######## tdc_encoder ########
Fig. 1: tdc_encoder, routed clock nets over the placement
Scale: 3 px per um.
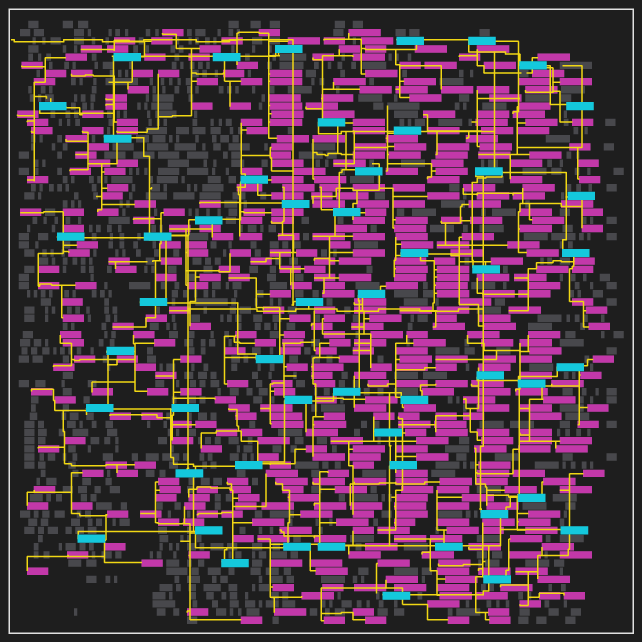
Fig. 2: tdc_encoder, clock nets
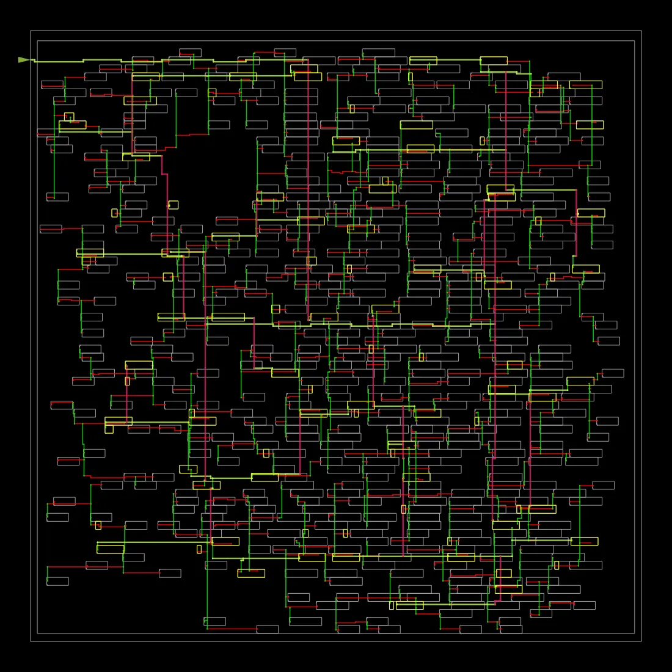
$ cat src/rtl/tdc_pkg.sv
// Shared constants, timestamp layout and the combinational helpers for the TDC encoder.
package tdc_pkg;
    localparam int CHAIN_LEN  = 32;
    localparam int FINE_W     = 6;
    localparam int COARSE_W   = 26;
    localparam int FIFO_DEPTH = 8;

    typedef struct packed {
        logic [COARSE_W-1:0] coarse;
        logic [FINE_W-1:0]   fine;
    } ts_t;

    // Three-tap majority vote; the edges are padded as "start reached" below and "not reached" above.
    function automatic logic [CHAIN_LEN-1:0] bubble_correct(input logic [CHAIN_LEN-1:0] therm);
        logic [CHAIN_LEN+1:0] ext;
        logic [CHAIN_LEN-1:0] corr;
        ext  = {1'b0, therm, 1'b1};
        corr = '0;
        for (int i = 0; i < CHAIN_LEN; i++) begin
            corr[i] = (ext[i] & ext[i+1]) | (ext[i] & ext[i+2]) | (ext[i+1] & ext[i+2]);
        end
        return corr;
    endfunction

    function automatic logic [FINE_W-1:0] popcount(input logic [CHAIN_LEN-1:0] bits);
        logic [FINE_W-1:0] cnt;
        cnt = '0;
        for (int i = 0; i < CHAIN_LEN; i++) begin
            cnt = cnt + {{(FINE_W-1){1'b0}}, bits[i]};
        end
        return cnt;
    endfunction
endpackage

$ cat src/rtl/tdc_ts_fifo.sv
// Timestamp FIFO: the head lives in a dedicated output register, the rest in a small array.
module tdc_ts_fifo
    import tdc_pkg::*;
#(
    parameter int DEPTH = FIFO_DEPTH
) (
    input  logic clk,
    input  logic rst_n,
    input  logic wr_en,
    input  ts_t  wr_data,
    input  logic rd_en,
    output ts_t  rd_data,
    output logic rd_valid,
    output logic full,
    output logic empty
);
    localparam int PTR_W = $clog2(DEPTH);
    localparam int CNT_W = PTR_W + 1;
    localparam logic [PTR_W-1:0] PTR_ONE  = PTR_W'(1);
    localparam logic [CNT_W-1:0] CNT_ONE  = CNT_W'(1);
    localparam logic [CNT_W-1:0] CNT_FULL = CNT_W'(DEPTH);

    ts_t              mem_r [DEPTH];
    ts_t              head_r;
    logic             head_valid_r;
    logic [PTR_W-1:0] wr_ptr_r, rd_ptr_r;
    logic [CNT_W-1:0] mem_cnt_r, total_s;
    logic             pop_s, push_s, load_s, from_mem_s, to_mem_s;

    // Occupancy and routing: a push bypasses the array only when the head refills from nothing else.
    always_comb begin
        total_s    = mem_cnt_r + {{PTR_W{1'b0}}, head_valid_r};
        pop_s      = head_valid_r & rd_en;
        push_s     = wr_en & ((total_s != CNT_FULL) | pop_s);
        load_s     = ~head_valid_r | pop_s;
        from_mem_s = load_s & (mem_cnt_r != '0);
        to_mem_s   = push_s & ~(load_s & (mem_cnt_r == '0));
    end

    // Array storage; contents are only meaningful below mem_cnt_r.
    always_ff @(posedge clk) begin
        if (to_mem_s) begin
            mem_r[wr_ptr_r] <= wr_data;
        end
    end

    // Pointer and array-occupancy bookkeeping.
    always_ff @(posedge clk) begin
        if (!rst_n) begin
            wr_ptr_r  <= '0;
            rd_ptr_r  <= '0;
            mem_cnt_r <= '0;
        end else begin
            if (to_mem_s)   wr_ptr_r <= wr_ptr_r + PTR_ONE;
            if (from_mem_s) rd_ptr_r <= rd_ptr_r + PTR_ONE;
            case ({to_mem_s, from_mem_s})
                2'b10:   mem_cnt_r <= mem_cnt_r + CNT_ONE;
                2'b01:   mem_cnt_r <= mem_cnt_r - CNT_ONE;
                default: mem_cnt_r <= mem_cnt_r;
            endcase
        end
    end

    // Head register: holds steady until popped, then refills from the array or the incoming write.
    always_ff @(posedge clk) begin
        if (!rst_n) begin
            head_r       <= '0;
            head_valid_r <= 1'b0;
        end else if (from_mem_s) begin
            head_r       <= mem_r[rd_ptr_r];
            head_valid_r <= 1'b1;
        end else if (load_s && push_s) begin
            head_r       <= wr_data;
            head_valid_r <= 1'b1;
        end else if (load_s) begin
            head_valid_r <= 1'b0;
        end
    end

    assign rd_data  = head_r;
    assign rd_valid = head_valid_r;
    assign full     = (total_s == CNT_FULL);
    assign empty    = (total_s == '0);
endmodule

$ cat src/rtl/tdc_encoder.sv
// Carry-chain TDC encoder: three-stage snapshot/bubble-fix/popcount pipeline feeding a timestamp FIFO.
module tdc_encoder #(
    parameter int CHAIN_LEN  = tdc_pkg::CHAIN_LEN,
    parameter int COARSE_W   = tdc_pkg::COARSE_W,
    parameter int FIFO_DEPTH = tdc_pkg::FIFO_DEPTH
) (
    input  logic                 clk,
    input  logic                 rst_n,
    input  logic                 en_i,
    input  logic                 hit_i,
    input  logic [CHAIN_LEN-1:0] therm_i,
    output logic [31:0]          ts_o,
    output logic                 ts_valid_o,
    input  logic                 ts_ready_i,
    output logic                 sat_o,
    output logic [15:0]          drop_cnt_o
);
    localparam int FINE_W = tdc_pkg::FINE_W;
    localparam logic [COARSE_W-1:0] COARSE_ONE = COARSE_W'(1);
    localparam logic [FINE_W-1:0]   FINE_SAT   = FINE_W'(CHAIN_LEN);

    logic [COARSE_W-1:0]  coarse_r, coarse1_r, coarse2_r, coarse3_r;
    logic [CHAIN_LEN-1:0] therm1_r, bub2_r;
    logic [FINE_W-1:0]    fine3_r;
    logic                 valid1_r, valid2_r, valid3_r;
    logic                 sat_r;
    logic [15:0]          drop_cnt_r;
    tdc_pkg::ts_t         wr_ts_s, head_s;
    logic                 head_valid_s, fifo_full_s, fifo_empty_s, drop_s;

    // Free-running coarse time base; wraps silently.
    always_ff @(posedge clk) begin
        if (!rst_n) begin
            coarse_r <= '0;
        end else begin
            coarse_r <= coarse_r + COARSE_ONE;
        end
    end

    // Hit pipeline: S1 snapshot, S2 bubble correction, S3 popcount. Never stalls.
    always_ff @(posedge clk) begin
        if (!rst_n) begin
            valid1_r  <= 1'b0;
            valid2_r  <= 1'b0;
            valid3_r  <= 1'b0;
            therm1_r  <= '0;
            bub2_r    <= '0;
            fine3_r   <= '0;
            coarse1_r <= '0;
            coarse2_r <= '0;
            coarse3_r <= '0;
        end else begin
            valid1_r <= hit_i & en_i;
            if (hit_i && en_i) begin
                therm1_r  <= therm_i;
                coarse1_r <= coarse_r;
            end
            valid2_r  <= valid1_r;
            bub2_r    <= tdc_pkg::bubble_correct(therm1_r);
            coarse2_r <= coarse1_r;
            valid3_r  <= valid2_r;
            fine3_r   <= tdc_pkg::popcount(bub2_r);
            coarse3_r <= coarse2_r;
        end
    end

    assign wr_ts_s = '{coarse: coarse3_r, fine: fine3_r};
    // A full FIFO still takes the write when the head is leaving in the same cycle.
    assign drop_s  = valid3_r & fifo_full_s & ~(ts_ready_i & ~fifo_empty_s);

    // Sticky saturation flag and saturating drop counter.
    always_ff @(posedge clk) begin
        if (!rst_n) begin
            sat_r      <= 1'b0;
            drop_cnt_r <= 16'h0000;
        end else begin
            if (valid3_r && (fine3_r == FINE_SAT)) sat_r <= 1'b1;
            if (drop_s && (drop_cnt_r != 16'hFFFF)) drop_cnt_r <= drop_cnt_r + 16'h0001;
        end
    end

    tdc_ts_fifo #(
        .DEPTH (FIFO_DEPTH)
    ) u_fifo (
        .clk      (clk),
        .rst_n    (rst_n),
        .wr_en    (valid3_r),
        .wr_data  (wr_ts_s),
        .rd_en    (ts_ready_i),
        .rd_data  (head_s),
        .rd_valid (head_valid_s),
        .full     (fifo_full_s),
        .empty    (fifo_empty_s)
    );

    assign ts_o       = head_s;
    assign ts_valid_o = head_valid_s;
    assign sat_o      = sat_r;
    assign drop_cnt_o = drop_cnt_r;
endmodule

$ cat config.mk
export PLATFORM = sky130hd
export DESIGN_NAME = tdc_encoder
export DESIGN_NICKNAME = d
export VERILOG_FILES = /design/src/rtl/tdc_pkg.sv /design/src/rtl/tdc_ts_fifo.sv /design/src/rtl/tdc_encoder.sv
export SDC_FILE = /design/constraint.sdc
export NUM_CORES = 1
export LEC_CHECK = 0
export CAP_MARGIN = 20
export CELL_PAD_IN_SITES_DETAIL_PLACEMENT = 1
export CELL_PAD_IN_SITES_GLOBAL_PLACEMENT = 2
export CORE_MARGIN = 2
export CORE_UTILIZATION = 46
export CTS_CLUSTER_SIZE = 30
export DETAILED_ROUTE_END_ITERATION = 8
export PLACE_DENSITY = 0.83
export RECOVER_POWER = 50
export REMOVE_ABC_BUFFERS = 1
export SLEW_MARGIN = 20
export SYNTH_ARGS = -nofsm -noshare
export SYNTH_HDL_FRONTEND = slang
export SYNTH_SLANG_ARGS = --single-unit
$ cat constraint.sdc
create_clock -name clk -period 9.9 [get_ports clk]
set_clock_uncertainty 0.1 [all_clocks]
set_input_delay 1.485 -clock clk [delete_from_list [all_inputs] [get_ports clk]]
set_output_delay 1.485 -clock clk [all_outputs]
set_load 0.02 [all_outputs]
==> summary.rpt <==
PHYSICAL IMPLEMENTATION REPORT
----------------------------------------------------
[Drt]
  Amount of wire on met3 after detailed routing ........................ approximately 1.7 mm
  Remaining DRCs ........................ 0
  Routed via count divided by cell count ........................ 5.402

[STA]
  Final slew viol count ........................ about 170
  Final setup violation count ........................ 0

[Run status]
  Failing checks ........................ capacitance limit, slew limit
  Run status ........................ finished, violations left

[Job]
  MaxCap Viol Count ........................ 2

[Synthesis]
  Multiplexer area fraction after synthesis ........................ about 9.8%
  Cell count listed in synth_stat.txt ........................ 1,417
  Combinational family with the most area after synthesis ........................ multiplexers
  Number of distinct library cell variants in the gate-level netlist after synthesis ........................ approximately 57

[Clock network]
  Clock slew seen by the registers of the worst setup and hold paths ........................ 60 ps
  Number of setup buffers added after CTS ........................ 0
  Number of H-tree levels ........................ 2

[Final layout]
  Nets ........................ 1,576
  Post-layout util ........................ between 50% and 60%

[Placed design]
  Number of I/O port buffers ........................ between 80 and 90
  Cell area after placement ........................ between 0.02 and 0.025 mm^2

[Worst hold path]
  Min-Delay Path Class ........................ reg2reg

[Worst setup path]
  Sequence of cells on the critical path ........................ clkbuf_1 > clkinvlp_2 > clkbuf_1 > a21oi_1
  Buffer-and-inverter tally for the worst setup path ........................ 3

[Power]
  Sequential share of power ........................ a little under half
  Net switching power ........................ 1324 uW

[Global routing]
  Met1 Usage GRT ........................ around a quarter

----------------------------------------------------
About Fig. 1:
- clock-net drivers: cyan (count 51)
- flip-flops: magenta (count 496)
- clock wires: yellow (length 5,930 um)
- routed clock nets: 52
- flops lie: all over the die
clock latency of the later-clocked register in the worst-skew pair: 590 ps
relative contribution of the clock network to total power: 37.8%
Clock net power: 1900 uW

About Fig. 2:
total CTS buffers: 51
clock buf count: 67
number of sinks on the clock net: 496
number of flip-flops and latches: 496


######## mseq_sched ########
`config.mk`:
```
export PLATFORM = sky130hd
export DESIGN_NAME = mseq_sched
export DESIGN_NICKNAME = d
export VERILOG_FILES = /design/src/rtl/mseq_pkg.sv /design/src/rtl/mseq_rr_arb.sv /design/src/rtl/mseq_sched.sv
export SDC_FILE = /design/constraint.sdc
export NUM_CORES = 1
export LEC_CHECK = 0
export ABC_CLOCK_PERIOD_IN_PS = 6700
export CORE_UTILIZATION = 40
export CTS_CLUSTER_SIZE = 25
export DETAILED_ROUTE_END_ITERATION = 10
export GPL_ROUTABILITY_DRIVEN = 0
export PLACE_DENSITY_LB_ADDON = 0.3
export SYNTH_ARGS = -nofsm -noshare
export SYNTH_HDL_FRONTEND = slang
export SYNTH_HIERARCHICAL = 1
export SYNTH_SLANG_ARGS = --single-unit
```
`constraint.sdc`:
```
create_clock -name clk -period 6.7 [get_ports clk]
set_input_delay 2.01 -clock clk [delete_from_list [all_inputs] [get_ports clk]]
set_output_delay 2.01 -clock clk [all_outputs]
set_load 0.03 [all_outputs]
```
`src/rtl/mseq_pkg.sv`:
```
// Shared types and the single feedback step used by the m-sequence scheduler.
// step_fn works on a fixed wide container so any channel WIDTH up to MAX_W reuses it.
package mseq_pkg;

  typedef enum logic [1:0] {
    ST_IDLE,
    ST_EVAL,
    ST_COMMIT
  } fsm_e;

  localparam int DEF_WIDTH = 4;
  localparam int MAX_W     = 32;

  function automatic int ch_w(input int n);
    return (n > 1) ? $clog2(n) : 1;
  endfunction

  // Returns {parity, next_state}; state/taps must be zero above bit width-1.
  function automatic logic [MAX_W:0] step_fn(input logic [MAX_W-1:0] state,
                                             input logic [MAX_W-1:0] taps,
                                             input int               width);
    logic             sum;
    logic [MAX_W-1:0] nxt;
    sum = ^(state & taps);
    nxt = (state >> 1) | ({{(MAX_W-1){1'b0}}, sum} << (width - 1));
    return {sum, nxt};
  endfunction

endpackage

```
`src/rtl/mseq_rr_arb.sv`:
```
// Combinational round-robin arbiter: search starts one past the last winner and wraps.
module mseq_rr_arb #(
  parameter int N  = 4,
  parameter int IW = 2
) (
  input  logic [N-1:0]  req,
  input  logic [IW-1:0] last,
  output logic [N-1:0]  gnt,
  output logic [IW-1:0] idx,
  output logic          any
);

  int            c;
  logic [IW-1:0] ci;

  always_comb begin
    gnt = '0;
    idx = '0;
    any = 1'b0;
    c   = 0;
    ci  = '0;
    for (int k = 1; k <= N; k++) begin
      c = int'(last) + k;
      if (c >= N) c = c - N;
      ci = IW'(c);
      if (!any && req[ci]) begin
        any     = 1'b1;
        gnt[ci] = 1'b1;
        idx     = ci;
      end
    end
  end

endmodule

```
`src/rtl/mseq_sched.sv`:
```
// Time-shared m-sequence scheduler: per-channel state/taps, round-robin grant,
// one shared feedback evaluation in flight at a time with fixed grant-to-result latency.
module mseq_sched
  import mseq_pkg::*;
#(
  parameter int CHANNELS    = 4,
  parameter int WIDTH       = DEF_WIDTH,
  parameter int STEP_CYCLES = 3
) (
  input  logic                        clk,
  input  logic                        rst,
  input  logic                        cfg_we,
  input  logic [$clog2(CHANNELS)-1:0] cfg_ch,
  input  logic [WIDTH-1:0]            cfg_type,
  input  logic [WIDTH-1:0]            cfg_seed,
  input  logic [CHANNELS-1:0]         req,
  output logic [CHANNELS-1:0]         grant,
  output logic                        bit_valid,
  output logic [$clog2(CHANNELS)-1:0] bit_ch,
  output logic                        bit_out,
  output logic [WIDTH-1:0]            fase_out,
  output logic                        busy,
  output logic [CHANNELS-1:0]         lockup
);

  localparam int CW    = ch_w(CHANNELS);
  localparam int CNT_W = (STEP_CYCLES > 1) ? $clog2(STEP_CYCLES) : 1;

  logic [CHANNELS-1:0][WIDTH-1:0] st_q;
  logic [CHANNELS-1:0][WIDTH-1:0] tp_q;
  logic [CHANNELS-1:0]            en_q;
  logic [CHANNELS-1:0]            lock_q;

  fsm_e             fsm_q, fsm_d;
  logic [CNT_W-1:0] cnt_q, cnt_d;
  logic [CW-1:0]    cur_q, cur_d;
  logic [CW-1:0]    ptr_q, ptr_d;

  logic [CHANNELS-1:0] arb_gnt;
  logic [CW-1:0]       arb_idx;
  logic                arb_any;

  logic [CW-1:0]    eval_ch;
  logic [WIDTH-1:0] eval_st;
  logic [WIDTH-1:0] eval_tp;
  logic [MAX_W:0]   step_res;
  logic             step_sum;
  logic [WIDTH-1:0] step_nxt;
  logic             unused_hi;

  logic commit;
  logic abort;

  logic             bit_valid_q;
  logic [CW-1:0]    bit_ch_q;
  logic             bit_out_q;
  logic [WIDTH-1:0] fase_q;

  mseq_rr_arb #(
    .N  (CHANNELS),
    .IW (CW)
  ) u_arb (
    .req  (req & en_q),
    .last (ptr_q),
    .gnt  (arb_gnt),
    .idx  (arb_idx),
    .any  (arb_any)
  );

  // Shared feedback unit: the winner is evaluated directly from IDLE when STEP_CYCLES==1.
  assign eval_ch   = (fsm_q == ST_IDLE) ? arb_idx : cur_q;
  assign eval_st   = st_q[eval_ch];
  assign eval_tp   = tp_q[eval_ch];
  assign step_res  = step_fn(MAX_W'(eval_st), MAX_W'(eval_tp), WIDTH);
  assign step_sum  = step_res[MAX_W];
  assign step_nxt  = step_res[WIDTH-1:0];
  assign unused_hi = ^step_res[MAX_W-1:WIDTH];

  assign abort = cfg_we && (cfg_ch == cur_q);

  always_comb begin
    fsm_d  = fsm_q;
    cnt_d  = cnt_q;
    cur_d  = cur_q;
    ptr_d  = ptr_q;
    commit = 1'b0;
    case (fsm_q)
      ST_IDLE: begin
        if (arb_any) begin
          cur_d = arb_idx;
          if (STEP_CYCLES == 1) begin
            fsm_d  = ST_COMMIT;
            commit = 1'b1;
          end else begin
            fsm_d = ST_EVAL;
            cnt_d = CNT_W'(STEP_CYCLES - 1);
          end
        end
      end
      ST_EVAL: begin
        cnt_d = cnt_q - 1'b1;
        if (abort) begin
          // The fresh configuration wins; the channel still loses its turn.
          fsm_d = ST_IDLE;
          ptr_d = cur_q;
        end else if (cnt_d == '0) begin
          fsm_d  = ST_COMMIT;
          commit = 1'b1;
        end
      end
      ST_COMMIT: begin
        fsm_d = ST_IDLE;
        ptr_d = cur_q;
      end
      default: fsm_d = ST_IDLE;
    endcase
  end

  always_ff @(posedge clk or posedge rst) begin
    if (rst) begin
      fsm_q <= ST_IDLE;
      cnt_q <= '0;
      cur_q <= '0;
      ptr_q <= CW'(CHANNELS - 1);
    end else begin
      fsm_q <= fsm_d;
      cnt_q <= cnt_d;
      cur_q <= cur_d;
      ptr_q <= ptr_d;
    end
  end

  // Channel table: a config write always takes priority over a step write-back.
  always_ff @(posedge clk or posedge rst) begin
    if (rst) begin
      st_q   <= '0;
      tp_q   <= '0;
      en_q   <= '0;
      lock_q <= '0;
    end else begin
      for (int i = 0; i < CHANNELS; i++) begin
        if (cfg_we && (cfg_ch == CW'(i))) begin
          st_q[i]   <= cfg_seed;
          tp_q[i]   <= cfg_type;
          en_q[i]   <= (cfg_type != '0);
          lock_q[i] <= (cfg_type != '0) && (cfg_seed == '0);
        end else if (commit && (eval_ch == CW'(i))) begin
          st_q[i]   <= step_nxt;
          lock_q[i] <= en_q[i] && (step_nxt == '0);
        end
      end
    end
  end

  // Result stage: fields hold between pulses.
  always_ff @(posedge clk or posedge rst) begin
    if (rst) begin
      bit_valid_q <= 1'b0;
      bit_ch_q    <= '0;
      bit_out_q   <= 1'b0;
      fase_q      <= '0;
    end else begin
      bit_valid_q <= commit;
      if (commit) begin
        bit_ch_q  <= eval_ch;
        bit_out_q <= step_sum;
        fase_q    <= step_nxt;
      end
    end
  end

  assign grant     = (fsm_q == ST_IDLE) ? arb_gnt : '0;
  assign busy      = (fsm_q != ST_IDLE);
  assign bit_valid = bit_valid_q;
  assign bit_ch    = bit_ch_q;
  assign bit_out   = bit_out_q;
  assign fase_out  = fase_q;
  assign lockup    = lock_q;

endmodule

```
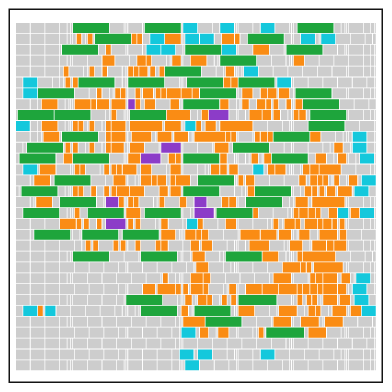
Fig. 3. Cell classes on the final placement (mseq_sched).
Scale: 4 px per um. Fill, decap, tap and diode cells in grey.
- registers: green (cells 55; share of their area 38%)
- remaining logic cells: orange (cells 272; share of their area 50%)
- remaining buffers and delay cells: cyan (cells 38; share of their area 10%)
- clock drivers and dummy loads: purple (cells 8; share of their area 2.5%)
final design area excluding fillers: 0.003787 mm^2
fraction of area in registers: 36.41%

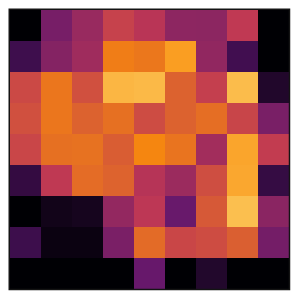
Fig. 4. Cell area per tile (mseq_sched).
Scale: 3 px per um. 9 x 9 tiles, from black (low) to pale yellow (high), 0 to 100% covered.
- tiles over 75% full: 8.6%
- nearly empty tiles: 14%
- densest ninth of the die: top middle
- fullest tile: 86%
- mean over tiles: 42%
- emptiest ninth of the die: bottom left
placeable core region: 0.007848 mm^2
post-layout util: 48.26%
Initial Util: 42.12%

==> summary.rpt <==
PHYSICAL IMPLEMENTATION REPORT
----------------------------------------------------
[Floorplan]
  N_taps ........................ 102
  Number of primary I/O pins ........................ 34

[Placed design]
  Half-perimeter wire length of the detailed placement result ........................ 5.543 mm

[Drt]
  Via count ........................ around 2.6k

[Clock network]
  Clock slew seen by the registers of the worst setup and hold paths ........................ around 90 ps
  Number of H-tree levels ........................ 2
  Total CTS buffers ........................ 5

[STA]
  Maximum clock frequency ........................ ~150 MHz

[Final layout]
  Top library cells by usage in the layout, fill and taps aside ........................ sky130_fd_sc_hd__nand2_1 (69), sky130_fd_sc_hd__dfrtp_1 (53), sky130_fd_sc_hd__clkdlybuf4s50_1 (33)
  Multi-input gates ........................ 263
  Fraction of standard cell area in multi-input logic ........................ between 40% and 50%

[Synthesis]
  Most used standard cell by instance count after synthesis ........................ sky130_fd_sc_hd__nand2_1

[Global routing]
  Total routing usage reported by global routing ........................ between 10% and 20%

[Run status]
  Run status ........................ finished, final reports clean

[Job]
  Stage-log warning count ........................ 33

[Worst setup path]
  WP depth ........................ 9

----------------------------------------------------

######## pipeline_hazard_controller ########
Fig. 5: pipeline_hazard_controller, cell classes on the final placement
Scale: 3 px per um. Fill, decap, tap and diode cells in grey.
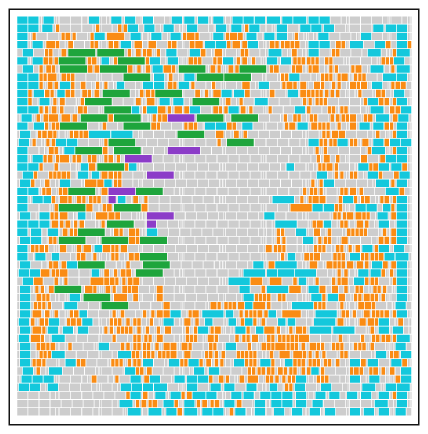
Fig. 6: pipeline_hazard_controller, clock nets
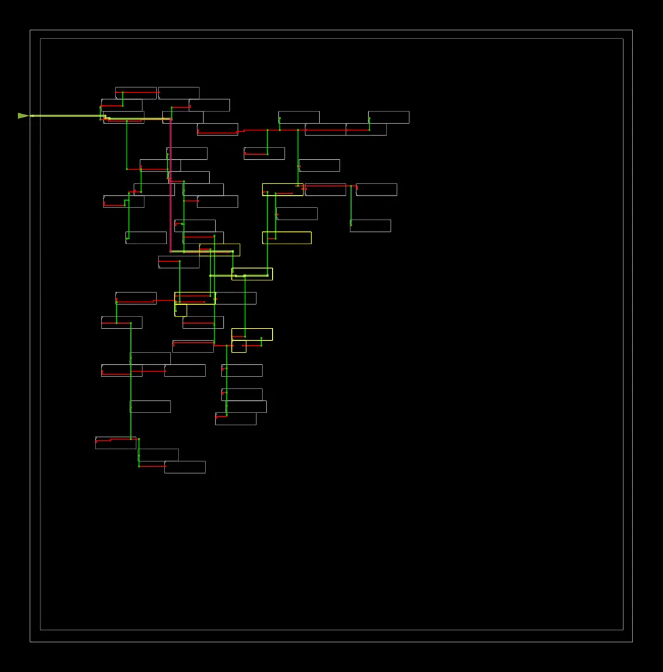
<file path="src/rtl/pipeline_hazard_controller.sv">
// Hazard and redirect controller for a five-stage pipeline: stage stall/flush,
// redirect PC selection, operand bypassing and a memory-wait timeout.
module pipeline_hazard_controller #(
  parameter int XLEN        = 32,
  parameter int MEM_TIMEOUT = 255
) (
  input  logic            clk,
  input  logic            rst,
  input  logic [4:0]      decRs1Addr,
  input  logic [4:0]      decRs2Addr,
  input  logic            decRs1Used,
  input  logic            decRs2Used,
  input  logic [4:0]      exRs1Addr,
  input  logic [4:0]      exRs2Addr,
  input  logic [XLEN-1:0] exRs1Data,
  input  logic [XLEN-1:0] exRs2Data,
  input  logic [4:0]      exRdAddr,
  input  logic            exWbEnable,
  input  logic            exIsLoad,
  input  logic [4:0]      memRdAddr,
  input  logic            memWbEnable,
  input  logic [XLEN-1:0] memResult,
  input  logic [4:0]      wbRdAddr,
  input  logic            wbWbEnable,
  input  logic [XLEN-1:0] wbResult,
  input  logic            brMispredict,
  input  logic [XLEN-1:0] brTarget,
  input  logic            trapReq,
  input  logic [XLEN-1:0] trapVector,
  input  logic            memBusy,
  output logic [XLEN-1:0] irregPc,
  output logic            irregPcValid,
  output logic            fetchStall,
  output logic            fetchFlush,
  output logic            fetchVirtualStall,
  output logic            fetchVirtualFlush,
  output logic            decodeStall,
  output logic            decodeFlush,
  output logic            executeStall,
  output logic            executeFlush,
  output logic            memStall,
  output logic            memFlush,
  output logic [XLEN-1:0] bypassedRs1,
  output logic [XLEN-1:0] bypassedRs2,
  output logic            memTimeout
);

  // RUN: normal flow; HOLD: memory wait, nothing pending;
  // REDIRECT: memory wait (or its last cycle) with a mispredict target parked.
  typedef enum logic [1:0] {RUN, HOLD, REDIRECT} state_t;

  localparam logic [7:0] TMO_MAX = 8'(MEM_TIMEOUT);
  localparam logic [7:0] TMO_PRE = 8'(MEM_TIMEOUT - 1);

  state_t            state_q, state_d;
  logic              pending_valid_q, pending_valid_d;
  logic [XLEN-1:0]   pending_pc_q, pending_pc_d;
  logic [7:0]        tmo_cnt_q, tmo_cnt_d;
  logic              load_use_q, load_use_d;
  logic              load_use_hit;

  assign load_use_hit = exIsLoad && exWbEnable && (exRdAddr != 5'd0) &&
                        ((decRs1Used && (decRs1Addr == exRdAddr)) ||
                         (decRs2Used && (decRs2Addr == exRdAddr)));

  always_ff @(posedge clk or posedge rst) begin
    if (rst) begin
      state_q         <= RUN;
      pending_valid_q <= 1'b0;
      pending_pc_q    <= '0;
      tmo_cnt_q       <= '0;
      load_use_q      <= 1'b0;
    end else begin
      state_q         <= state_d;
      pending_valid_q <= pending_valid_d;
      pending_pc_q    <= pending_pc_d;
      tmo_cnt_q       <= tmo_cnt_d;
      load_use_q      <= load_use_d;
    end
  end

  always_comb begin
    state_d           = state_q;
    pending_valid_d   = pending_valid_q;
    pending_pc_d      = pending_pc_q;
    load_use_d        = 1'b0;
    irregPc           = '0;
    irregPcValid      = 1'b0;
    fetchStall        = 1'b0;
    fetchFlush        = 1'b0;
    fetchVirtualStall = 1'b0;
    fetchVirtualFlush = 1'b0;
    decodeStall       = 1'b0;
    decodeFlush       = 1'b0;
    executeStall      = 1'b0;
    executeFlush      = 1'b0;
    memStall          = 1'b0;
    memFlush          = 1'b0;
    if (!rst) begin
      if (trapReq) begin
        irregPc           = trapVector;
        irregPcValid      = 1'b1;
        fetchVirtualFlush = 1'b1;
        decodeFlush       = 1'b1;
        executeFlush      = 1'b1;
        memFlush          = 1'b1;
        pending_valid_d   = 1'b0;
        state_d           = RUN;
      end else if (memBusy) begin
        fetchStall        = 1'b1;
        fetchVirtualStall = 1'b1;
        decodeStall       = 1'b1;
        executeStall      = 1'b1;
        memStall          = 1'b1;
        // Only the oldest mispredict matters; younger ones are on a wrong path.
        if (brMispredict && !pending_valid_q) begin
          pending_valid_d = 1'b1;
          pending_pc_d    = brTarget;
        end
        state_d = pending_valid_d ? REDIRECT : HOLD;
      end else if (state_q == REDIRECT) begin
        irregPc           = pending_pc_q;
        irregPcValid      = 1'b1;
        fetchVirtualFlush = 1'b1;
        decodeFlush       = 1'b1;
        executeFlush      = 1'b1;
        pending_valid_d   = 1'b0;
        state_d           = RUN;
      end else begin
        state_d = RUN;
        if (brMispredict) begin
          irregPc           = brTarget;
          irregPcValid      = 1'b1;
          fetchVirtualFlush = 1'b1;
          decodeFlush       = 1'b1;
          executeFlush      = 1'b1;
        end else if (load_use_hit && !load_use_q) begin
          // The bubble removes the load from execute, so one cycle suffices.
          fetchStall        = 1'b1;
          fetchVirtualStall = 1'b1;
          decodeStall       = 1'b1;
          executeFlush      = 1'b1;
          load_use_d        = 1'b1;
        end
      end
    end
  end

  always_comb begin
    tmo_cnt_d = '0;
    if (memBusy) begin
      tmo_cnt_d = (tmo_cnt_q == TMO_MAX) ? tmo_cnt_q : tmo_cnt_q + 8'd1;
    end
    memTimeout = !rst && memBusy && (tmo_cnt_q == TMO_PRE);
  end

  always_comb begin
    bypassedRs1 = exRs1Data;
    if (exRs1Addr != 5'd0) begin
      if (memWbEnable && (memRdAddr == exRs1Addr))     bypassedRs1 = memResult;
      else if (wbWbEnable && (wbRdAddr == exRs1Addr))  bypassedRs1 = wbResult;
    end
    bypassedRs2 = exRs2Data;
    if (exRs2Addr != 5'd0) begin
      if (memWbEnable && (memRdAddr == exRs2Addr))     bypassedRs2 = memResult;
      else if (wbWbEnable && (wbRdAddr == exRs2Addr))  bypassedRs2 = wbResult;
    end
  end

endmodule

</file>
<file path="config.mk">
export PLATFORM = sky130hd
export DESIGN_NAME = pipeline_hazard_controller
export DESIGN_NICKNAME = d
export VERILOG_FILES = /design/src/rtl/pipeline_hazard_controller.sv
export SDC_FILE = /design/constraint.sdc
export NUM_CORES = 1
export LEC_CHECK = 0
export ABC_AREA = 1
export ABC_CLOCK_PERIOD_IN_PS = 3900
export CAP_MARGIN = 40
export CORE_AREA = 2 2 134 136
export DETAILED_ROUTE_END_ITERATION = 8
export DIE_AREA = 0 0 136 138
export PLACE_DENSITY = 0.71
export SYNTH_ARGS = -nofsm -noshare
export SYNTH_HDL_FRONTEND = slang
export SYNTH_SLANG_ARGS = --single-unit
</file>
<file path="constraint.sdc">
create_clock -name clk -period 3.9 [get_ports clk]
set_input_delay 0.78 -clock clk [delete_from_list [all_inputs] [get_ports clk]]
set_output_delay 0.78 -clock clk [all_outputs]
set_load 0.02 [all_outputs]
</file>
==> summary.rpt <==
PHYSICAL IMPLEMENTATION REPORT
----------------------------------------------------
[Clock network]
  Number of H-tree levels ........................ 2
  CTS max path bufs ........................ 2

[Floorplan]
  Horizontal die dimension ........................ ~140 um
  Full die area ........................ approximately 0.019 mm^2
  Vertical die size ........................ between 100 and 150 um

[Placed design]
  Cell area after placement ........................ between 0.009 and 0.01 mm^2
  Half-perimeter wire length of the detailed placement result ........................ 19.00 mm

[Synthesis]
  Register area share after synthesis ........................ between 20 and 25%

[Final layout]
  Area occupied by registers ........................ ~0.0011 mm^2
  Share of layout cells above drive strength 1 ........................ just over 7%

[Global routing]
  Via count of the first global-routing pass ........................ 7,373

[Worst setup path]
  WP depth ........................ 11
  Critical path data arrival time ........................ just over 3000 ps

[Run status]
  Run status ........................ finished, final reports clean

[STA]
  Post-Route Hold Slack ........................ approximately 490 ps

[Drt]
  Final routed wire length divided by cell count ........................ 15.44 um

----------------------------------------------------
## Picture notes: Fig. 5
- remaining buffers and delay cells: cyan (cells 392; share of their area 44%)
- clock drivers and dummy loads: purple (cells 8; share of their area 1.8%)
- remaining logic cells: orange (cells 876; share of their area 43%)
- registers: green (cells 44; share of their area 12%)
placeable core region: 0.01753 mm^2
fraction of area in registers: 11.46%

## Picture notes: Fig. 6
total CTS buffers: 5
Clock Skew: 5.060 ps
number of flip-flops and latches: 44
clock latency of the later-clocked register in the worst-skew pair: 280 ps
number of sinks on the clock net: 44


######## sync_axis_fifo ########
### src/rtl/sync_axis_fifo_pkg.sv
// Shared helpers for the single-clock stream FIFO: widths and parameter sanity.
// No logic, no latency.
// No flow control; elaboration-time helpers only.
package sync_axis_fifo_pkg;

    // Fill counter must represent 0..depth inclusive.
    function automatic int cnt_width(input int depth);
        return $clog2(depth + 1);
    endfunction

    // A stored entry is the payload plus its end-of-packet marker.
    function automatic int entry_width(input int data_width);
        return data_width + 1;
    endfunction

    function automatic bit depth_ok(input int depth);
        return depth >= 2;
    endfunction

    function automatic bit af_thresh_ok(input int depth, input int af_thresh);
        return (af_thresh >= 1) && (af_thresh <= depth);
    endfunction

    function automatic bit ae_thresh_ok(input int depth, input int ae_thresh);
        return (ae_thresh >= 0) && (ae_thresh <= depth - 1);
    endfunction

endpackage

### src/rtl/sync_axis_fifo_mem.sv
// Register-array storage for the stream FIFO, one write port, one read port.
// Write lands on the clock edge; read is combinational from the address.
// No flow control; the owner decides when wr_en is allowed.
module fifo_mem #(
    parameter int DEPTH = 128,
    parameter int WIDTH = 9,
    parameter int AW    = $clog2(DEPTH)
) (
    input  logic             clk,
    input  logic             wr_en,
    input  logic [AW-1:0]    wr_addr,
    input  logic [WIDTH-1:0] wr_dat,
    input  logic [AW-1:0]    rd_addr,
    output logic [WIDTH-1:0] rd_dat
);

    logic [WIDTH-1:0] mem [DEPTH];

    // Storage is deliberately unreset; the pointers alone define what is valid.
    always_ff @(posedge clk) begin
        if (wr_en) begin
            mem[wr_addr] <= wr_dat;
        end
    end

    assign rd_dat = mem[rd_addr];

endmodule

### src/rtl/sync_axis_fifo.sv
// Single-clock AXI-Stream FIFO with fill count, almost flags, flush and packet mode.
// First-word-fall-through: a word written at edge N is offered from cycle N+1.
// s_axis_ready drops when full (no write-through); m_axis_valid may wait for a whole packet.
module sync_axis_fifo
    import sync_axis_fifo_pkg::*;
#(
    parameter int DATA_WIDTH  = 8,
    parameter int DEPTH       = 128,
    parameter int AF_THRESH   = DEPTH - 2,
    parameter int AE_THRESH   = 2,
    parameter bit PACKET_MODE = 1'b0,
    parameter int CNT_W       = cnt_width(DEPTH)
) (
    input  logic                  clk,
    input  logic                  reset_n,
    input  logic                  flush,
    input  logic [DATA_WIDTH-1:0] s_axis_data,
    input  logic                  s_axis_last,
    input  logic                  s_axis_valid,
    output logic                  s_axis_ready,
    output logic [DATA_WIDTH-1:0] m_axis_data,
    output logic                  m_axis_last,
    output logic                  m_axis_valid,
    input  logic                  m_axis_ready,
    output logic [CNT_W-1:0]      fill_count,
    output logic                  full,
    output logic                  empty,
    output logic                  almost_full,
    output logic                  almost_empty
);

    localparam int AW = $clog2(DEPTH);
    localparam int EW = entry_width(DATA_WIDTH);

    typedef struct packed {
        logic [DATA_WIDTH-1:0] data;
        logic                  last;
    } entry_t;

    if (!depth_ok(DEPTH)) begin : g_bad_depth
        $error("sync_axis_fifo: DEPTH must be at least 2");
    end
    if (!af_thresh_ok(DEPTH, AF_THRESH)) begin : g_bad_af
        $error("sync_axis_fifo: AF_THRESH must lie in 1..DEPTH");
    end
    if (!ae_thresh_ok(DEPTH, AE_THRESH)) begin : g_bad_ae
        $error("sync_axis_fifo: AE_THRESH must lie in 0..DEPTH-1");
    end

    logic [AW-1:0]    wr_ptr;
    logic [AW-1:0]    rd_ptr;
    logic [CNT_W-1:0] count;
    logic [CNT_W-1:0] count_nxt;
    logic [CNT_W-1:0] pkt_count;
    logic [CNT_W-1:0] pkt_count_nxt;
    logic             wr_fire;
    logic             rd_fire;
    entry_t           wr_entry;
    entry_t           rd_entry;

    assign wr_entry = '{data: s_axis_data, last: s_axis_last};

    fifo_mem #(
        .DEPTH (DEPTH),
        .WIDTH (EW),
        .AW    (AW)
    ) u_mem (
        .clk     (clk),
        .wr_en   (wr_fire),
        .wr_addr (wr_ptr),
        .wr_dat  (wr_entry),
        .rd_addr (rd_ptr),
        .rd_dat  (rd_entry)
    );

    // Ready ignores the consumer side, so a full FIFO never accepts even while draining.
    assign s_axis_ready = reset_n && !flush && !full;

    // In packet mode the full term releases an over-long packet that could never complete.
    assign m_axis_valid = !flush && !empty && (!PACKET_MODE || (pkt_count != '0) || full);
    assign m_axis_data  = rd_entry.data;
    assign m_axis_last  = rd_entry.last;

    assign wr_fire = s_axis_valid && s_axis_ready;
    assign rd_fire = m_axis_valid && m_axis_ready;

    assign fill_count = count;

    // Next fill level and stored-packet tally; simultaneous in/out leaves them unchanged.
    always_comb begin
        count_nxt     = count;
        pkt_count_nxt = pkt_count;
        if (wr_fire && !rd_fire) begin
            count_nxt = count + CNT_W'(1);
        end else if (rd_fire && !wr_fire) begin
            count_nxt = count - CNT_W'(1);
        end
        if ((wr_fire && s_axis_last) && !(rd_fire && rd_entry.last)) begin
            pkt_count_nxt = pkt_count + CNT_W'(1);
        end else if ((rd_fire && rd_entry.last) && !(wr_fire && s_axis_last)) begin
            pkt_count_nxt = pkt_count - CNT_W'(1);
        end
    end

    // Pointers, counters and registered status; reset beats flush beats transfers.
    always_ff @(posedge clk) begin
        if (!reset_n || flush) begin
            wr_ptr       <= '0;
            rd_ptr       <= '0;
            count        <= '0;
            pkt_count    <= '0;
            full         <= 1'b0;
            empty        <= 1'b1;
            almost_full  <= 1'b0;
            almost_empty <= 1'b1;
        end else begin
            if (wr_fire) begin
                wr_ptr <= (wr_ptr == AW'(DEPTH - 1)) ? '0 : wr_ptr + AW'(1);
            end
            if (rd_fire) begin
                rd_ptr <= (rd_ptr == AW'(DEPTH - 1)) ? '0 : rd_ptr + AW'(1);
            end
            count        <= count_nxt;
            pkt_count    <= pkt_count_nxt;
            full         <= (count_nxt == CNT_W'(DEPTH));
            empty        <= (count_nxt == '0);
            almost_full  <= (count_nxt >= CNT_W'(AF_THRESH));
            almost_empty <= (count_nxt <= CNT_W'(AE_THRESH));
        end
    end

endmodule
### config.mk
export PLATFORM = sky130hd
export DESIGN_NAME = sync_axis_fifo
export DESIGN_NICKNAME = d
export VERILOG_FILES = /design/src/rtl/sync_axis_fifo_pkg.sv /design/src/rtl/sync_axis_fifo_mem.sv /design/src/rtl/sync_axis_fifo.sv
export SDC_FILE = /design/constraint.sdc
export NUM_CORES = 1
export LEC_CHECK = 0
export CAP_MARGIN = 40
export CORE_MARGIN = 3
export CORE_UTILIZATION = 35
export DETAILED_ROUTE_END_ITERATION = 10
export GPL_ROUTABILITY_DRIVEN = 0
export PLACE_DENSITY = 0.59
export SYNTH_ARGS = -nofsm -noshare
export SYNTH_HDL_FRONTEND = slang
export SYNTH_HIERARCHICAL = 1
export SYNTH_SLANG_ARGS = --single-unit
### constraint.sdc
create_clock -name clk -period 10.6 [get_ports clk]
set_clock_uncertainty 0.1 [all_clocks]
set_input_delay 2.12 -clock clk [delete_from_list [all_inputs] [get_ports clk]]
set_output_delay 2.12 -clock clk [all_outputs]
set_load 0.005 [all_outputs]
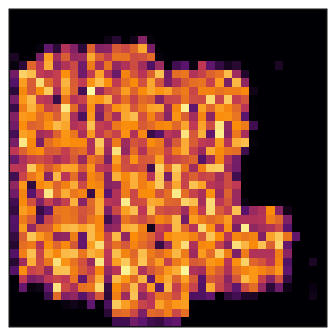
Fig. 7. Cell area per tile (sync_axis_fifo).
37 x 37 tiles, from black (low) to pale yellow (high), 0 to 100% covered.
- nearly empty tiles: 35%
- tiles over 75% full: 16%
- densest ninth of the die: middle
- mean over tiles: 38%
placeable core region: 0.1296 mm^2
post-layout util: 41.03%

==> summary.rpt <==
PHYSICAL IMPLEMENTATION REPORT
----------------------------------------------------
[Run status]
  Run status ........................ finished, final reports clean

[Worst setup path]
  Beginning of the worst register-to-register path ........................ full
  Cell type group with the largest total delay on the critical path ........................ multiplexers
  Cell with the biggest individual delay on the critical path ........................ sky130_fd_sc_hd__dfxtp_4
  Worst r2r dst ........................ u_mem/mem[44][4]

[Final layout]
  Top register by number of flip-flops ........................ u_mem/mem
  Fraction of standard cell area in multi-input logic ........................ about a fifth
  Multi-input gates ........................ around 680
  Non-filler cells, final ........................ about 4k
  Filler Cells Inserted ........................ approximately 11k
  Area added between synthesis and finish ........................ 16.27%
  Antenna cell count ........................ 1
  Max FFs per register ........................ between 1k and 1.5k

[Power]
  Power consumption ........................ between 9000 and 10,000 uW
  Max VDD drop ........................ around 0.00014 V

[Clock network]
  CTS root buf ........................ sky130_fd_sc_hd__clkbuf_16

[Synthesis]
  Xor and xnor area share after synthesis ........................ 0.3254%
  Multiplexer area fraction after synthesis ........................ between 10% and 20%
  Post-synthesis cell count ........................ between 1.5k and 2k

[Job]
  MaxCap Viol Count ........................ 0

[STA]
  Maximum clock frequency ........................ about 140 MHz

[Global routing]
  Routing usage on met3 ........................ ~3.4%
  Met1 Usage GRT ........................ a little under a quarter
  Met2 track demand over resource ........................ a little over a quarter

[Floorplan]
  Horizontal die dimension ........................ around 370 um
  Vertical die size ........................ approximately 370 um

[Worst hold path]
  Min-Delay Path Class ........................ reg2reg

[Drt]
  Number of iterations in the first detailed-routing pass ........................ 5

----------------------------------------------------

######## risk_alarm_fsm_flat ########
Fig. 8: risk_alarm_fsm_flat, cell classes on the final placement
Scale: 8 px per um. Fill, decap, tap and diode cells in grey.
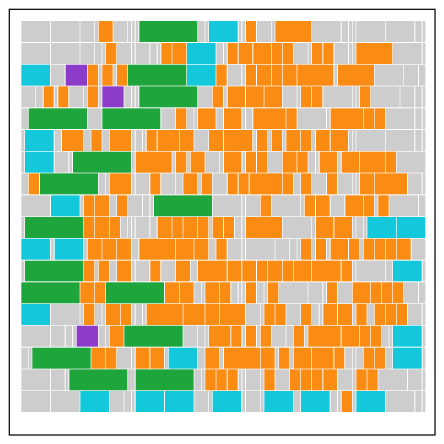
Fig. 9: risk_alarm_fsm_flat, cell area per tile
Scale: 4 px per um. 11 x 11 tiles, from black (low) to pale yellow (high), 0 to 100% covered.
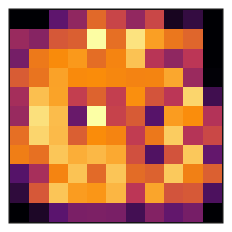
Fig. 10: risk_alarm_fsm_flat, a small window of the routed layout
Region (14, 14) to (39, 39) um. Cells in grey, sequential cells in the stronger grey; small squares are vias.
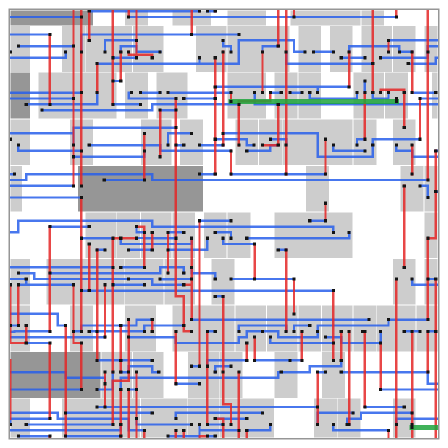
File: src/rtl/risk_alarm_if.sv
// Sample/alert bundle between the fuzzy risk core (master) and the alarm FSM (slave).
interface risk_alarm_if;
    logic [7:0] risk_in;
    logic       risk_valid;
    logic       ack;
    logic [1:0] level;
    logic       level_chg;
    logic       alarm_latched;
    logic [7:0] peak;

    modport master (
        output risk_in, risk_valid, ack,
        input  level, level_chg, alarm_latched, peak
    );

    modport slave (
        input  risk_in, risk_valid, ack,
        output level, level_chg, alarm_latched, peak
    );
endinterface

File: src/rtl/risk_alarm_fsm.sv
// Debounced three-level risk alert with hysteresis, sticky alarm flag and peak-risk register.
// Every level step needs PERSIST consecutive qualifying valid samples.
module risk_alarm_fsm #(
    parameter int unsigned LOW_TH  = 40,
    parameter int unsigned HIGH_TH = 70,
    parameter int unsigned HYST    = 5,
    parameter int unsigned PERSIST = 4
) (
    input  logic           clk,
    input  logic           rst,
    risk_alarm_if.slave    bus
);
    localparam int unsigned CW = $clog2(PERSIST + 1);

    localparam logic [7:0]    MAX_R    = 8'd100;
    localparam logic [7:0]    LOW_UP   = 8'(LOW_TH);
    localparam logic [7:0]    HIGH_UP  = 8'(HIGH_TH);
    localparam logic [7:0]    WATCH_DN = 8'(LOW_TH - HYST);
    localparam logic [7:0]    ALERT_DN = 8'(HIGH_TH - HYST);
    localparam logic [CW-1:0] CNT_MAX  = CW'(PERSIST);
    localparam logic [CW-1:0] CNT_ONE  = CW'(1);

    typedef enum logic [1:0] {
        SAFE  = 2'b00,
        WATCH = 2'b01,
        ALERT = 2'b10
    } state_t;

    state_t        state_q, state_d;
    logic [CW-1:0] cnt_q, cnt_d;
    logic          dir_up_q, dir_up_d;
    logic          chg_q, chg_d;
    logic          alarm_q, alarm_d;
    logic [7:0]    peak_q, peak_d;

    logic [7:0]    r;
    logic          up;
    logic          dn;
    logic          ack_ok;

    always_comb begin
        r        = (bus.risk_in > MAX_R) ? MAX_R : bus.risk_in;
        up       = 1'b0;
        dn       = 1'b0;
        state_d  = state_q;
        cnt_d    = cnt_q;
        dir_up_d = dir_up_q;
        alarm_d  = alarm_q;
        peak_d   = peak_q;
        ack_ok   = bus.ack && (state_q != ALERT);

        case (state_q)
            SAFE:    up = (r >= LOW_UP);
            WATCH: begin
                up = (r >= HIGH_UP);
                dn = (r <  WATCH_DN);
            end
            ALERT:   dn = (r <  ALERT_DN);
            default: begin
                up = 1'b0;
                dn = 1'b0;
            end
        endcase

        // dir_up_q names the condition being counted; a sample satisfying the
        // other condition starts a fresh streak of one.
        if (bus.risk_valid) begin
            if (up) begin
                cnt_d    = dir_up_q ? (cnt_q + CNT_ONE) : CNT_ONE;
                dir_up_d = 1'b1;
            end else if (dn) begin
                cnt_d    = dir_up_q ? CNT_ONE : (cnt_q + CNT_ONE);
                dir_up_d = 1'b0;
            end else begin
                cnt_d    = '0;
            end

            if (cnt_d == CNT_MAX) begin
                cnt_d = '0;
                case (state_q)
                    SAFE:    state_d = WATCH;
                    WATCH:   state_d = up ? ALERT : SAFE;
                    ALERT:   state_d = WATCH;
                    default: state_d = SAFE;
                endcase
            end
        end

        chg_d = (state_d != state_q);

        if (ack_ok) begin
            alarm_d = 1'b0;
        end
        if ((state_d == ALERT) && (state_q != ALERT)) begin
            alarm_d = 1'b1;
        end

        if (ack_ok) begin
            peak_d = bus.risk_valid ? r : 8'd0;
        end else if (bus.risk_valid && (r > peak_q)) begin
            peak_d = r;
        end
    end

    always_ff @(posedge clk) begin
        if (rst) begin
            state_q  <= SAFE;
            cnt_q    <= '0;
            dir_up_q <= 1'b0;
            chg_q    <= 1'b0;
            alarm_q  <= 1'b0;
            peak_q   <= 8'd0;
        end else begin
            state_q  <= state_d;
            cnt_q    <= cnt_d;
            dir_up_q <= dir_up_d;
            chg_q    <= chg_d;
            alarm_q  <= alarm_d;
            peak_q   <= peak_d;
        end
    end

    assign bus.level         = state_q;
    assign bus.level_chg     = chg_q;
    assign bus.alarm_latched = alarm_q;
    assign bus.peak          = peak_q;
endmodule

File: src/flat_wrapper.sv
// flat-port wrapper written by rule: the top's interface ports become plain ports
module risk_alarm_fsm_flat 
#(
    parameter int unsigned LOW_TH  = 40,
    parameter int unsigned HIGH_TH = 70,
    parameter int unsigned HYST    = 5,
    parameter int unsigned PERSIST = 4
)
  (clk, rst, bus_risk_in, bus_risk_valid, bus_ack, bus_level, bus_level_chg, bus_alarm_latched, bus_peak);
  risk_alarm_if bus_i ();
  input  logic clk;
  input  logic rst;
  input wire logic [$bits(bus_i.risk_in)-1:0] bus_risk_in;
  input wire logic [$bits(bus_i.risk_valid)-1:0] bus_risk_valid;
  input wire logic [$bits(bus_i.ack)-1:0] bus_ack;
  output wire logic [$bits(bus_i.level)-1:0] bus_level;
  output wire logic [$bits(bus_i.level_chg)-1:0] bus_level_chg;
  output wire logic [$bits(bus_i.alarm_latched)-1:0] bus_alarm_latched;
  output wire logic [$bits(bus_i.peak)-1:0] bus_peak;
  assign bus_i.risk_in = bus_risk_in;
  assign bus_i.risk_valid = bus_risk_valid;
  assign bus_i.ack = bus_ack;
  assign bus_level = bus_i.level;
  assign bus_level_chg = bus_i.level_chg;
  assign bus_alarm_latched = bus_i.alarm_latched;
  assign bus_peak = bus_i.peak;
  risk_alarm_fsm #(.LOW_TH(LOW_TH), .HIGH_TH(HIGH_TH), .HYST(HYST), .PERSIST(PERSIST)) u_core (.clk(clk), .rst(rst), .bus(bus_i));
endmodule
File: config.mk
export PLATFORM = sky130hd
export DESIGN_NAME = risk_alarm_fsm_flat
export DESIGN_NICKNAME = d
export VERILOG_FILES = /design/src/rtl/risk_alarm_if.sv /design/src/rtl/risk_alarm_fsm.sv /design/src/flat_wrapper.sv
export SDC_FILE = /design/constraint.sdc
export NUM_CORES = 1
export LEC_CHECK = 0
export ABC_AREA = 1
export CORE_UTILIZATION = 52
export DETAILED_ROUTE_END_ITERATION = 6
export PLACE_DENSITY = 0.78
export SYNTH_ARGS = -nofsm -noshare
export SYNTH_HDL_FRONTEND = slang
export SYNTH_SLANG_ARGS = --single-unit
File: constraint.sdc
create_clock -name clk -period 3.6 [get_ports clk]
set_clock_uncertainty 0.1 [all_clocks]
set_input_delay 0.72 -clock clk [delete_from_list [all_inputs] [get_ports clk]]
set_output_delay 0.72 -clock clk [all_outputs]
set_load 0.05 [all_outputs]
==> summary.rpt <==
PHYSICAL IMPLEMENTATION REPORT
----------------------------------------------------
[Run status]
  Run status ........................ finished, final reports clean

[Drt]
  Final routed wire length divided by cell count ........................ about 11 um
  DR WL met2 ........................ 1.130 mm
  Amount of wire on met3 after detailed routing ........................ about 85 um

[Global routing]
  Routing usage on met3 ........................ under 10%
  Total routing usage reported by global routing ........................ between 20% and 30%
  Number of antenna violations at the first check in global routing ........................ 0
  Met2 track demand over resource ........................ between 30% and 40%

[Final layout]
  Area occupied by registers ........................ approximately 320 um^2
  Final design area excluding fillers ........................ 0.001612 mm^2

[STA]
  Setup repair after global routing missed its margin ........................ false

[Power]
  Net switching power ........................ between 100 and 150 uW
  Leakage power total ........................ 0.0007651 uW

[Synthesis]
  Area share of the leading cell type in the synthesized netlist ........................ between 20% and 30%

[Placed design]
  Setup WS pre-CTS ........................ around 110 ps

[Clock network]
  Number of setup buffers added after CTS ........................ 0

[Worst hold path]
  Min-Delay Path Class ........................ reg2reg

[Job]
  MaxCap Viol Count ........................ 0

[Worst setup path]
  Logic depth of the worst register-to-register path ........................ 17

----------------------------------------------------
About Fig. 8:
- remaining logic cells: orange (cells 194; share of their area 64%)
- remaining buffers and delay cells: cyan (cells 23; share of their area 15%)
- clock-net drivers: purple (cells 3; share of their area 1.4%)
- registers: green (cells 16; share of their area 20%)
post-layout util: 65.05%
fraction of area in registers: 19.88%

About Fig. 9:
- mean over tiles: 56%
- fullest tile: 100%
- tiles over 75% full: 27%
- emptiest ninth of the die: top right
- nearly empty tiles: 6.6%
Initial Util: 54.65%
placeable core region: 0.002477 mm^2

About Fig. 10:
- M3: green
- M2: red
- M1: blue
- netlist names of flops here include: u_core.bus.peak (1), u_core.dir_up_q (1)
- most frequent: nand2_1 (14), nor2_1 (11)
- cells with their middle in the window: 68
- sequential cells in the window: 2


######## bus_timer ########
Fig. 11: bus_timer, a small window of the routed layout
Region (49, 49) to (74, 74) um. Cells in grey, sequential cells in the stronger grey; small squares are vias.
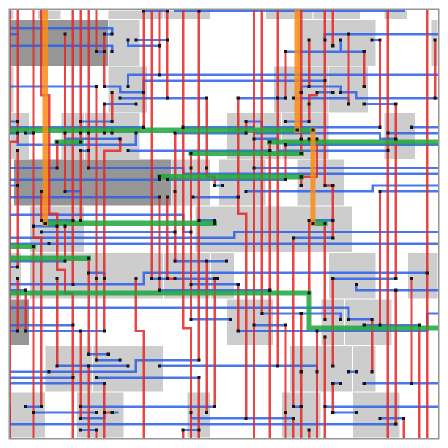
Fig. 12: bus_timer, cell classes on the final placement
Scale: 3 px per um. Fill, decap, tap and diode cells in grey.
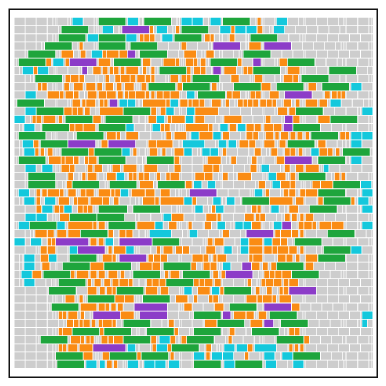
Fig. 13: bus_timer, clock nets
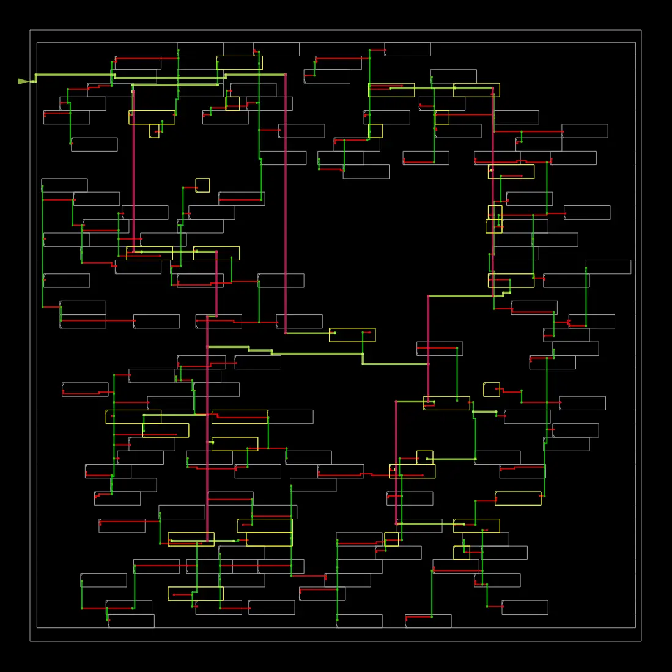
## src/rtl/bus_timer_pkg.sv

```systemverilog
// Shared register map and control-bit layout for the memory-mapped bus timer.
package bus_timer_pkg;

    typedef enum logic [1:0] {
        OFF_CTRL   = 2'd0,
        OFF_LOAD   = 2'd1,
        OFF_COUNT  = 2'd2,
        OFF_STATUS = 2'd3
    } reg_off_e;

    localparam int CTRL_EN    = 0;
    localparam int CTRL_AUTO  = 1;
    localparam int CTRL_IRQEN = 2;
    localparam int STAT_FLAG  = 0;

    typedef struct packed {
        logic irq_en;
        logic auto_reload;
        logic en;
    } ctrl_t;

    function automatic logic [31:0] ctrl_word(input ctrl_t c);
        logic [31:0] w;
        w             = '0;
        w[CTRL_EN]    = c.en;
        w[CTRL_AUTO]  = c.auto_reload;
        w[CTRL_IRQEN] = c.irq_en;
        return w;
    endfunction

endpackage

```

## src/rtl/tick_gen.sv

```systemverilog
// Prescaler: emits a one-cycle tick every PRESCALE clocks while enabled.
module tick_gen #(
    parameter int PRESCALE = 50000
) (
    input  logic clk,
    input  logic rstn,
    input  logic en,
    output logic tick
);

    localparam int            PW   = (PRESCALE > 1) ? $clog2(PRESCALE) : 1;
    localparam logic [PW-1:0] LAST = PW'(PRESCALE - 1);

    logic [PW-1:0] pcnt;

    // Disabling discards any partial period so a re-enable starts a full one.
    always_ff @(posedge clk or negedge rstn) begin
        if (!rstn) begin
            pcnt <= '0;
        end else if (!en || pcnt == LAST) begin
            pcnt <= '0;
        end else begin
            pcnt <= pcnt + 1'b1;
        end
    end

    assign tick = en && (pcnt == LAST);

endmodule

```

## src/rtl/bus_timer.sv

```systemverilog
// Down-counting bus timer with auto-reload / one-shot modes and a W1C expire flag.
module bus_timer
    import bus_timer_pkg::*;
#(
    parameter int CNT_WIDTH = 32,
    parameter int PRESCALE  = 50000
) (
    input  logic        clk,
    input  logic        rstn,
    input  logic        wr,
    input  logic [31:0] waddr,
    input  logic [31:0] wdata,
    input  logic        rd,
    input  logic [31:0] raddr,
    output logic [31:0] rdata,
    output logic        irq
);

    localparam logic [CNT_WIDTH-1:0] CNT_ONE = CNT_WIDTH'(1);

    ctrl_t                ctrl;
    logic [CNT_WIDTH-1:0] load_q;
    logic [CNT_WIDTH-1:0] count_q;
    logic                 flag;
    logic                 tick;
    logic                 expire;
    reg_off_e             wsel;
    reg_off_e             rsel;
    logic                 wr_ctrl;
    logic                 wr_load;
    logic                 wr_count;
    logic                 wr_status;
    logic                 unused_bits;

    assign wsel      = reg_off_e'(waddr[3:2]);
    assign rsel      = reg_off_e'(raddr[3:2]);
    assign wr_ctrl   = wr && (wsel == OFF_CTRL);
    assign wr_load   = wr && (wsel == OFF_LOAD);
    assign wr_count  = wr && (wsel == OFF_COUNT);
    assign wr_status = wr && (wsel == OFF_STATUS);
    assign expire    = tick && (count_q == CNT_ONE);
    assign unused_bits = &{1'b0, waddr[31:4], waddr[1:0], raddr[31:4], raddr[1:0], wdata};

    tick_gen #(
        .PRESCALE (PRESCALE)
    ) u_tick_gen (
        .clk  (clk),
        .rstn (rstn),
        .en   (ctrl.en),
        .tick (tick)
    );

    // A bus write to CTRL wins over the one-shot self-disable.
    always_ff @(posedge clk or negedge rstn) begin
        if (!rstn) begin
            ctrl <= '0;
        end else if (wr_ctrl) begin
            ctrl.en          <= wdata[CTRL_EN];
            ctrl.auto_reload <= wdata[CTRL_AUTO];
            ctrl.irq_en      <= wdata[CTRL_IRQEN];
        end else if (expire && !ctrl.auto_reload) begin
            ctrl.en <= 1'b0;
        end
    end

    always_ff @(posedge clk or negedge rstn) begin
        if (!rstn) begin
            load_q <= '0;
        end else if (wr_load) begin
            load_q <= wdata[CNT_WIDTH-1:0];
        end
    end

    // A bus write to COUNT wins over the tick update on the same edge.
    always_ff @(posedge clk or negedge rstn) begin
        if (!rstn) begin
            count_q <= '0;
        end else if (wr_count) begin
            count_q <= wdata[CNT_WIDTH-1:0];
        end else if (tick) begin
            if (count_q == CNT_ONE) begin
                count_q <= ctrl.auto_reload ? load_q : '0;
            end else if (count_q != '0) begin
                count_q <= count_q - CNT_ONE;
            end
        end
    end

    // Setting on expire wins over a same-edge W1C clear.
    always_ff @(posedge clk or negedge rstn) begin
        if (!rstn) begin
            flag <= 1'b0;
        end else if (expire) begin
            flag <= 1'b1;
        end else if (wr_status && wdata[STAT_FLAG]) begin
            flag <= 1'b0;
        end
    end

    always_ff @(posedge clk or negedge rstn) begin
        if (!rstn) begin
            rdata <= '0;
        end else if (rd) begin
            case (rsel)
                OFF_CTRL:   rdata <= ctrl_word(ctrl);
                OFF_LOAD:   rdata <= 32'(load_q);
                OFF_COUNT:  rdata <= 32'(count_q);
                OFF_STATUS: rdata <= {31'd0, flag};
                default:    rdata <= '0;
            endcase
        end
    end

    assign irq = flag && ctrl.irq_en;

endmodule

```

## config.mk

```make
export PLATFORM = sky130hd
export DESIGN_NAME = bus_timer
export DESIGN_NICKNAME = d
export VERILOG_FILES = /design/src/rtl/bus_timer_pkg.sv /design/src/rtl/tick_gen.sv /design/src/rtl/bus_timer.sv
export SDC_FILE = /design/constraint.sdc
export NUM_CORES = 1
export LEC_CHECK = 0
export CAP_MARGIN = 20
export CORE_UTILIZATION = 45
export DETAILED_ROUTE_END_ITERATION = 10
export HOLD_SLACK_MARGIN = 0.03
export MAX_ROUTING_LAYER = met4
export PLACE_DENSITY = 0.71
export RECOVER_POWER = 25
export SLEW_MARGIN = 20
export SYNTH_ARGS = -nofsm -noshare
export SYNTH_HDL_FRONTEND = slang
export SYNTH_SLANG_ARGS = --single-unit
export TNS_END_PERCENT = 50
```

## constraint.sdc

```tcl
create_clock -name clk -period 2.5 [get_ports clk]
set_input_delay 0.25 -clock clk [delete_from_list [all_inputs] [get_ports clk]]
set_output_delay 0.25 -clock clk [all_outputs]
set_load 0.01 [all_outputs]
```

==> summary.rpt <==
PHYSICAL IMPLEMENTATION REPORT
----------------------------------------------------
[Run status]
  Run status ........................ finished, final reports clean

[Final layout]
  Fraction of standard cell area in multi-input logic ........................ roughly two fifths
  Clock buf/inv share ........................ ~7.5%

[Clock network]
  CTS root buf ........................ sky130_fd_sc_hd__clkbuf_16
  Number of setup buffers added after CTS ........................ 0
  CTS Hold Bufs ........................ 1

[Power]
  Leakage power total ........................ 0.003400 uW
  Sequential logic power ........................ approximately 2500 uW
  Switching Share ........................ about 29%

[Worst setup path]
  Startpoint Class ........................ register
  Endpoint of the most critical setup path ........................ count_q[30]
  Cell with the biggest individual delay on the critical path ........................ sky130_fd_sc_hd__or3b_2

[Synthesis]
  Adders+Majority by Area ........................ less than 1%
  Combinational family with the most area after synthesis ........................ simple AND/OR/NAND/NOR gates

[STA]
  Setup TNS ........................ 0 ps
  Post-layout minimum cycle time ........................ between 2000 and 2500 ps

[Placed design]
  # placed instances ........................ approximately 940

[Worst hold path]
  Count of cells along the worst hold path ........................ 2

[Global routing]
  Number of antenna violations at the first check in global routing ........................ 0

----------------------------------------------------
About Fig. 11:
- M2: red
- M1: blue
- M4: orange
- M3: green
- cells with their middle in the window: 35
- sequential cells in the window: 2
- most frequent: buf_4 (10), nand2_1 (3)
- netlist names of flops here include: count_q (2)

About Fig. 12:
- remaining buffers and delay cells: cyan (cells 133; share of their area 15%)
- remaining logic cells: orange (cells 512; share of their area 42%)
- registers: green (cells 116; share of their area 36%)
- clock drivers and dummy loads: purple (cells 32; share of their area 7.8%)
final design area excluding fillers: 0.008357 mm^2
placeable core region: 0.01399 mm^2

About Fig. 13:
Clock Skew: 6.307 ps
clock latency of the later-clocked register in the worst-skew pair: 430 ps
number of flip-flops and latches: 116
number of sinks on the clock net: 116
Clock net power: 2610 uW


######## ula_seq_flat ########
## config.mk

```make
export PLATFORM = sky130hd
export DESIGN_NAME = ula_seq_flat
export DESIGN_NICKNAME = d
export VERILOG_FILES = /design/src/rtl/ula_pkg.sv /design/src/rtl/ula_seq_if.sv /design/src/rtl/ula_muldiv_iter.sv /design/src/rtl/ula_seq.sv /design/src/flat_wrapper.sv
export SDC_FILE = /design/constraint.sdc
export NUM_CORES = 2
export LEC_CHECK = 0
export ABC_AREA = 1
export CAP_MARGIN = 20
export CORE_MARGIN = 2
export CORE_UTILIZATION = 35
export CTS_BUF_LIST = sky130_fd_sc_hd__clkbuf_4 sky130_fd_sc_hd__clkbuf_8 sky130_fd_sc_hd__clkbuf_16
export DETAILED_ROUTE_END_ITERATION = 8
export PLACE_DENSITY_LB_ADDON = 0.1
export RECOVER_POWER = 25
export SETUP_SLACK_MARGIN = 0.2
export SLEW_MARGIN = 0
export SYNTH_ARGS = -nofsm -noshare
export SYNTH_HDL_FRONTEND = slang
export SYNTH_SLANG_ARGS = --single-unit
```

## constraint.sdc

```tcl
create_clock -name clock -period 11.1 [get_ports clock]
set_input_delay 1.11 -clock clock [delete_from_list [all_inputs] [get_ports clock]]
set_output_delay 1.11 -clock clock [all_outputs]
set_load 0.01 [all_outputs]
```

## src/rtl/ula_pkg.sv

```systemverilog
// Shared opcodes, FSM state type and immediate constants for the sequential ALU.
package ula_pkg;

    localparam logic [4:0] OP_SLL   = 5'd0;
    localparam logic [4:0] OP_SRL   = 5'd1;
    localparam logic [4:0] OP_SRA   = 5'd2;
    localparam logic [4:0] OP_SLLV  = 5'd3;
    localparam logic [4:0] OP_SRLV  = 5'd4;
    localparam logic [4:0] OP_SRAV  = 5'd5;
    localparam logic [4:0] OP_ADD   = 5'd6;
    localparam logic [4:0] OP_SUB   = 5'd7;
    localparam logic [4:0] OP_AND   = 5'd8;
    localparam logic [4:0] OP_OR    = 5'd9;
    localparam logic [4:0] OP_XOR   = 5'd10;
    localparam logic [4:0] OP_NOR   = 5'd11;
    localparam logic [4:0] OP_SLT   = 5'd12;
    localparam logic [4:0] OP_SLTU  = 5'd13;
    localparam logic [4:0] OP_LUI   = 5'd14;
    localparam logic [4:0] OP_ORI   = 5'd15;
    localparam logic [4:0] OP_MULT  = 5'd16;
    localparam logic [4:0] OP_MULTU = 5'd17;
    localparam logic [4:0] OP_DIV   = 5'd18;
    localparam logic [4:0] OP_DIVU  = 5'd19;
    localparam logic [4:0] OP_MFHI  = 5'd20;
    localparam logic [4:0] OP_MFLO  = 5'd21;
    localparam logic [4:0] OP_MTHI  = 5'd22;
    localparam logic [4:0] OP_MTLO  = 5'd23;

    localparam int unsigned LUI_SHIFT = 16;
    localparam int unsigned IMM_W     = 16;

    typedef enum logic [1:0] {IDLE, MUL, DIV, FIX} state_t;

endpackage

```

## src/rtl/ula_seq_if.sv

```systemverilog
// Request/response bundle between the EX-stage control and the sequential ALU.
interface ula_seq_if #(
    parameter int unsigned WIDTH   = 32,
    parameter int unsigned SHAMT_W = $clog2(WIDTH)
);
    logic                      start;
    logic [4:0]                OP;
    logic [WIDTH-1:0]          In1;
    logic [WIDTH-1:0]          In2;
    logic [SHAMT_W-1:0]        shamt;
    logic [ula_pkg::IMM_W-1:0] immediate;
    logic [WIDTH-1:0]          result;
    logic                      Zero_flag;
    logic                      busy;
    logic                      done;
    logic                      div_by_zero;

    modport master (
        output start, OP, In1, In2, shamt, immediate,
        input  result, Zero_flag, busy, done, div_by_zero
    );

    modport slave (
        input  start, OP, In1, In2, shamt, immediate,
        output result, Zero_flag, busy, done, div_by_zero
    );
endinterface

```

## src/rtl/ula_muldiv_iter.sv

```systemverilog
// Iterative shift-add multiplier / restoring divider on operand magnitudes,
// with the sign fix-up applied combinationally to the finished registers.
module ula_muldiv_iter #(
    parameter int unsigned WIDTH = 32
) (
    input  logic             clock,
    input  logic             reset,
    input  logic             go,
    input  logic             is_div,
    input  logic             is_signed,
    input  logic [WIDTH-1:0] a,
    input  logic [WIDTH-1:0] b,
    output logic [WIDTH-1:0] hi,
    output logic [WIDTH-1:0] lo,
    output logic             fin
);
    localparam int unsigned CNT_W = $clog2(WIDTH);

    logic             run_q, div_q, neg_q, rneg_q;
    logic [CNT_W-1:0] cnt_q;
    logic [WIDTH-1:0] dvs_q, acc_hi_q, acc_lo_q;

    logic             a_neg, b_neg;
    logic [WIDTH-1:0] a_mag, b_mag;
    logic [WIDTH:0]   sum, shifted;
    logic             q_bit;
    logic [WIDTH-1:0] nxt_hi, nxt_lo;
    logic [2*WIDTH-1:0] prod, prod_fix;

    always_comb begin
        a_neg = is_signed & a[WIDTH-1];
        b_neg = is_signed & b[WIDTH-1];
        a_mag = a_neg ? -a : a;
        b_mag = b_neg ? -b : b;

        sum     = {1'b0, acc_hi_q} + (acc_lo_q[0] ? {1'b0, dvs_q} : '0);
        shifted = {acc_hi_q, acc_lo_q[WIDTH-1]};
        q_bit   = shifted >= {1'b0, dvs_q};

        if (div_q) begin
            // Partial remainder stays below the divisor, so WIDTH bits suffice after subtract.
            nxt_hi = q_bit ? (shifted[WIDTH-1:0] - dvs_q) : shifted[WIDTH-1:0];
            nxt_lo = {acc_lo_q[WIDTH-2:0], q_bit};
        end else begin
            nxt_hi = sum[WIDTH:1];
            nxt_lo = {sum[0], acc_lo_q[WIDTH-1:1]};
        end

        prod     = {acc_hi_q, acc_lo_q};
        prod_fix = neg_q ? -prod : prod;
        if (div_q) begin
            hi = rneg_q ? -acc_hi_q : acc_hi_q;
            lo = neg_q ? -acc_lo_q : acc_lo_q;
        end else begin
            hi = prod_fix[2*WIDTH-1:WIDTH];
            lo = prod_fix[WIDTH-1:0];
        end

        fin = run_q && (cnt_q == CNT_W'(WIDTH - 1));
    end

    always_ff @(posedge clock or posedge reset) begin
        if (reset) begin
            run_q    <= 1'b0;
            div_q    <= 1'b0;
            neg_q    <= 1'b0;
            rneg_q   <= 1'b0;
            cnt_q    <= '0;
            dvs_q    <= '0;
            acc_hi_q <= '0;
            acc_lo_q <= '0;
        end else if (go) begin
            run_q    <= 1'b1;
            div_q    <= is_div;
            neg_q    <= a_neg ^ b_neg;
            rneg_q   <= a_neg;
            cnt_q    <= '0;
            dvs_q    <= b_mag;
            acc_hi_q <= '0;
            acc_lo_q <= a_mag;
        end else if (run_q) begin
            acc_hi_q <= nxt_hi;
            acc_lo_q <= nxt_lo;
            cnt_q    <= cnt_q + CNT_W'(1);
            if (fin) run_q <= 1'b0;
        end
    end
endmodule

```

## src/rtl/ula_seq.sv

```systemverilog
// Registered EX-stage ALU: single-cycle ops, HI/LO moves, and an iterative
// multiply/divide unit behind a start/busy/done handshake.
module ula_seq
    import ula_pkg::*;
#(
    parameter int unsigned WIDTH   = 32,
    parameter int unsigned SHAMT_W = $clog2(WIDTH)
) (
    input logic      clock,
    input logic      reset,
    ula_seq_if.slave bus
);
    state_t           state_q, state_d;
    logic [WIDTH-1:0] result_q, result_d, hi_q, hi_d, lo_q, lo_d;
    logic             done_q, done_d, dbz_q, dbz_d;

    logic             go, is_div, is_signed;
    logic [WIDTH-1:0] md_hi, md_lo;
    logic             md_fin;
    logic [WIDTH-1:0] alu, imm_z;

    ula_muldiv_iter #(.WIDTH(WIDTH)) u_muldiv (
        .clock     (clock),
        .reset     (reset),
        .go        (go),
        .is_div    (is_div),
        .is_signed (is_signed),
        .a         (bus.In1),
        .b         (bus.In2),
        .hi        (md_hi),
        .lo        (md_lo),
        .fin       (md_fin)
    );

    always_comb begin
        imm_z = WIDTH'(bus.immediate);
        alu   = '0;
        case (bus.OP)
            OP_SLL:  alu = bus.In2 << bus.shamt;
            OP_SRL:  alu = bus.In2 >> bus.shamt;
            OP_SRA:  alu = $signed(bus.In2) >>> bus.shamt;
            OP_SLLV: alu = bus.In2 << bus.In1[SHAMT_W-1:0];
            OP_SRLV: alu = bus.In2 >> bus.In1[SHAMT_W-1:0];
            OP_SRAV: alu = $signed(bus.In2) >>> bus.In1[SHAMT_W-1:0];
            OP_ADD:  alu = bus.In1 + bus.In2;
            OP_SUB:  alu = bus.In1 - bus.In2;
            OP_AND:  alu = bus.In1 & bus.In2;
            OP_OR:   alu = bus.In1 | bus.In2;
            OP_XOR:  alu = bus.In1 ^ bus.In2;
            OP_NOR:  alu = ~(bus.In1 | bus.In2);
            OP_SLT:  alu = WIDTH'($signed(bus.In1) < $signed(bus.In2));
            OP_SLTU: alu = WIDTH'(bus.In1 < bus.In2);
            OP_LUI:  alu = imm_z << LUI_SHIFT;
            OP_ORI:  alu = bus.In1 | imm_z;
            default: alu = '0;
        endcase
    end

    always_comb begin
        state_d   = state_q;
        result_d  = result_q;
        hi_d      = hi_q;
        lo_d      = lo_q;
        done_d    = 1'b0;
        dbz_d     = 1'b0;
        go        = 1'b0;
        is_div    = 1'b0;
        is_signed = 1'b0;
        case (state_q)
            IDLE: begin
                if (bus.start) begin
                    done_d = 1'b1;
                    case (bus.OP)
                        OP_MULT, OP_MULTU: begin
                            done_d    = 1'b0;
                            go        = 1'b1;
                            is_signed = (bus.OP == OP_MULT);
                            state_d   = MUL;
                        end
                        OP_DIV, OP_DIVU: begin
                            is_div    = 1'b1;
                            is_signed = (bus.OP == OP_DIV);
                            if (bus.In2 == '0) begin
                                hi_d     = bus.In1;
                                lo_d     = '1;
                                result_d = '1;
                                dbz_d    = 1'b1;
                            end else begin
                                done_d  = 1'b0;
                                go      = 1'b1;
                                state_d = DIV;
                            end
                        end
                        OP_MFHI: result_d = hi_q;
                        OP_MFLO: result_d = lo_q;
                        OP_MTHI: begin
                            hi_d     = bus.In1;
                            result_d = bus.In1;
                        end
                        OP_MTLO: begin
                            lo_d     = bus.In1;
                            result_d = bus.In1;
                        end
                        default: result_d = bus.OP[4] ? '0 : alu;
                    endcase
                end
            end
            MUL, DIV: begin
                if (md_fin) state_d = FIX;
            end
            FIX: begin
                hi_d     = md_hi;
                lo_d     = md_lo;
                result_d = md_lo;
                done_d   = 1'b1;
                state_d  = IDLE;
            end
            default: state_d = IDLE;
        endcase
    end

    always_ff @(posedge clock or posedge reset) begin
        if (reset) begin
            state_q  <= IDLE;
            result_q <= '0;
            hi_q     <= '0;
            lo_q     <= '0;
            done_q   <= 1'b0;
            dbz_q    <= 1'b0;
        end else begin
            state_q  <= state_d;
            result_q <= result_d;
            hi_q     <= hi_d;
            lo_q     <= lo_d;
            done_q   <= done_d;
            dbz_q    <= dbz_d;
        end
    end

    assign bus.result      = result_q;
    assign bus.Zero_flag   = (result_q == '0);
    assign bus.busy        = (state_q != IDLE);
    assign bus.done        = done_q;
    assign bus.div_by_zero = dbz_q;
endmodule
```

## src/flat_wrapper.sv

```systemverilog
// flat-port wrapper written by rule: the top's interface ports become plain ports
module ula_seq_flat import ula_pkg::*;
#(
    parameter int unsigned WIDTH   = 32,
    parameter int unsigned SHAMT_W = $clog2(WIDTH)
)
  (clock, reset, bus_start, bus_OP, bus_In1, bus_In2, bus_shamt, bus_immediate, bus_result, bus_Zero_flag, bus_busy, bus_done, bus_div_by_zero);
  ula_seq_if #(.WIDTH(WIDTH), .SHAMT_W(SHAMT_W)) bus_i ();
  input logic clock;
  input logic reset;
  input wire logic [$bits(bus_i.start)-1:0] bus_start;
  input wire logic [$bits(bus_i.OP)-1:0] bus_OP;
  input wire logic [$bits(bus_i.In1)-1:0] bus_In1;
  input wire logic [$bits(bus_i.In2)-1:0] bus_In2;
  input wire logic [$bits(bus_i.shamt)-1:0] bus_shamt;
  input wire logic [$bits(bus_i.immediate)-1:0] bus_immediate;
  output wire logic [$bits(bus_i.result)-1:0] bus_result;
  output wire logic [$bits(bus_i.Zero_flag)-1:0] bus_Zero_flag;
  output wire logic [$bits(bus_i.busy)-1:0] bus_busy;
  output wire logic [$bits(bus_i.done)-1:0] bus_done;
  output wire logic [$bits(bus_i.div_by_zero)-1:0] bus_div_by_zero;
  assign bus_i.start = bus_start;
  assign bus_i.OP = bus_OP;
  assign bus_i.In1 = bus_In1;
  assign bus_i.In2 = bus_In2;
  assign bus_i.shamt = bus_shamt;
  assign bus_i.immediate = bus_immediate;
  assign bus_result = bus_i.result;
  assign bus_Zero_flag = bus_i.Zero_flag;
  assign bus_busy = bus_i.busy;
  assign bus_done = bus_i.done;
  assign bus_div_by_zero = bus_i.div_by_zero;
  ula_seq #(.WIDTH(WIDTH), .SHAMT_W(SHAMT_W)) u_core (.clock(clock), .reset(reset), .bus(bus_i));
endmodule
```

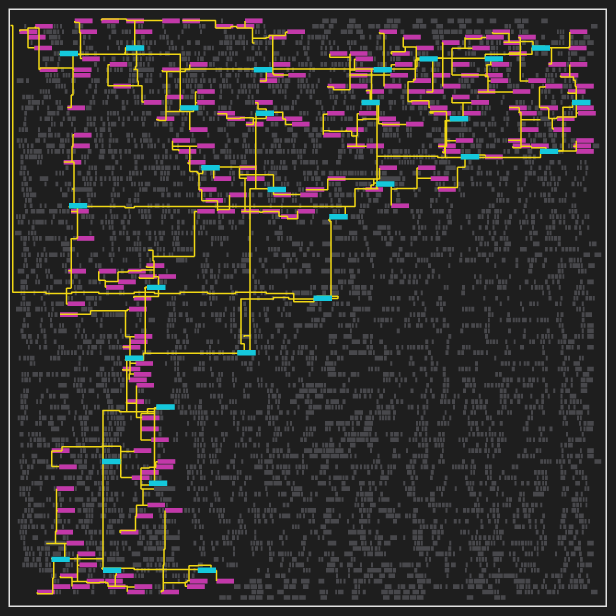
Fig. 14. Routed clock nets over the placement (ula_seq_flat).
Scale: 2 px per um.
- flip-flops: magenta (count 205)
- clock wires: yellow (length 3,990 um)
- clock-net drivers: cyan (count 29)
- flops lie: all over the die
- routed clock nets: 30
relative contribution of the clock network to total power: 13.2%
clock latency of the later-clocked register in the worst-skew pair: 650 ps

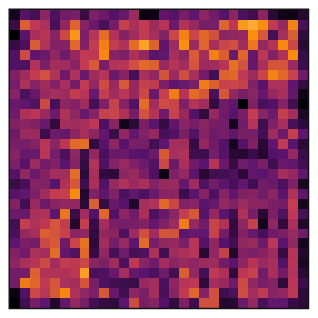
Fig. 15. Cell area per tile (ula_seq_flat).
Scale: 1 px per um. 30 x 30 tiles, from black (low) to pale yellow (high), 0 to 100% covered.
- tiles over 75% full: 0.90%
- fullest tile: 82%
- nearly empty tiles: 0.40%
- emptiest ninth of the die: right middle
placeable core region: 0.08541 mm^2
Initial Util: 35.37%
post-layout util: 39.33%

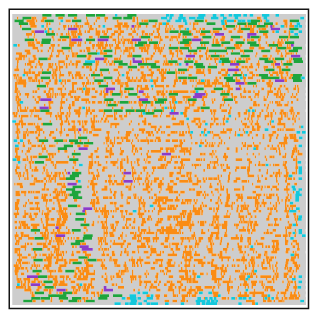
Fig. 16. Cell classes on the final placement (ula_seq_flat).
Scale: 1 px per um. Fill, decap, tap and diode cells in grey.
- remaining logic cells: orange (cells 4,790; share of their area 75%)
- clock drivers and dummy loads: purple (cells 52; share of their area 3.4%)
- registers: green (cells 205; share of their area 16%)
- remaining buffers and delay cells: cyan (cells 209; share of their area 5.9%)
number of placement rows: 107
final design area excluding fillers: 0.03359 mm^2
fraction of area in registers: 15.27%

==> summary.rpt <==
PHYSICAL IMPLEMENTATION REPORT
----------------------------------------------------
[Worst setup path]
  Cell with the biggest individual delay on the critical path ........................ sky130_fd_sc_hd__clkbuf_1
  Cell type group with the largest total delay on the critical path ........................ buffers and inverters

[Final layout]
  Top library cells by usage in the layout, fill and taps aside ........................ sky130_fd_sc_hd__nand2_1 (1,387), sky130_fd_sc_hd__nand3_1 (652), sky130_fd_sc_hd__inv_1 (529)
  Biggest area consumer among cell classes ........................ multi-input combinational cells
  Clock buf count ........................ 38

[Drt]
  Total length of routed wires ........................ ~200 mm

[Floorplan]
  Horizontal die dimension ........................ between 200 and 300 um

[Job]
  MaxCap Viol Count ........................ 3
  Stage-log warning count ........................ around 110

[Synthesis]
  Ranking of synthesized cells by area ........................ sky130_fd_sc_hd__nand2_1 (17%), sky130_fd_sc_hd__dfrtp_1 (17%), sky130_fd_sc_hd__nand3_1 (11%)
  Total standard cell area after synthesis ........................ around 0.03 mm^2
  Most used DFF post-synth ........................ sky130_fd_sc_hd__dfrtp_1

[Run status]
  Run status ........................ finished, violations left
  Failing checks ........................ capacitance limit, slew limit

[Power]
  Combinational power ........................ 5460 uW
  Pwr/cell area ........................ about 240 mW/mm^2
  Sequential share of power ........................ about 20%
  Power consumption ........................ approximately 8200 uW

[Clock network]
  CTS Hold Bufs ........................ 0
  Clock slew seen by the registers of the worst setup and hold paths ........................ roughly 60 ps

[STA]
  Final slew viol count ........................ around 210

[Global routing]
  Global-route wire length before repair ........................ ~270 mm

[Placed design]
  GPL Wtd Cong ........................ about 1.1

----------------------------------------------------

######## alu_pipe ########
Fig. 17: alu_pipe, cell classes on the final placement
Scale: 1.5 px per um. Fill, decap, tap and diode cells in grey.
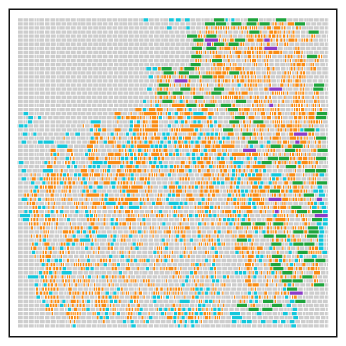
Fig. 18: alu_pipe, clock nets
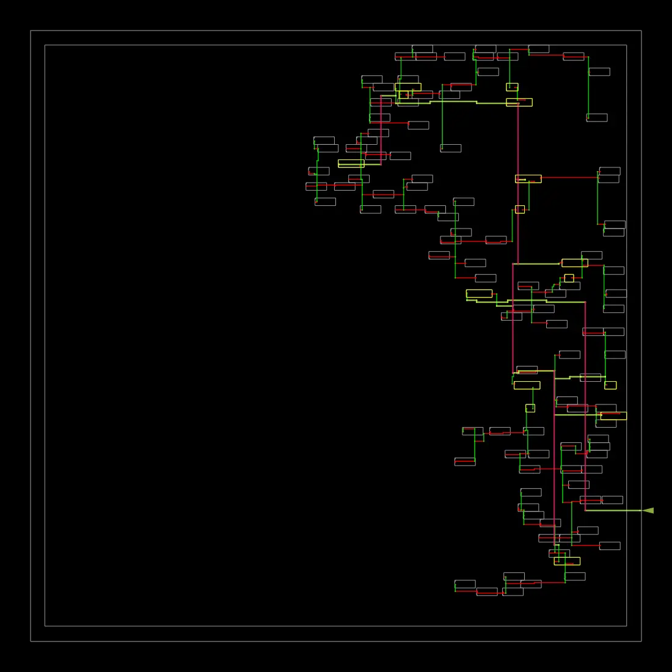
Fig. 19: alu_pipe, routed clock nets over the placement
Scale: 3 px per um.
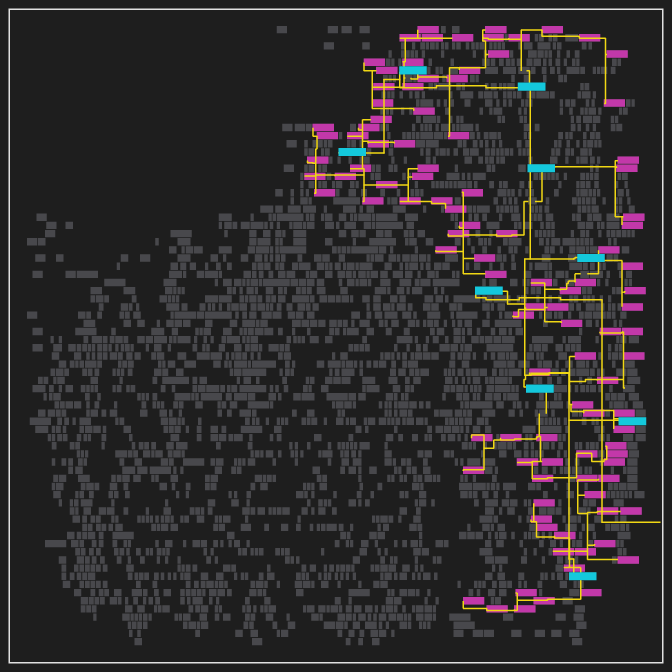
### src/rtl/alu_pkg.sv
// Shared opcodes, flag bit positions and FSM encoding for the pipelined ALU.
package alu_pkg;

    localparam logic [3:0] OP_ADD = 4'h0;
    localparam logic [3:0] OP_SUB = 4'h1;
    localparam logic [3:0] OP_AND = 4'h2;
    localparam logic [3:0] OP_OR  = 4'h3;
    localparam logic [3:0] OP_XOR = 4'h4;
    localparam logic [3:0] OP_NOT = 4'h5;
    localparam logic [3:0] OP_INC = 4'h6;
    localparam logic [3:0] OP_DEC = 4'h7;
    localparam logic [3:0] OP_SHL = 4'h8;
    localparam logic [3:0] OP_SHR = 4'h9;
    localparam logic [3:0] OP_ROL = 4'hA;
    localparam logic [3:0] OP_ROR = 4'hB;
    localparam logic [3:0] OP_SRA = 4'hC;
    localparam logic [3:0] OP_MUL = 4'hD;
    localparam logic [3:0] OP_CMP = 4'hE;
    localparam logic [3:0] OP_ILL = 4'hF;

    // Bit positions inside the 4-bit {V,C,N,Z} flag vector.
    localparam int FLG_Z = 0;
    localparam int FLG_N = 1;
    localparam int FLG_C = 2;
    localparam int FLG_V = 3;

    typedef enum logic {
        ST_IDLE = 1'b0,
        ST_MUL  = 1'b1
    } state_t;

    // Ops that never look at b; b is zeroed for them so it cannot toggle the datapath.
    function automatic logic is_b_isolated(input logic [3:0] opcode);
        return (opcode == OP_NOT) || (opcode == OP_INC) || (opcode == OP_DEC);
    endfunction

endpackage

### src/rtl/alu_mul_seq.sv
// Iterative shift-add multiplier: one multiplier bit per enabled cycle.
// Bit 0 is consumed in the start cycle, so after start the unit stays busy for
// WIDTH-1 enabled cycles and pulses done (with the full product) on the last one.
module alu_mul_seq
    import alu_pkg::*;
#(
    parameter int WIDTH = 16
) (
    input  logic               clk,
    input  logic               rst,
    input  logic               en,
    input  logic               start,
    input  logic [WIDTH-1:0]   a,
    input  logic [WIDTH-1:0]   b,
    output logic               busy,
    output logic               done,
    output logic [2*WIDTH-1:0] product
);
    localparam int SHW = $clog2(WIDTH);

    logic [2*WIDTH-1:0] mcand_reg;
    logic [WIDTH-1:0]   mplier_reg;
    logic [2*WIDTH-1:0] acc_reg;
    logic [SHW-1:0]     cnt_reg;
    logic               busy_reg;
    logic [2*WIDTH-1:0] addend;
    logic [2*WIDTH-1:0] acc_next;
    logic               last_step;

    // Partial product: the shifted multiplicand gated by the current multiplier bit.
    for (genvar gi = 0; gi < 2*WIDTH; gi++) begin : g_addend
        assign addend[gi] = mcand_reg[gi] & mplier_reg[0];
    end

    assign acc_next  = acc_reg + addend;
    assign last_step = busy_reg & en & (cnt_reg == SHW'(WIDTH-1));
    assign busy      = busy_reg;
    assign done      = last_step;
    assign product   = acc_next;

    // Accumulator, operand shifters and bit counter; en=0 freezes everything.
    always_ff @(posedge clk) begin
        if (rst) begin
            mcand_reg  <= '0;
            mplier_reg <= '0;
            acc_reg    <= '0;
            cnt_reg    <= '0;
            busy_reg   <= 1'b0;
        end else if (en) begin
            if (start) begin
                mcand_reg  <= {{WIDTH{1'b0}}, a} << 1;
                mplier_reg <= b >> 1;
                acc_reg    <= {{WIDTH{1'b0}}, a & {WIDTH{b[0]}}};
                cnt_reg    <= SHW'(1);
                busy_reg   <= 1'b1;
            end else if (busy_reg) begin
                acc_reg    <= acc_next;
                mcand_reg  <= mcand_reg << 1;
                mplier_reg <= mplier_reg >> 1;
                if (last_step) begin
                    cnt_reg  <= '0;
                    busy_reg <= 1'b0;
                end else begin
                    cnt_reg  <= cnt_reg + SHW'(1);
                end
            end
        end
    end

endmodule

### src/rtl/alu_pipe.sv
// Single-slot ALU with valid/ready on both sides, barrel shifts/rotates,
// {V,C,N,Z} flags and an FSM-sequenced iterative multiply.
module alu_pipe
    import alu_pkg::*;
#(
    parameter int WIDTH = 16
) (
    input  logic             clk,
    input  logic             rst,
    input  logic             en,
    input  logic             in_valid,
    output logic             in_ready,
    input  logic [3:0]       op,
    input  logic [WIDTH-1:0] a,
    input  logic [WIDTH-1:0] b,
    output logic             out_valid,
    input  logic             out_ready,
    output logic [WIDTH-1:0] result,
    output logic [3:0]       flags,
    output logic             err
);
    localparam int SHW = $clog2(WIDTH);
    localparam int MSB = WIDTH - 1;
    localparam logic [SHW:0] W_CNT = (SHW+1)'(WIDTH);

    state_t             state_reg, state_next;
    logic               out_valid_reg;
    logic [WIDTH-1:0]   result_reg;
    logic [3:0]         flags_reg;
    logic               err_reg;

    logic               accept, out_xfer, mul_start, load_single;
    logic               mul_busy, mul_done;
    logic [2*WIDTH-1:0] mul_product;

    logic [WIDTH-1:0]   b_iso, opnd;
    logic [SHW-1:0]     sh;
    logic [WIDTH:0]     sum_ext, diff_ext, shl_ext, shr_ext, sra_ext;
    logic [WIDTH-1:0]   rol_v, ror_v;
    logic               add_v, sub_v;

    logic [WIDTH-1:0]   alu_res;
    logic               alu_c, alu_v, alu_ill;
    logic [WIDTH-1:0]   res_next;
    logic [3:0]         flags_next;
    logic               err_next;

    // Handshake: a new op is taken only in IDLE and only if the output slot is free or draining.
    assign in_ready    = en & (state_reg == ST_IDLE) & ~mul_busy & (~out_valid_reg | out_ready);
    assign accept      = in_valid & in_ready;
    assign out_xfer    = en & out_valid_reg & out_ready;
    assign mul_start   = accept & (op == OP_MUL);
    assign load_single = accept & (op != OP_MUL);

    // INC/DEC reuse the add/subtract path with a constant 1 in place of the isolated b.
    assign b_iso = is_b_isolated(op) ? '0 : b;
    assign opnd  = ((op == OP_INC) || (op == OP_DEC)) ? WIDTH'(1) : b_iso;
    assign sh    = b_iso[SHW-1:0];

    assign sum_ext  = {1'b0, a} + {1'b0, opnd};
    assign diff_ext = {1'b0, a} - {1'b0, opnd};
    assign add_v    = (a[MSB] == opnd[MSB]) & (sum_ext[MSB] != a[MSB]);
    assign sub_v    = (a[MSB] != opnd[MSB]) & (diff_ext[MSB] != a[MSB]);

    // The extra bit beside a catches the last bit shifted out (0 when sh==0).
    assign shl_ext = {1'b0, a} << sh;
    assign shr_ext = {a, 1'b0} >> sh;
    assign sra_ext = $signed({a, 1'b0}) >>> sh;
    assign rol_v   = (a << sh) | (a >> (W_CNT - {1'b0, sh}));
    assign ror_v   = (a >> sh) | (a << (W_CNT - {1'b0, sh}));

    alu_mul_seq #(
        .WIDTH(WIDTH)
    ) u_mul (
        .clk     (clk),
        .rst     (rst),
        .en      (en),
        .start   (mul_start),
        .a       (a),
        .b       (b),
        .busy    (mul_busy),
        .done    (mul_done),
        .product (mul_product)
    );

    // Single-cycle ops: result plus carry/overflow before the common Z/N derivation.
    always_comb begin
        alu_res = '0;
        alu_c   = 1'b0;
        alu_v   = 1'b0;
        alu_ill = 1'b0;
        case (op)
            OP_ADD, OP_INC: begin
                alu_res = sum_ext[MSB:0];
                alu_c   = sum_ext[WIDTH];
                alu_v   = add_v;
            end
            OP_SUB, OP_DEC, OP_CMP: begin
                alu_res = diff_ext[MSB:0];
                alu_c   = diff_ext[WIDTH];
                alu_v   = sub_v;
            end
            OP_AND: alu_res = a & b_iso;
            OP_OR:  alu_res = a | b_iso;
            OP_XOR: alu_res = a ^ b_iso;
            OP_NOT: alu_res = ~a;
            OP_SHL: begin
                alu_res = shl_ext[MSB:0];
                alu_c   = shl_ext[WIDTH];
            end
            OP_SHR: begin
                alu_res = shr_ext[WIDTH:1];
                alu_c   = shr_ext[0];
            end
            OP_SRA: begin
                alu_res = sra_ext[WIDTH:1];
                alu_c   = sra_ext[0];
            end
            OP_ROL: begin
                alu_res = rol_v;
                alu_c   = (sh != '0) & rol_v[0];
            end
            OP_ROR: begin
                alu_res = ror_v;
                alu_c   = (sh != '0) & ror_v[MSB];
            end
            OP_ILL: alu_ill = 1'b1;
            default: alu_res = '0;
        endcase
    end

    // Select what loads into the output slot: multiplier completion or a single-cycle op.
    always_comb begin
        res_next   = alu_res;
        flags_next = '0;
        err_next   = 1'b0;
        if (mul_done) begin
            res_next          = mul_product[MSB:0];
            flags_next[FLG_C] = |mul_product[2*WIDTH-1:WIDTH];
            flags_next[FLG_Z] = (mul_product[MSB:0] == '0);
            flags_next[FLG_N] = mul_product[MSB];
        end else if (alu_ill) begin
            res_next = '0;
            err_next = 1'b1;
        end else begin
            flags_next[FLG_V] = alu_v;
            flags_next[FLG_C] = alu_c;
            flags_next[FLG_N] = alu_res[MSB];
            flags_next[FLG_Z] = (alu_res == '0);
        end
    end

    // FSM next state: leave IDLE on an accepted MUL, return when the multiplier finishes.
    always_comb begin
        state_next = state_reg;
        case (state_reg)
            ST_IDLE: if (mul_start) state_next = ST_MUL;
            ST_MUL:  if (mul_done)  state_next = ST_IDLE;
            default: state_next = ST_IDLE;
        endcase
    end

    // FSM state register; held while en=0.
    always_ff @(posedge clk) begin
        if (rst) begin
            state_reg <= ST_IDLE;
        end else if (en) begin
            state_reg <= state_next;
        end
    end

    // Output slot: a load wins over a same-cycle drain; data only changes on a load.
    always_ff @(posedge clk) begin
        if (rst) begin
            out_valid_reg <= 1'b0;
            result_reg    <= '0;
            flags_reg     <= '0;
            err_reg       <= 1'b0;
        end else if (en) begin
            if (load_single || mul_done) begin
                out_valid_reg <= 1'b1;
                result_reg    <= res_next;
                flags_reg     <= flags_next;
                err_reg       <= err_next;
            end else if (out_xfer) begin
                out_valid_reg <= 1'b0;
            end
        end
    end

    assign out_valid = out_valid_reg;
    assign result    = result_reg;
    assign flags     = flags_reg;
    assign err       = err_reg;

endmodule

### config.mk
export PLATFORM = sky130hd
export DESIGN_NAME = alu_pipe
export DESIGN_NICKNAME = d
export VERILOG_FILES = /design/src/rtl/alu_pkg.sv /design/src/rtl/alu_mul_seq.sv /design/src/rtl/alu_pipe.sv
export SDC_FILE = /design/constraint.sdc
export NUM_CORES = 1
export LEC_CHECK = 0
export ABC_AREA = 1
export ABC_CLOCK_PERIOD_IN_PS = 4000
export CAP_MARGIN = 20
export CORE_MARGIN = 5
export CORE_UTILIZATION = 29
export DETAILED_ROUTE_END_ITERATION = 10
export SLEW_MARGIN = 25
export SYNTH_ARGS = -nofsm -noshare
export SYNTH_HDL_FRONTEND = slang
export SYNTH_SLANG_ARGS = --single-unit
### constraint.sdc
create_clock -name clk -period 4 [get_ports clk]
set_clock_uncertainty 0.1 [all_clocks]
set_input_delay 1.2 -clock clk [delete_from_list [all_inputs] [get_ports clk]]
set_output_delay 1.2 -clock clk [all_outputs]
set_load 0.02 [all_outputs]
==> summary.rpt <==
PHYSICAL IMPLEMENTATION REPORT
----------------------------------------------------
[Run status]
  Run status ........................ finished, final reports clean

[Floorplan]
  N_taps ........................ between 500 and 600
  Initial Util ........................ 29.13%

[Power]
  Switching Share ........................ between 40% and 50%

[Worst setup path]
  Logic depth of the worst register-to-register path ........................ 22
  Crit path required time ........................ about 4200 ps
  Worst r2r dst ........................ flags[2]
  Worst-path maximum fanout ........................ 13
  Endpoint type of the worst setup path ........................ register

[STA]
  Setup WS post-layout ........................ 71.37 ps
  Maximum clock frequency ........................ roughly 250 MHz
  Final Hold Viols ........................ 0

[Final layout]
  Comb. cell area ........................ between 0.009 and 0.01 mm^2
  Area added between synthesis and finish ........................ 39.73%
  Biggest area consumer among cell classes ........................ multi-input combinational cells
  Multi-input gates ........................ about 1.7k
  Non-clock buffer count in the final layout ........................ roughly 480

[Synthesis]
  Simple-gate area share of the yosys netlist ........................ between 40% and 50%
  Adders+Majority by Area ........................ about a tenth

[Drt]
  Routed via count divided by cell count ........................ 5.282
  Via count ........................ between 15k and 20k

[Clock network]
  Number of setup buffers added after CTS ........................ 2
  Clock tree from TritonCTS ........................ built

[Placed design]
  GPL Wtd Cong ........................ approximately 1.0

----------------------------------------------------
About Fig. 17:
- registers: green (cells 105; share of their area 13%)
- remaining logic cells: orange (cells 1,977; share of their area 62%)
- remaining buffers and delay cells: cyan (cells 478; share of their area 24%)
- clock drivers and dummy loads: purple (cells 15; share of their area 1.7%)
final design area excluding fillers: 0.01742 mm^2
post-layout util: 40.70%
placeable core region: 0.04279 mm^2

About Fig. 18:
total CTS buffers: 9
clock latency of the later-clocked register in the worst-skew pair: 380 ps
Clock net power: 897 uW
clock buf count: 9
number of flip-flops and latches: 105

About Fig. 19:
- clock-net drivers: cyan (count 9)
- clock wires: yellow (length 1,530 um)
- flip-flops: magenta (count 105)
- routed clock nets: 10
relative contribution of the clock network to total power: 22.8%


######## spi_arbiter ########
<file path="config.mk">
export PLATFORM = sky130hd
export DESIGN_NAME = spi_arbiter
export DESIGN_NICKNAME = d
export VERILOG_FILES = /design/src/rtl/spi_arbiter.sv
export SDC_FILE = /design/constraint.sdc
export NUM_CORES = 1
export LEC_CHECK = 0
export CORE_ASPECT_RATIO = 0.6
export CORE_MARGIN = 2
export CORE_UTILIZATION = 39
export CTS_CLUSTER_DIAMETER = 80
export DETAILED_ROUTE_END_ITERATION = 6
export PLACE_DENSITY = 0.74
export SLEW_MARGIN = 40
export SYNTH_ARGS = -nofsm -noshare
export SYNTH_HDL_FRONTEND = slang
export SYNTH_SLANG_ARGS = --single-unit
</file>
<file path="constraint.sdc">
create_clock -name clk -period 1.5 [get_ports clk]
set_input_delay 0.45 -clock clk [delete_from_list [all_inputs] [get_ports clk]]
set_output_delay 0.45 -clock clk [all_outputs]
set_load 0.01 [all_outputs]
</file>
<file path="src/rtl/spi_arbiter.sv">
// spi_arbiter: round-robin arbiter letting two requesters share one byte-wide SPI master.
// Define SPI_ARB_TIMEOUT_EN to build in the WAIT watchdog (err0/err1 are tied low otherwise).
module spi_arbiter #(
   parameter int GUARD_CYCLES = 2,
   parameter int TIMEOUT      = 255
) (
   input  logic       clk,
   input  logic       rst,
   input  logic       req0,
   input  logic       req1,
   input  logic [7:0] data0,
   input  logic [7:0] data1,
   output logic       ack0,
   output logic       ack1,
   output logic       done0,
   output logic       done1,
   output logic       err0,
   output logic       err1,
   output logic       busy,
   output logic [7:0] spi_data,
   output logic       begin_transmission,
   output logic       ss,
   input  logic       end_transmission
);
   if (GUARD_CYCLES < 1 || GUARD_CYCLES > 15) begin : g_bad_guard
      $error("spi_arbiter: GUARD_CYCLES must be in 1..15");
   end
   if (TIMEOUT < 1 || TIMEOUT > 255) begin : g_bad_timeout
      $error("spi_arbiter: TIMEOUT must be in 1..255");
   end

   typedef enum logic [2:0] {IDLE, SETUP, START, WAIT, HOLD} state_t;

   state_t     state_reg, state_next;
   logic       owner_reg, owner_next;
   logic       last_reg, last_next;
   logic [3:0] hold_cnt_reg, hold_cnt_next;
   logic [7:0] spi_data_reg, spi_data_next;
   logic       ss_reg, ss_next;
   logic       begin_reg, begin_next;
   logic [1:0] ack_reg, ack_next;
   logic [1:0] done_reg, done_next;
   logic       busy_reg;
   logic       pick;
   logic       grant_ok;
`ifdef SPI_ARB_TIMEOUT_EN
   logic [1:0] err_reg, err_next;
   logic [7:0] wait_cnt_reg, wait_cnt_next;
`endif

   always_comb begin
      state_next    = state_reg;
      owner_next    = owner_reg;
      last_next     = last_reg;
      hold_cnt_next = hold_cnt_reg;
      spi_data_next = spi_data_reg;
      ss_next       = ss_reg;
      begin_next    = 1'b0;
      ack_next      = 2'b00;
      done_next     = 2'b00;
`ifdef SPI_ARB_TIMEOUT_EN
      err_next      = 2'b00;
      wait_cnt_next = wait_cnt_reg;
`endif
      // On a tie the requester that did not win last time gets the bus.
      pick     = (req0 && req1) ? ~last_reg : req1;
      grant_ok = (req0 || req1) &&
                 ((state_reg == IDLE) || (state_reg == HOLD && hold_cnt_reg == 4'd0));

      case (state_reg)
         SETUP: begin
            state_next = START;
            begin_next = 1'b1;
         end
         START: begin
            state_next = WAIT;
`ifdef SPI_ARB_TIMEOUT_EN
            wait_cnt_next = 8'd0;
`endif
         end
         WAIT: begin
            if (end_transmission) begin
               state_next           = HOLD;
               ss_next              = 1'b1;
               hold_cnt_next        = 4'(GUARD_CYCLES - 1);
               done_next[owner_reg] = 1'b1;
            end
`ifdef SPI_ARB_TIMEOUT_EN
            else if (wait_cnt_reg == 8'(TIMEOUT - 1)) begin
               state_next          = HOLD;
               ss_next             = 1'b1;
               hold_cnt_next       = 4'(GUARD_CYCLES - 1);
               err_next[owner_reg] = 1'b1;
            end else begin
               wait_cnt_next = wait_cnt_reg + 8'd1;
            end
`endif
         end
         HOLD: begin
            if (hold_cnt_reg == 4'd0)
               state_next = IDLE;
            else
               hold_cnt_next = hold_cnt_reg - 4'd1;
         end
         default: ;
      endcase

      // A grant on the last HOLD edge skips IDLE so the ss-high gap is exactly GUARD_CYCLES.
      if (grant_ok) begin
         state_next     = SETUP;
         ss_next        = 1'b0;
         owner_next     = pick;
         last_next      = pick;
         spi_data_next  = pick ? data1 : data0;
         ack_next[pick] = 1'b1;
      end
   end

   always_ff @(posedge clk) begin
      if (rst) begin
         state_reg    <= IDLE;
         owner_reg    <= 1'b0;
         last_reg     <= 1'b1;
         hold_cnt_reg <= 4'd0;
         spi_data_reg <= 8'h00;
         ss_reg       <= 1'b1;
         begin_reg    <= 1'b0;
         ack_reg      <= 2'b00;
         done_reg     <= 2'b00;
         busy_reg     <= 1'b0;
`ifdef SPI_ARB_TIMEOUT_EN
         err_reg      <= 2'b00;
         wait_cnt_reg <= 8'd0;
`endif
      end else begin
         state_reg    <= state_next;
         owner_reg    <= owner_next;
         last_reg     <= last_next;
         hold_cnt_reg <= hold_cnt_next;
         spi_data_reg <= spi_data_next;
         ss_reg       <= ss_next;
         begin_reg    <= begin_next;
         ack_reg      <= ack_next;
         done_reg     <= done_next;
         busy_reg     <= (state_next != IDLE);
`ifdef SPI_ARB_TIMEOUT_EN
         err_reg      <= err_next;
         wait_cnt_reg <= wait_cnt_next;
`endif
      end
   end

   assign ack0               = ack_reg[0];
   assign ack1               = ack_reg[1];
   assign done0              = done_reg[0];
   assign done1              = done_reg[1];
   assign busy               = busy_reg;
   assign spi_data           = spi_data_reg;
   assign begin_transmission = begin_reg;
   assign ss                 = ss_reg;
`ifdef SPI_ARB_TIMEOUT_EN
   assign err0 = err_reg[0];
   assign err1 = err_reg[1];
`else
   assign err0 = 1'b0;
   assign err1 = 1'b0;
`endif

endmodule

</file>
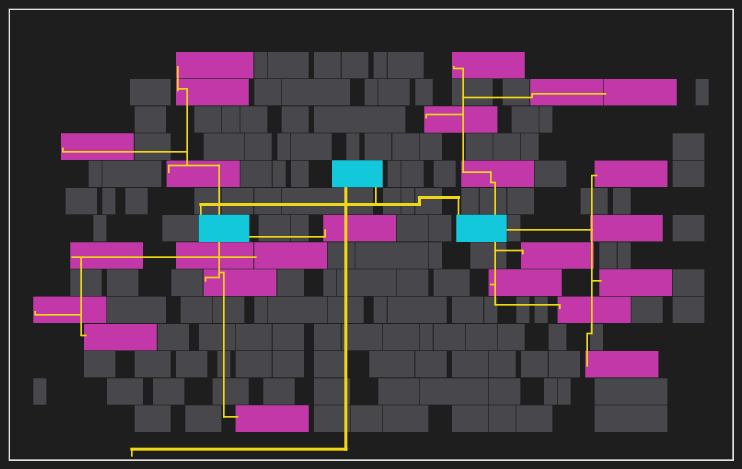
Fig. 20. Routed clock nets over the placement (spi_arbiter).
Scale: 10 px per um.
- flip-flops: magenta (count 24)
- clock-net drivers: cyan (count 3)
- clock wires: yellow (length 274 um)
- routed clock nets: 4
Clock Skew: 3.720 ps
clock latency of the later-clocked register in the worst-skew pair: 260 ps
Clock net power: 368 uW
relative contribution of the clock network to total power: 23.5%

==> summary.rpt <==
PHYSICAL IMPLEMENTATION REPORT
----------------------------------------------------
[Run status]
  Run status ........................ finished, violations left
  Failing checks ........................ setup timing

[Placed design]
  Half-perimeter wire length of the detailed placement result ........................ ~2.3 mm

[Clock network]
  CTS max path bufs ........................ 2
  Number of setup buffers added after CTS ........................ 2
  Clock tree from TritonCTS ........................ built
  CTS Hold Bufs ........................ 0

[Final layout]
  Biggest area consumer among cell classes ........................ multi-input combinational cells
  Post-layout util ........................ between 60% and 70%
  Non-filler cells, final ........................ 204
  Fraction of standard cell area in multi-input logic ........................ a little over a third

[STA]
  Share of the clock period used by the worst path after layout ........................ 104.7%
  Final setup violation count ........................ 10
  Setup WS post-layout ........................ -71.15 ps

[Drt]
  Antenna Violating Nets Remaining ........................ 0
  Amount of wire on met3 after detailed routing ........................ between 150 and 200 um
  Detailed-route wire length on metal 1 ........................ approximately 1.5 mm
  DR WL met2 ........................ around 1.6 mm

[Synthesis]
  Combinational family with the most area after synthesis ........................ AND-OR/OR-AND gates
  Post-synth tally of flip-flops with integrated enable ........................ 0
  Most used standard cell by instance count after synthesis ........................ sky130_fd_sc_hd__dfxtp_1
  And-or/or-and share of the synthesized area ........................ approximately a quarter
  Multiplexer area fraction after synthesis ........................ 0%
  Register area share after synthesis ........................ about 44%

[Worst setup path]
  Endpoint of the most critical setup path ........................ spi_data[4]
  Startpoint Class ........................ register

[Power]
  Top power group ........................ sequential cells

----------------------------------------------------


==> notes/layouts.md <==
Pictures saved along the way, in no particular order.

Cell area per tile.
image #1
Scale: 2 px per um. 14 x 14 tiles, from black (low) to pale yellow (high), 0 to 100% covered.
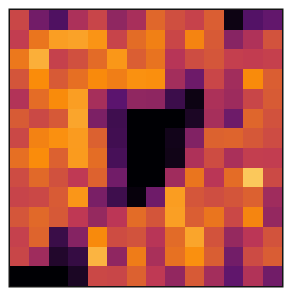
image #2
Scale: 1 px per um. 22 x 22 tiles, from black (low) to pale yellow (high), 0 to 100% covered.
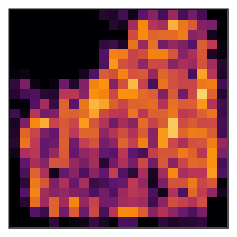
image #3
Scale: 1.5 px per um. 21 x 21 tiles, from black (low) to pale yellow (high), 0 to 100% covered.
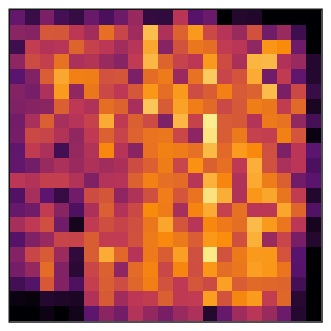
image #4
Scale: 2 px per um. 12 x 12 tiles, from black (low) to pale yellow (high), 0 to 100% covered.
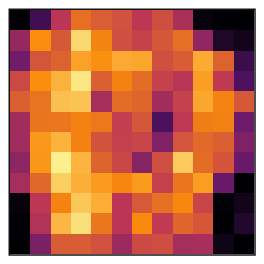
Of these, lowest utilization: image #2
Of these, smallest die: image #4
image #4 -> bus_timer
image #1 -> pipeline_hazard_controller
image #2 -> alu_pipe
image #3 -> tdc_encoder

Key to image #2:
- emptiest ninth of the die: top left
- tiles over 75% full: 4.5%
- mean over tiles: 35%
- nearly empty tiles: 19%
- fullest tile: 91%


==> layout pictures side by side <==
Routed clock nets over the placement.
Plate I
Scale: 4 px per um.
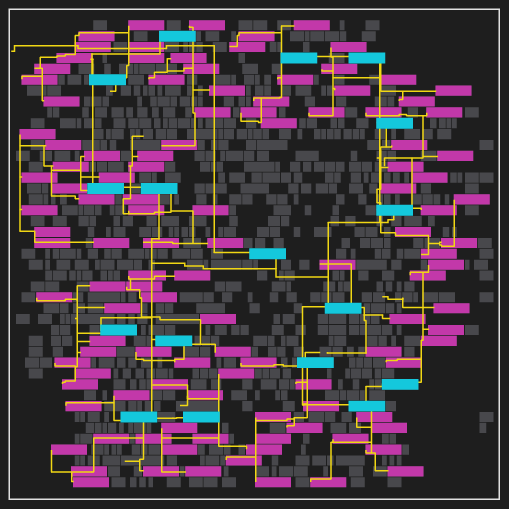
Plate II
Scale: 12 px per um.
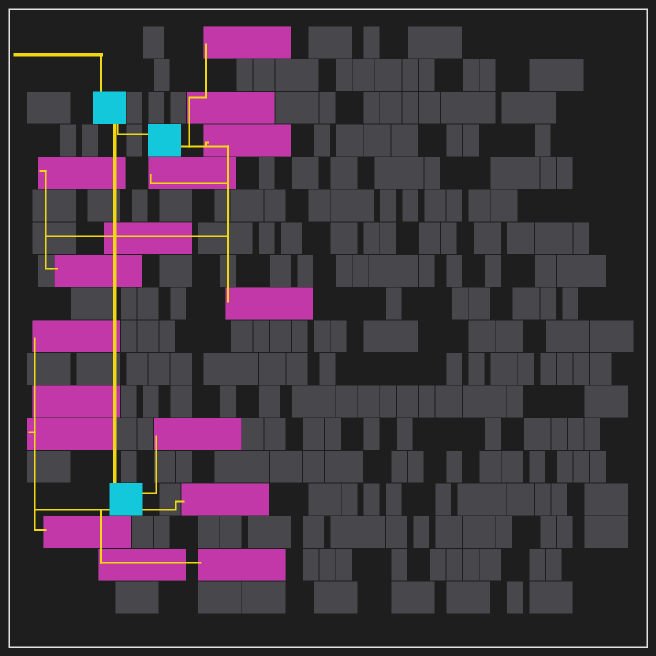
Plate III
Scale: 1.5 px per um.
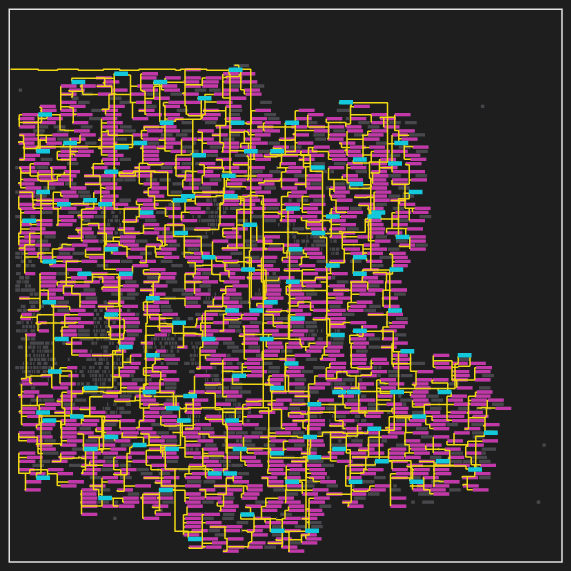
Plate IV
Scale: 6 px per um.
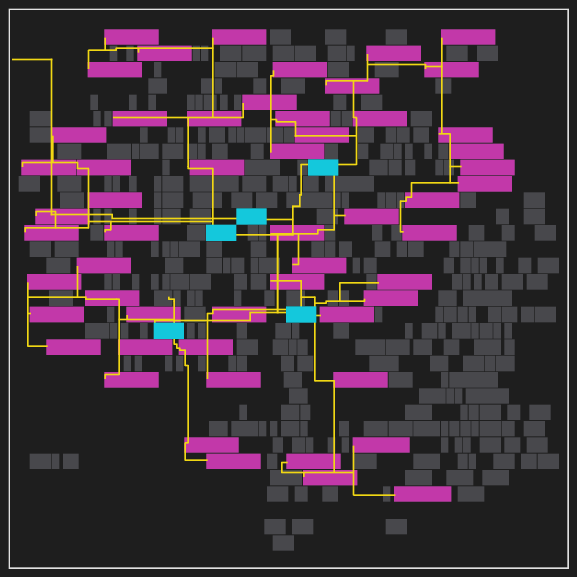
Plate V
Scale: 4 px per um.
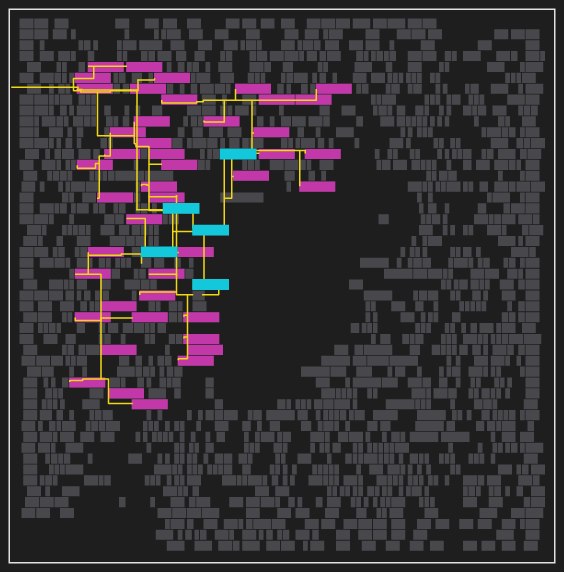
| from | picture |
|---|---|
| mseq_sched | Plate IV |
| bus_timer | Plate I |
| pipeline_hazard_controller | Plate V |
| risk_alarm_fsm_flat | Plate II |
| sync_axis_fifo | Plate III |

Power figures rest on the tool's default switching activity, not on a simulated workload.
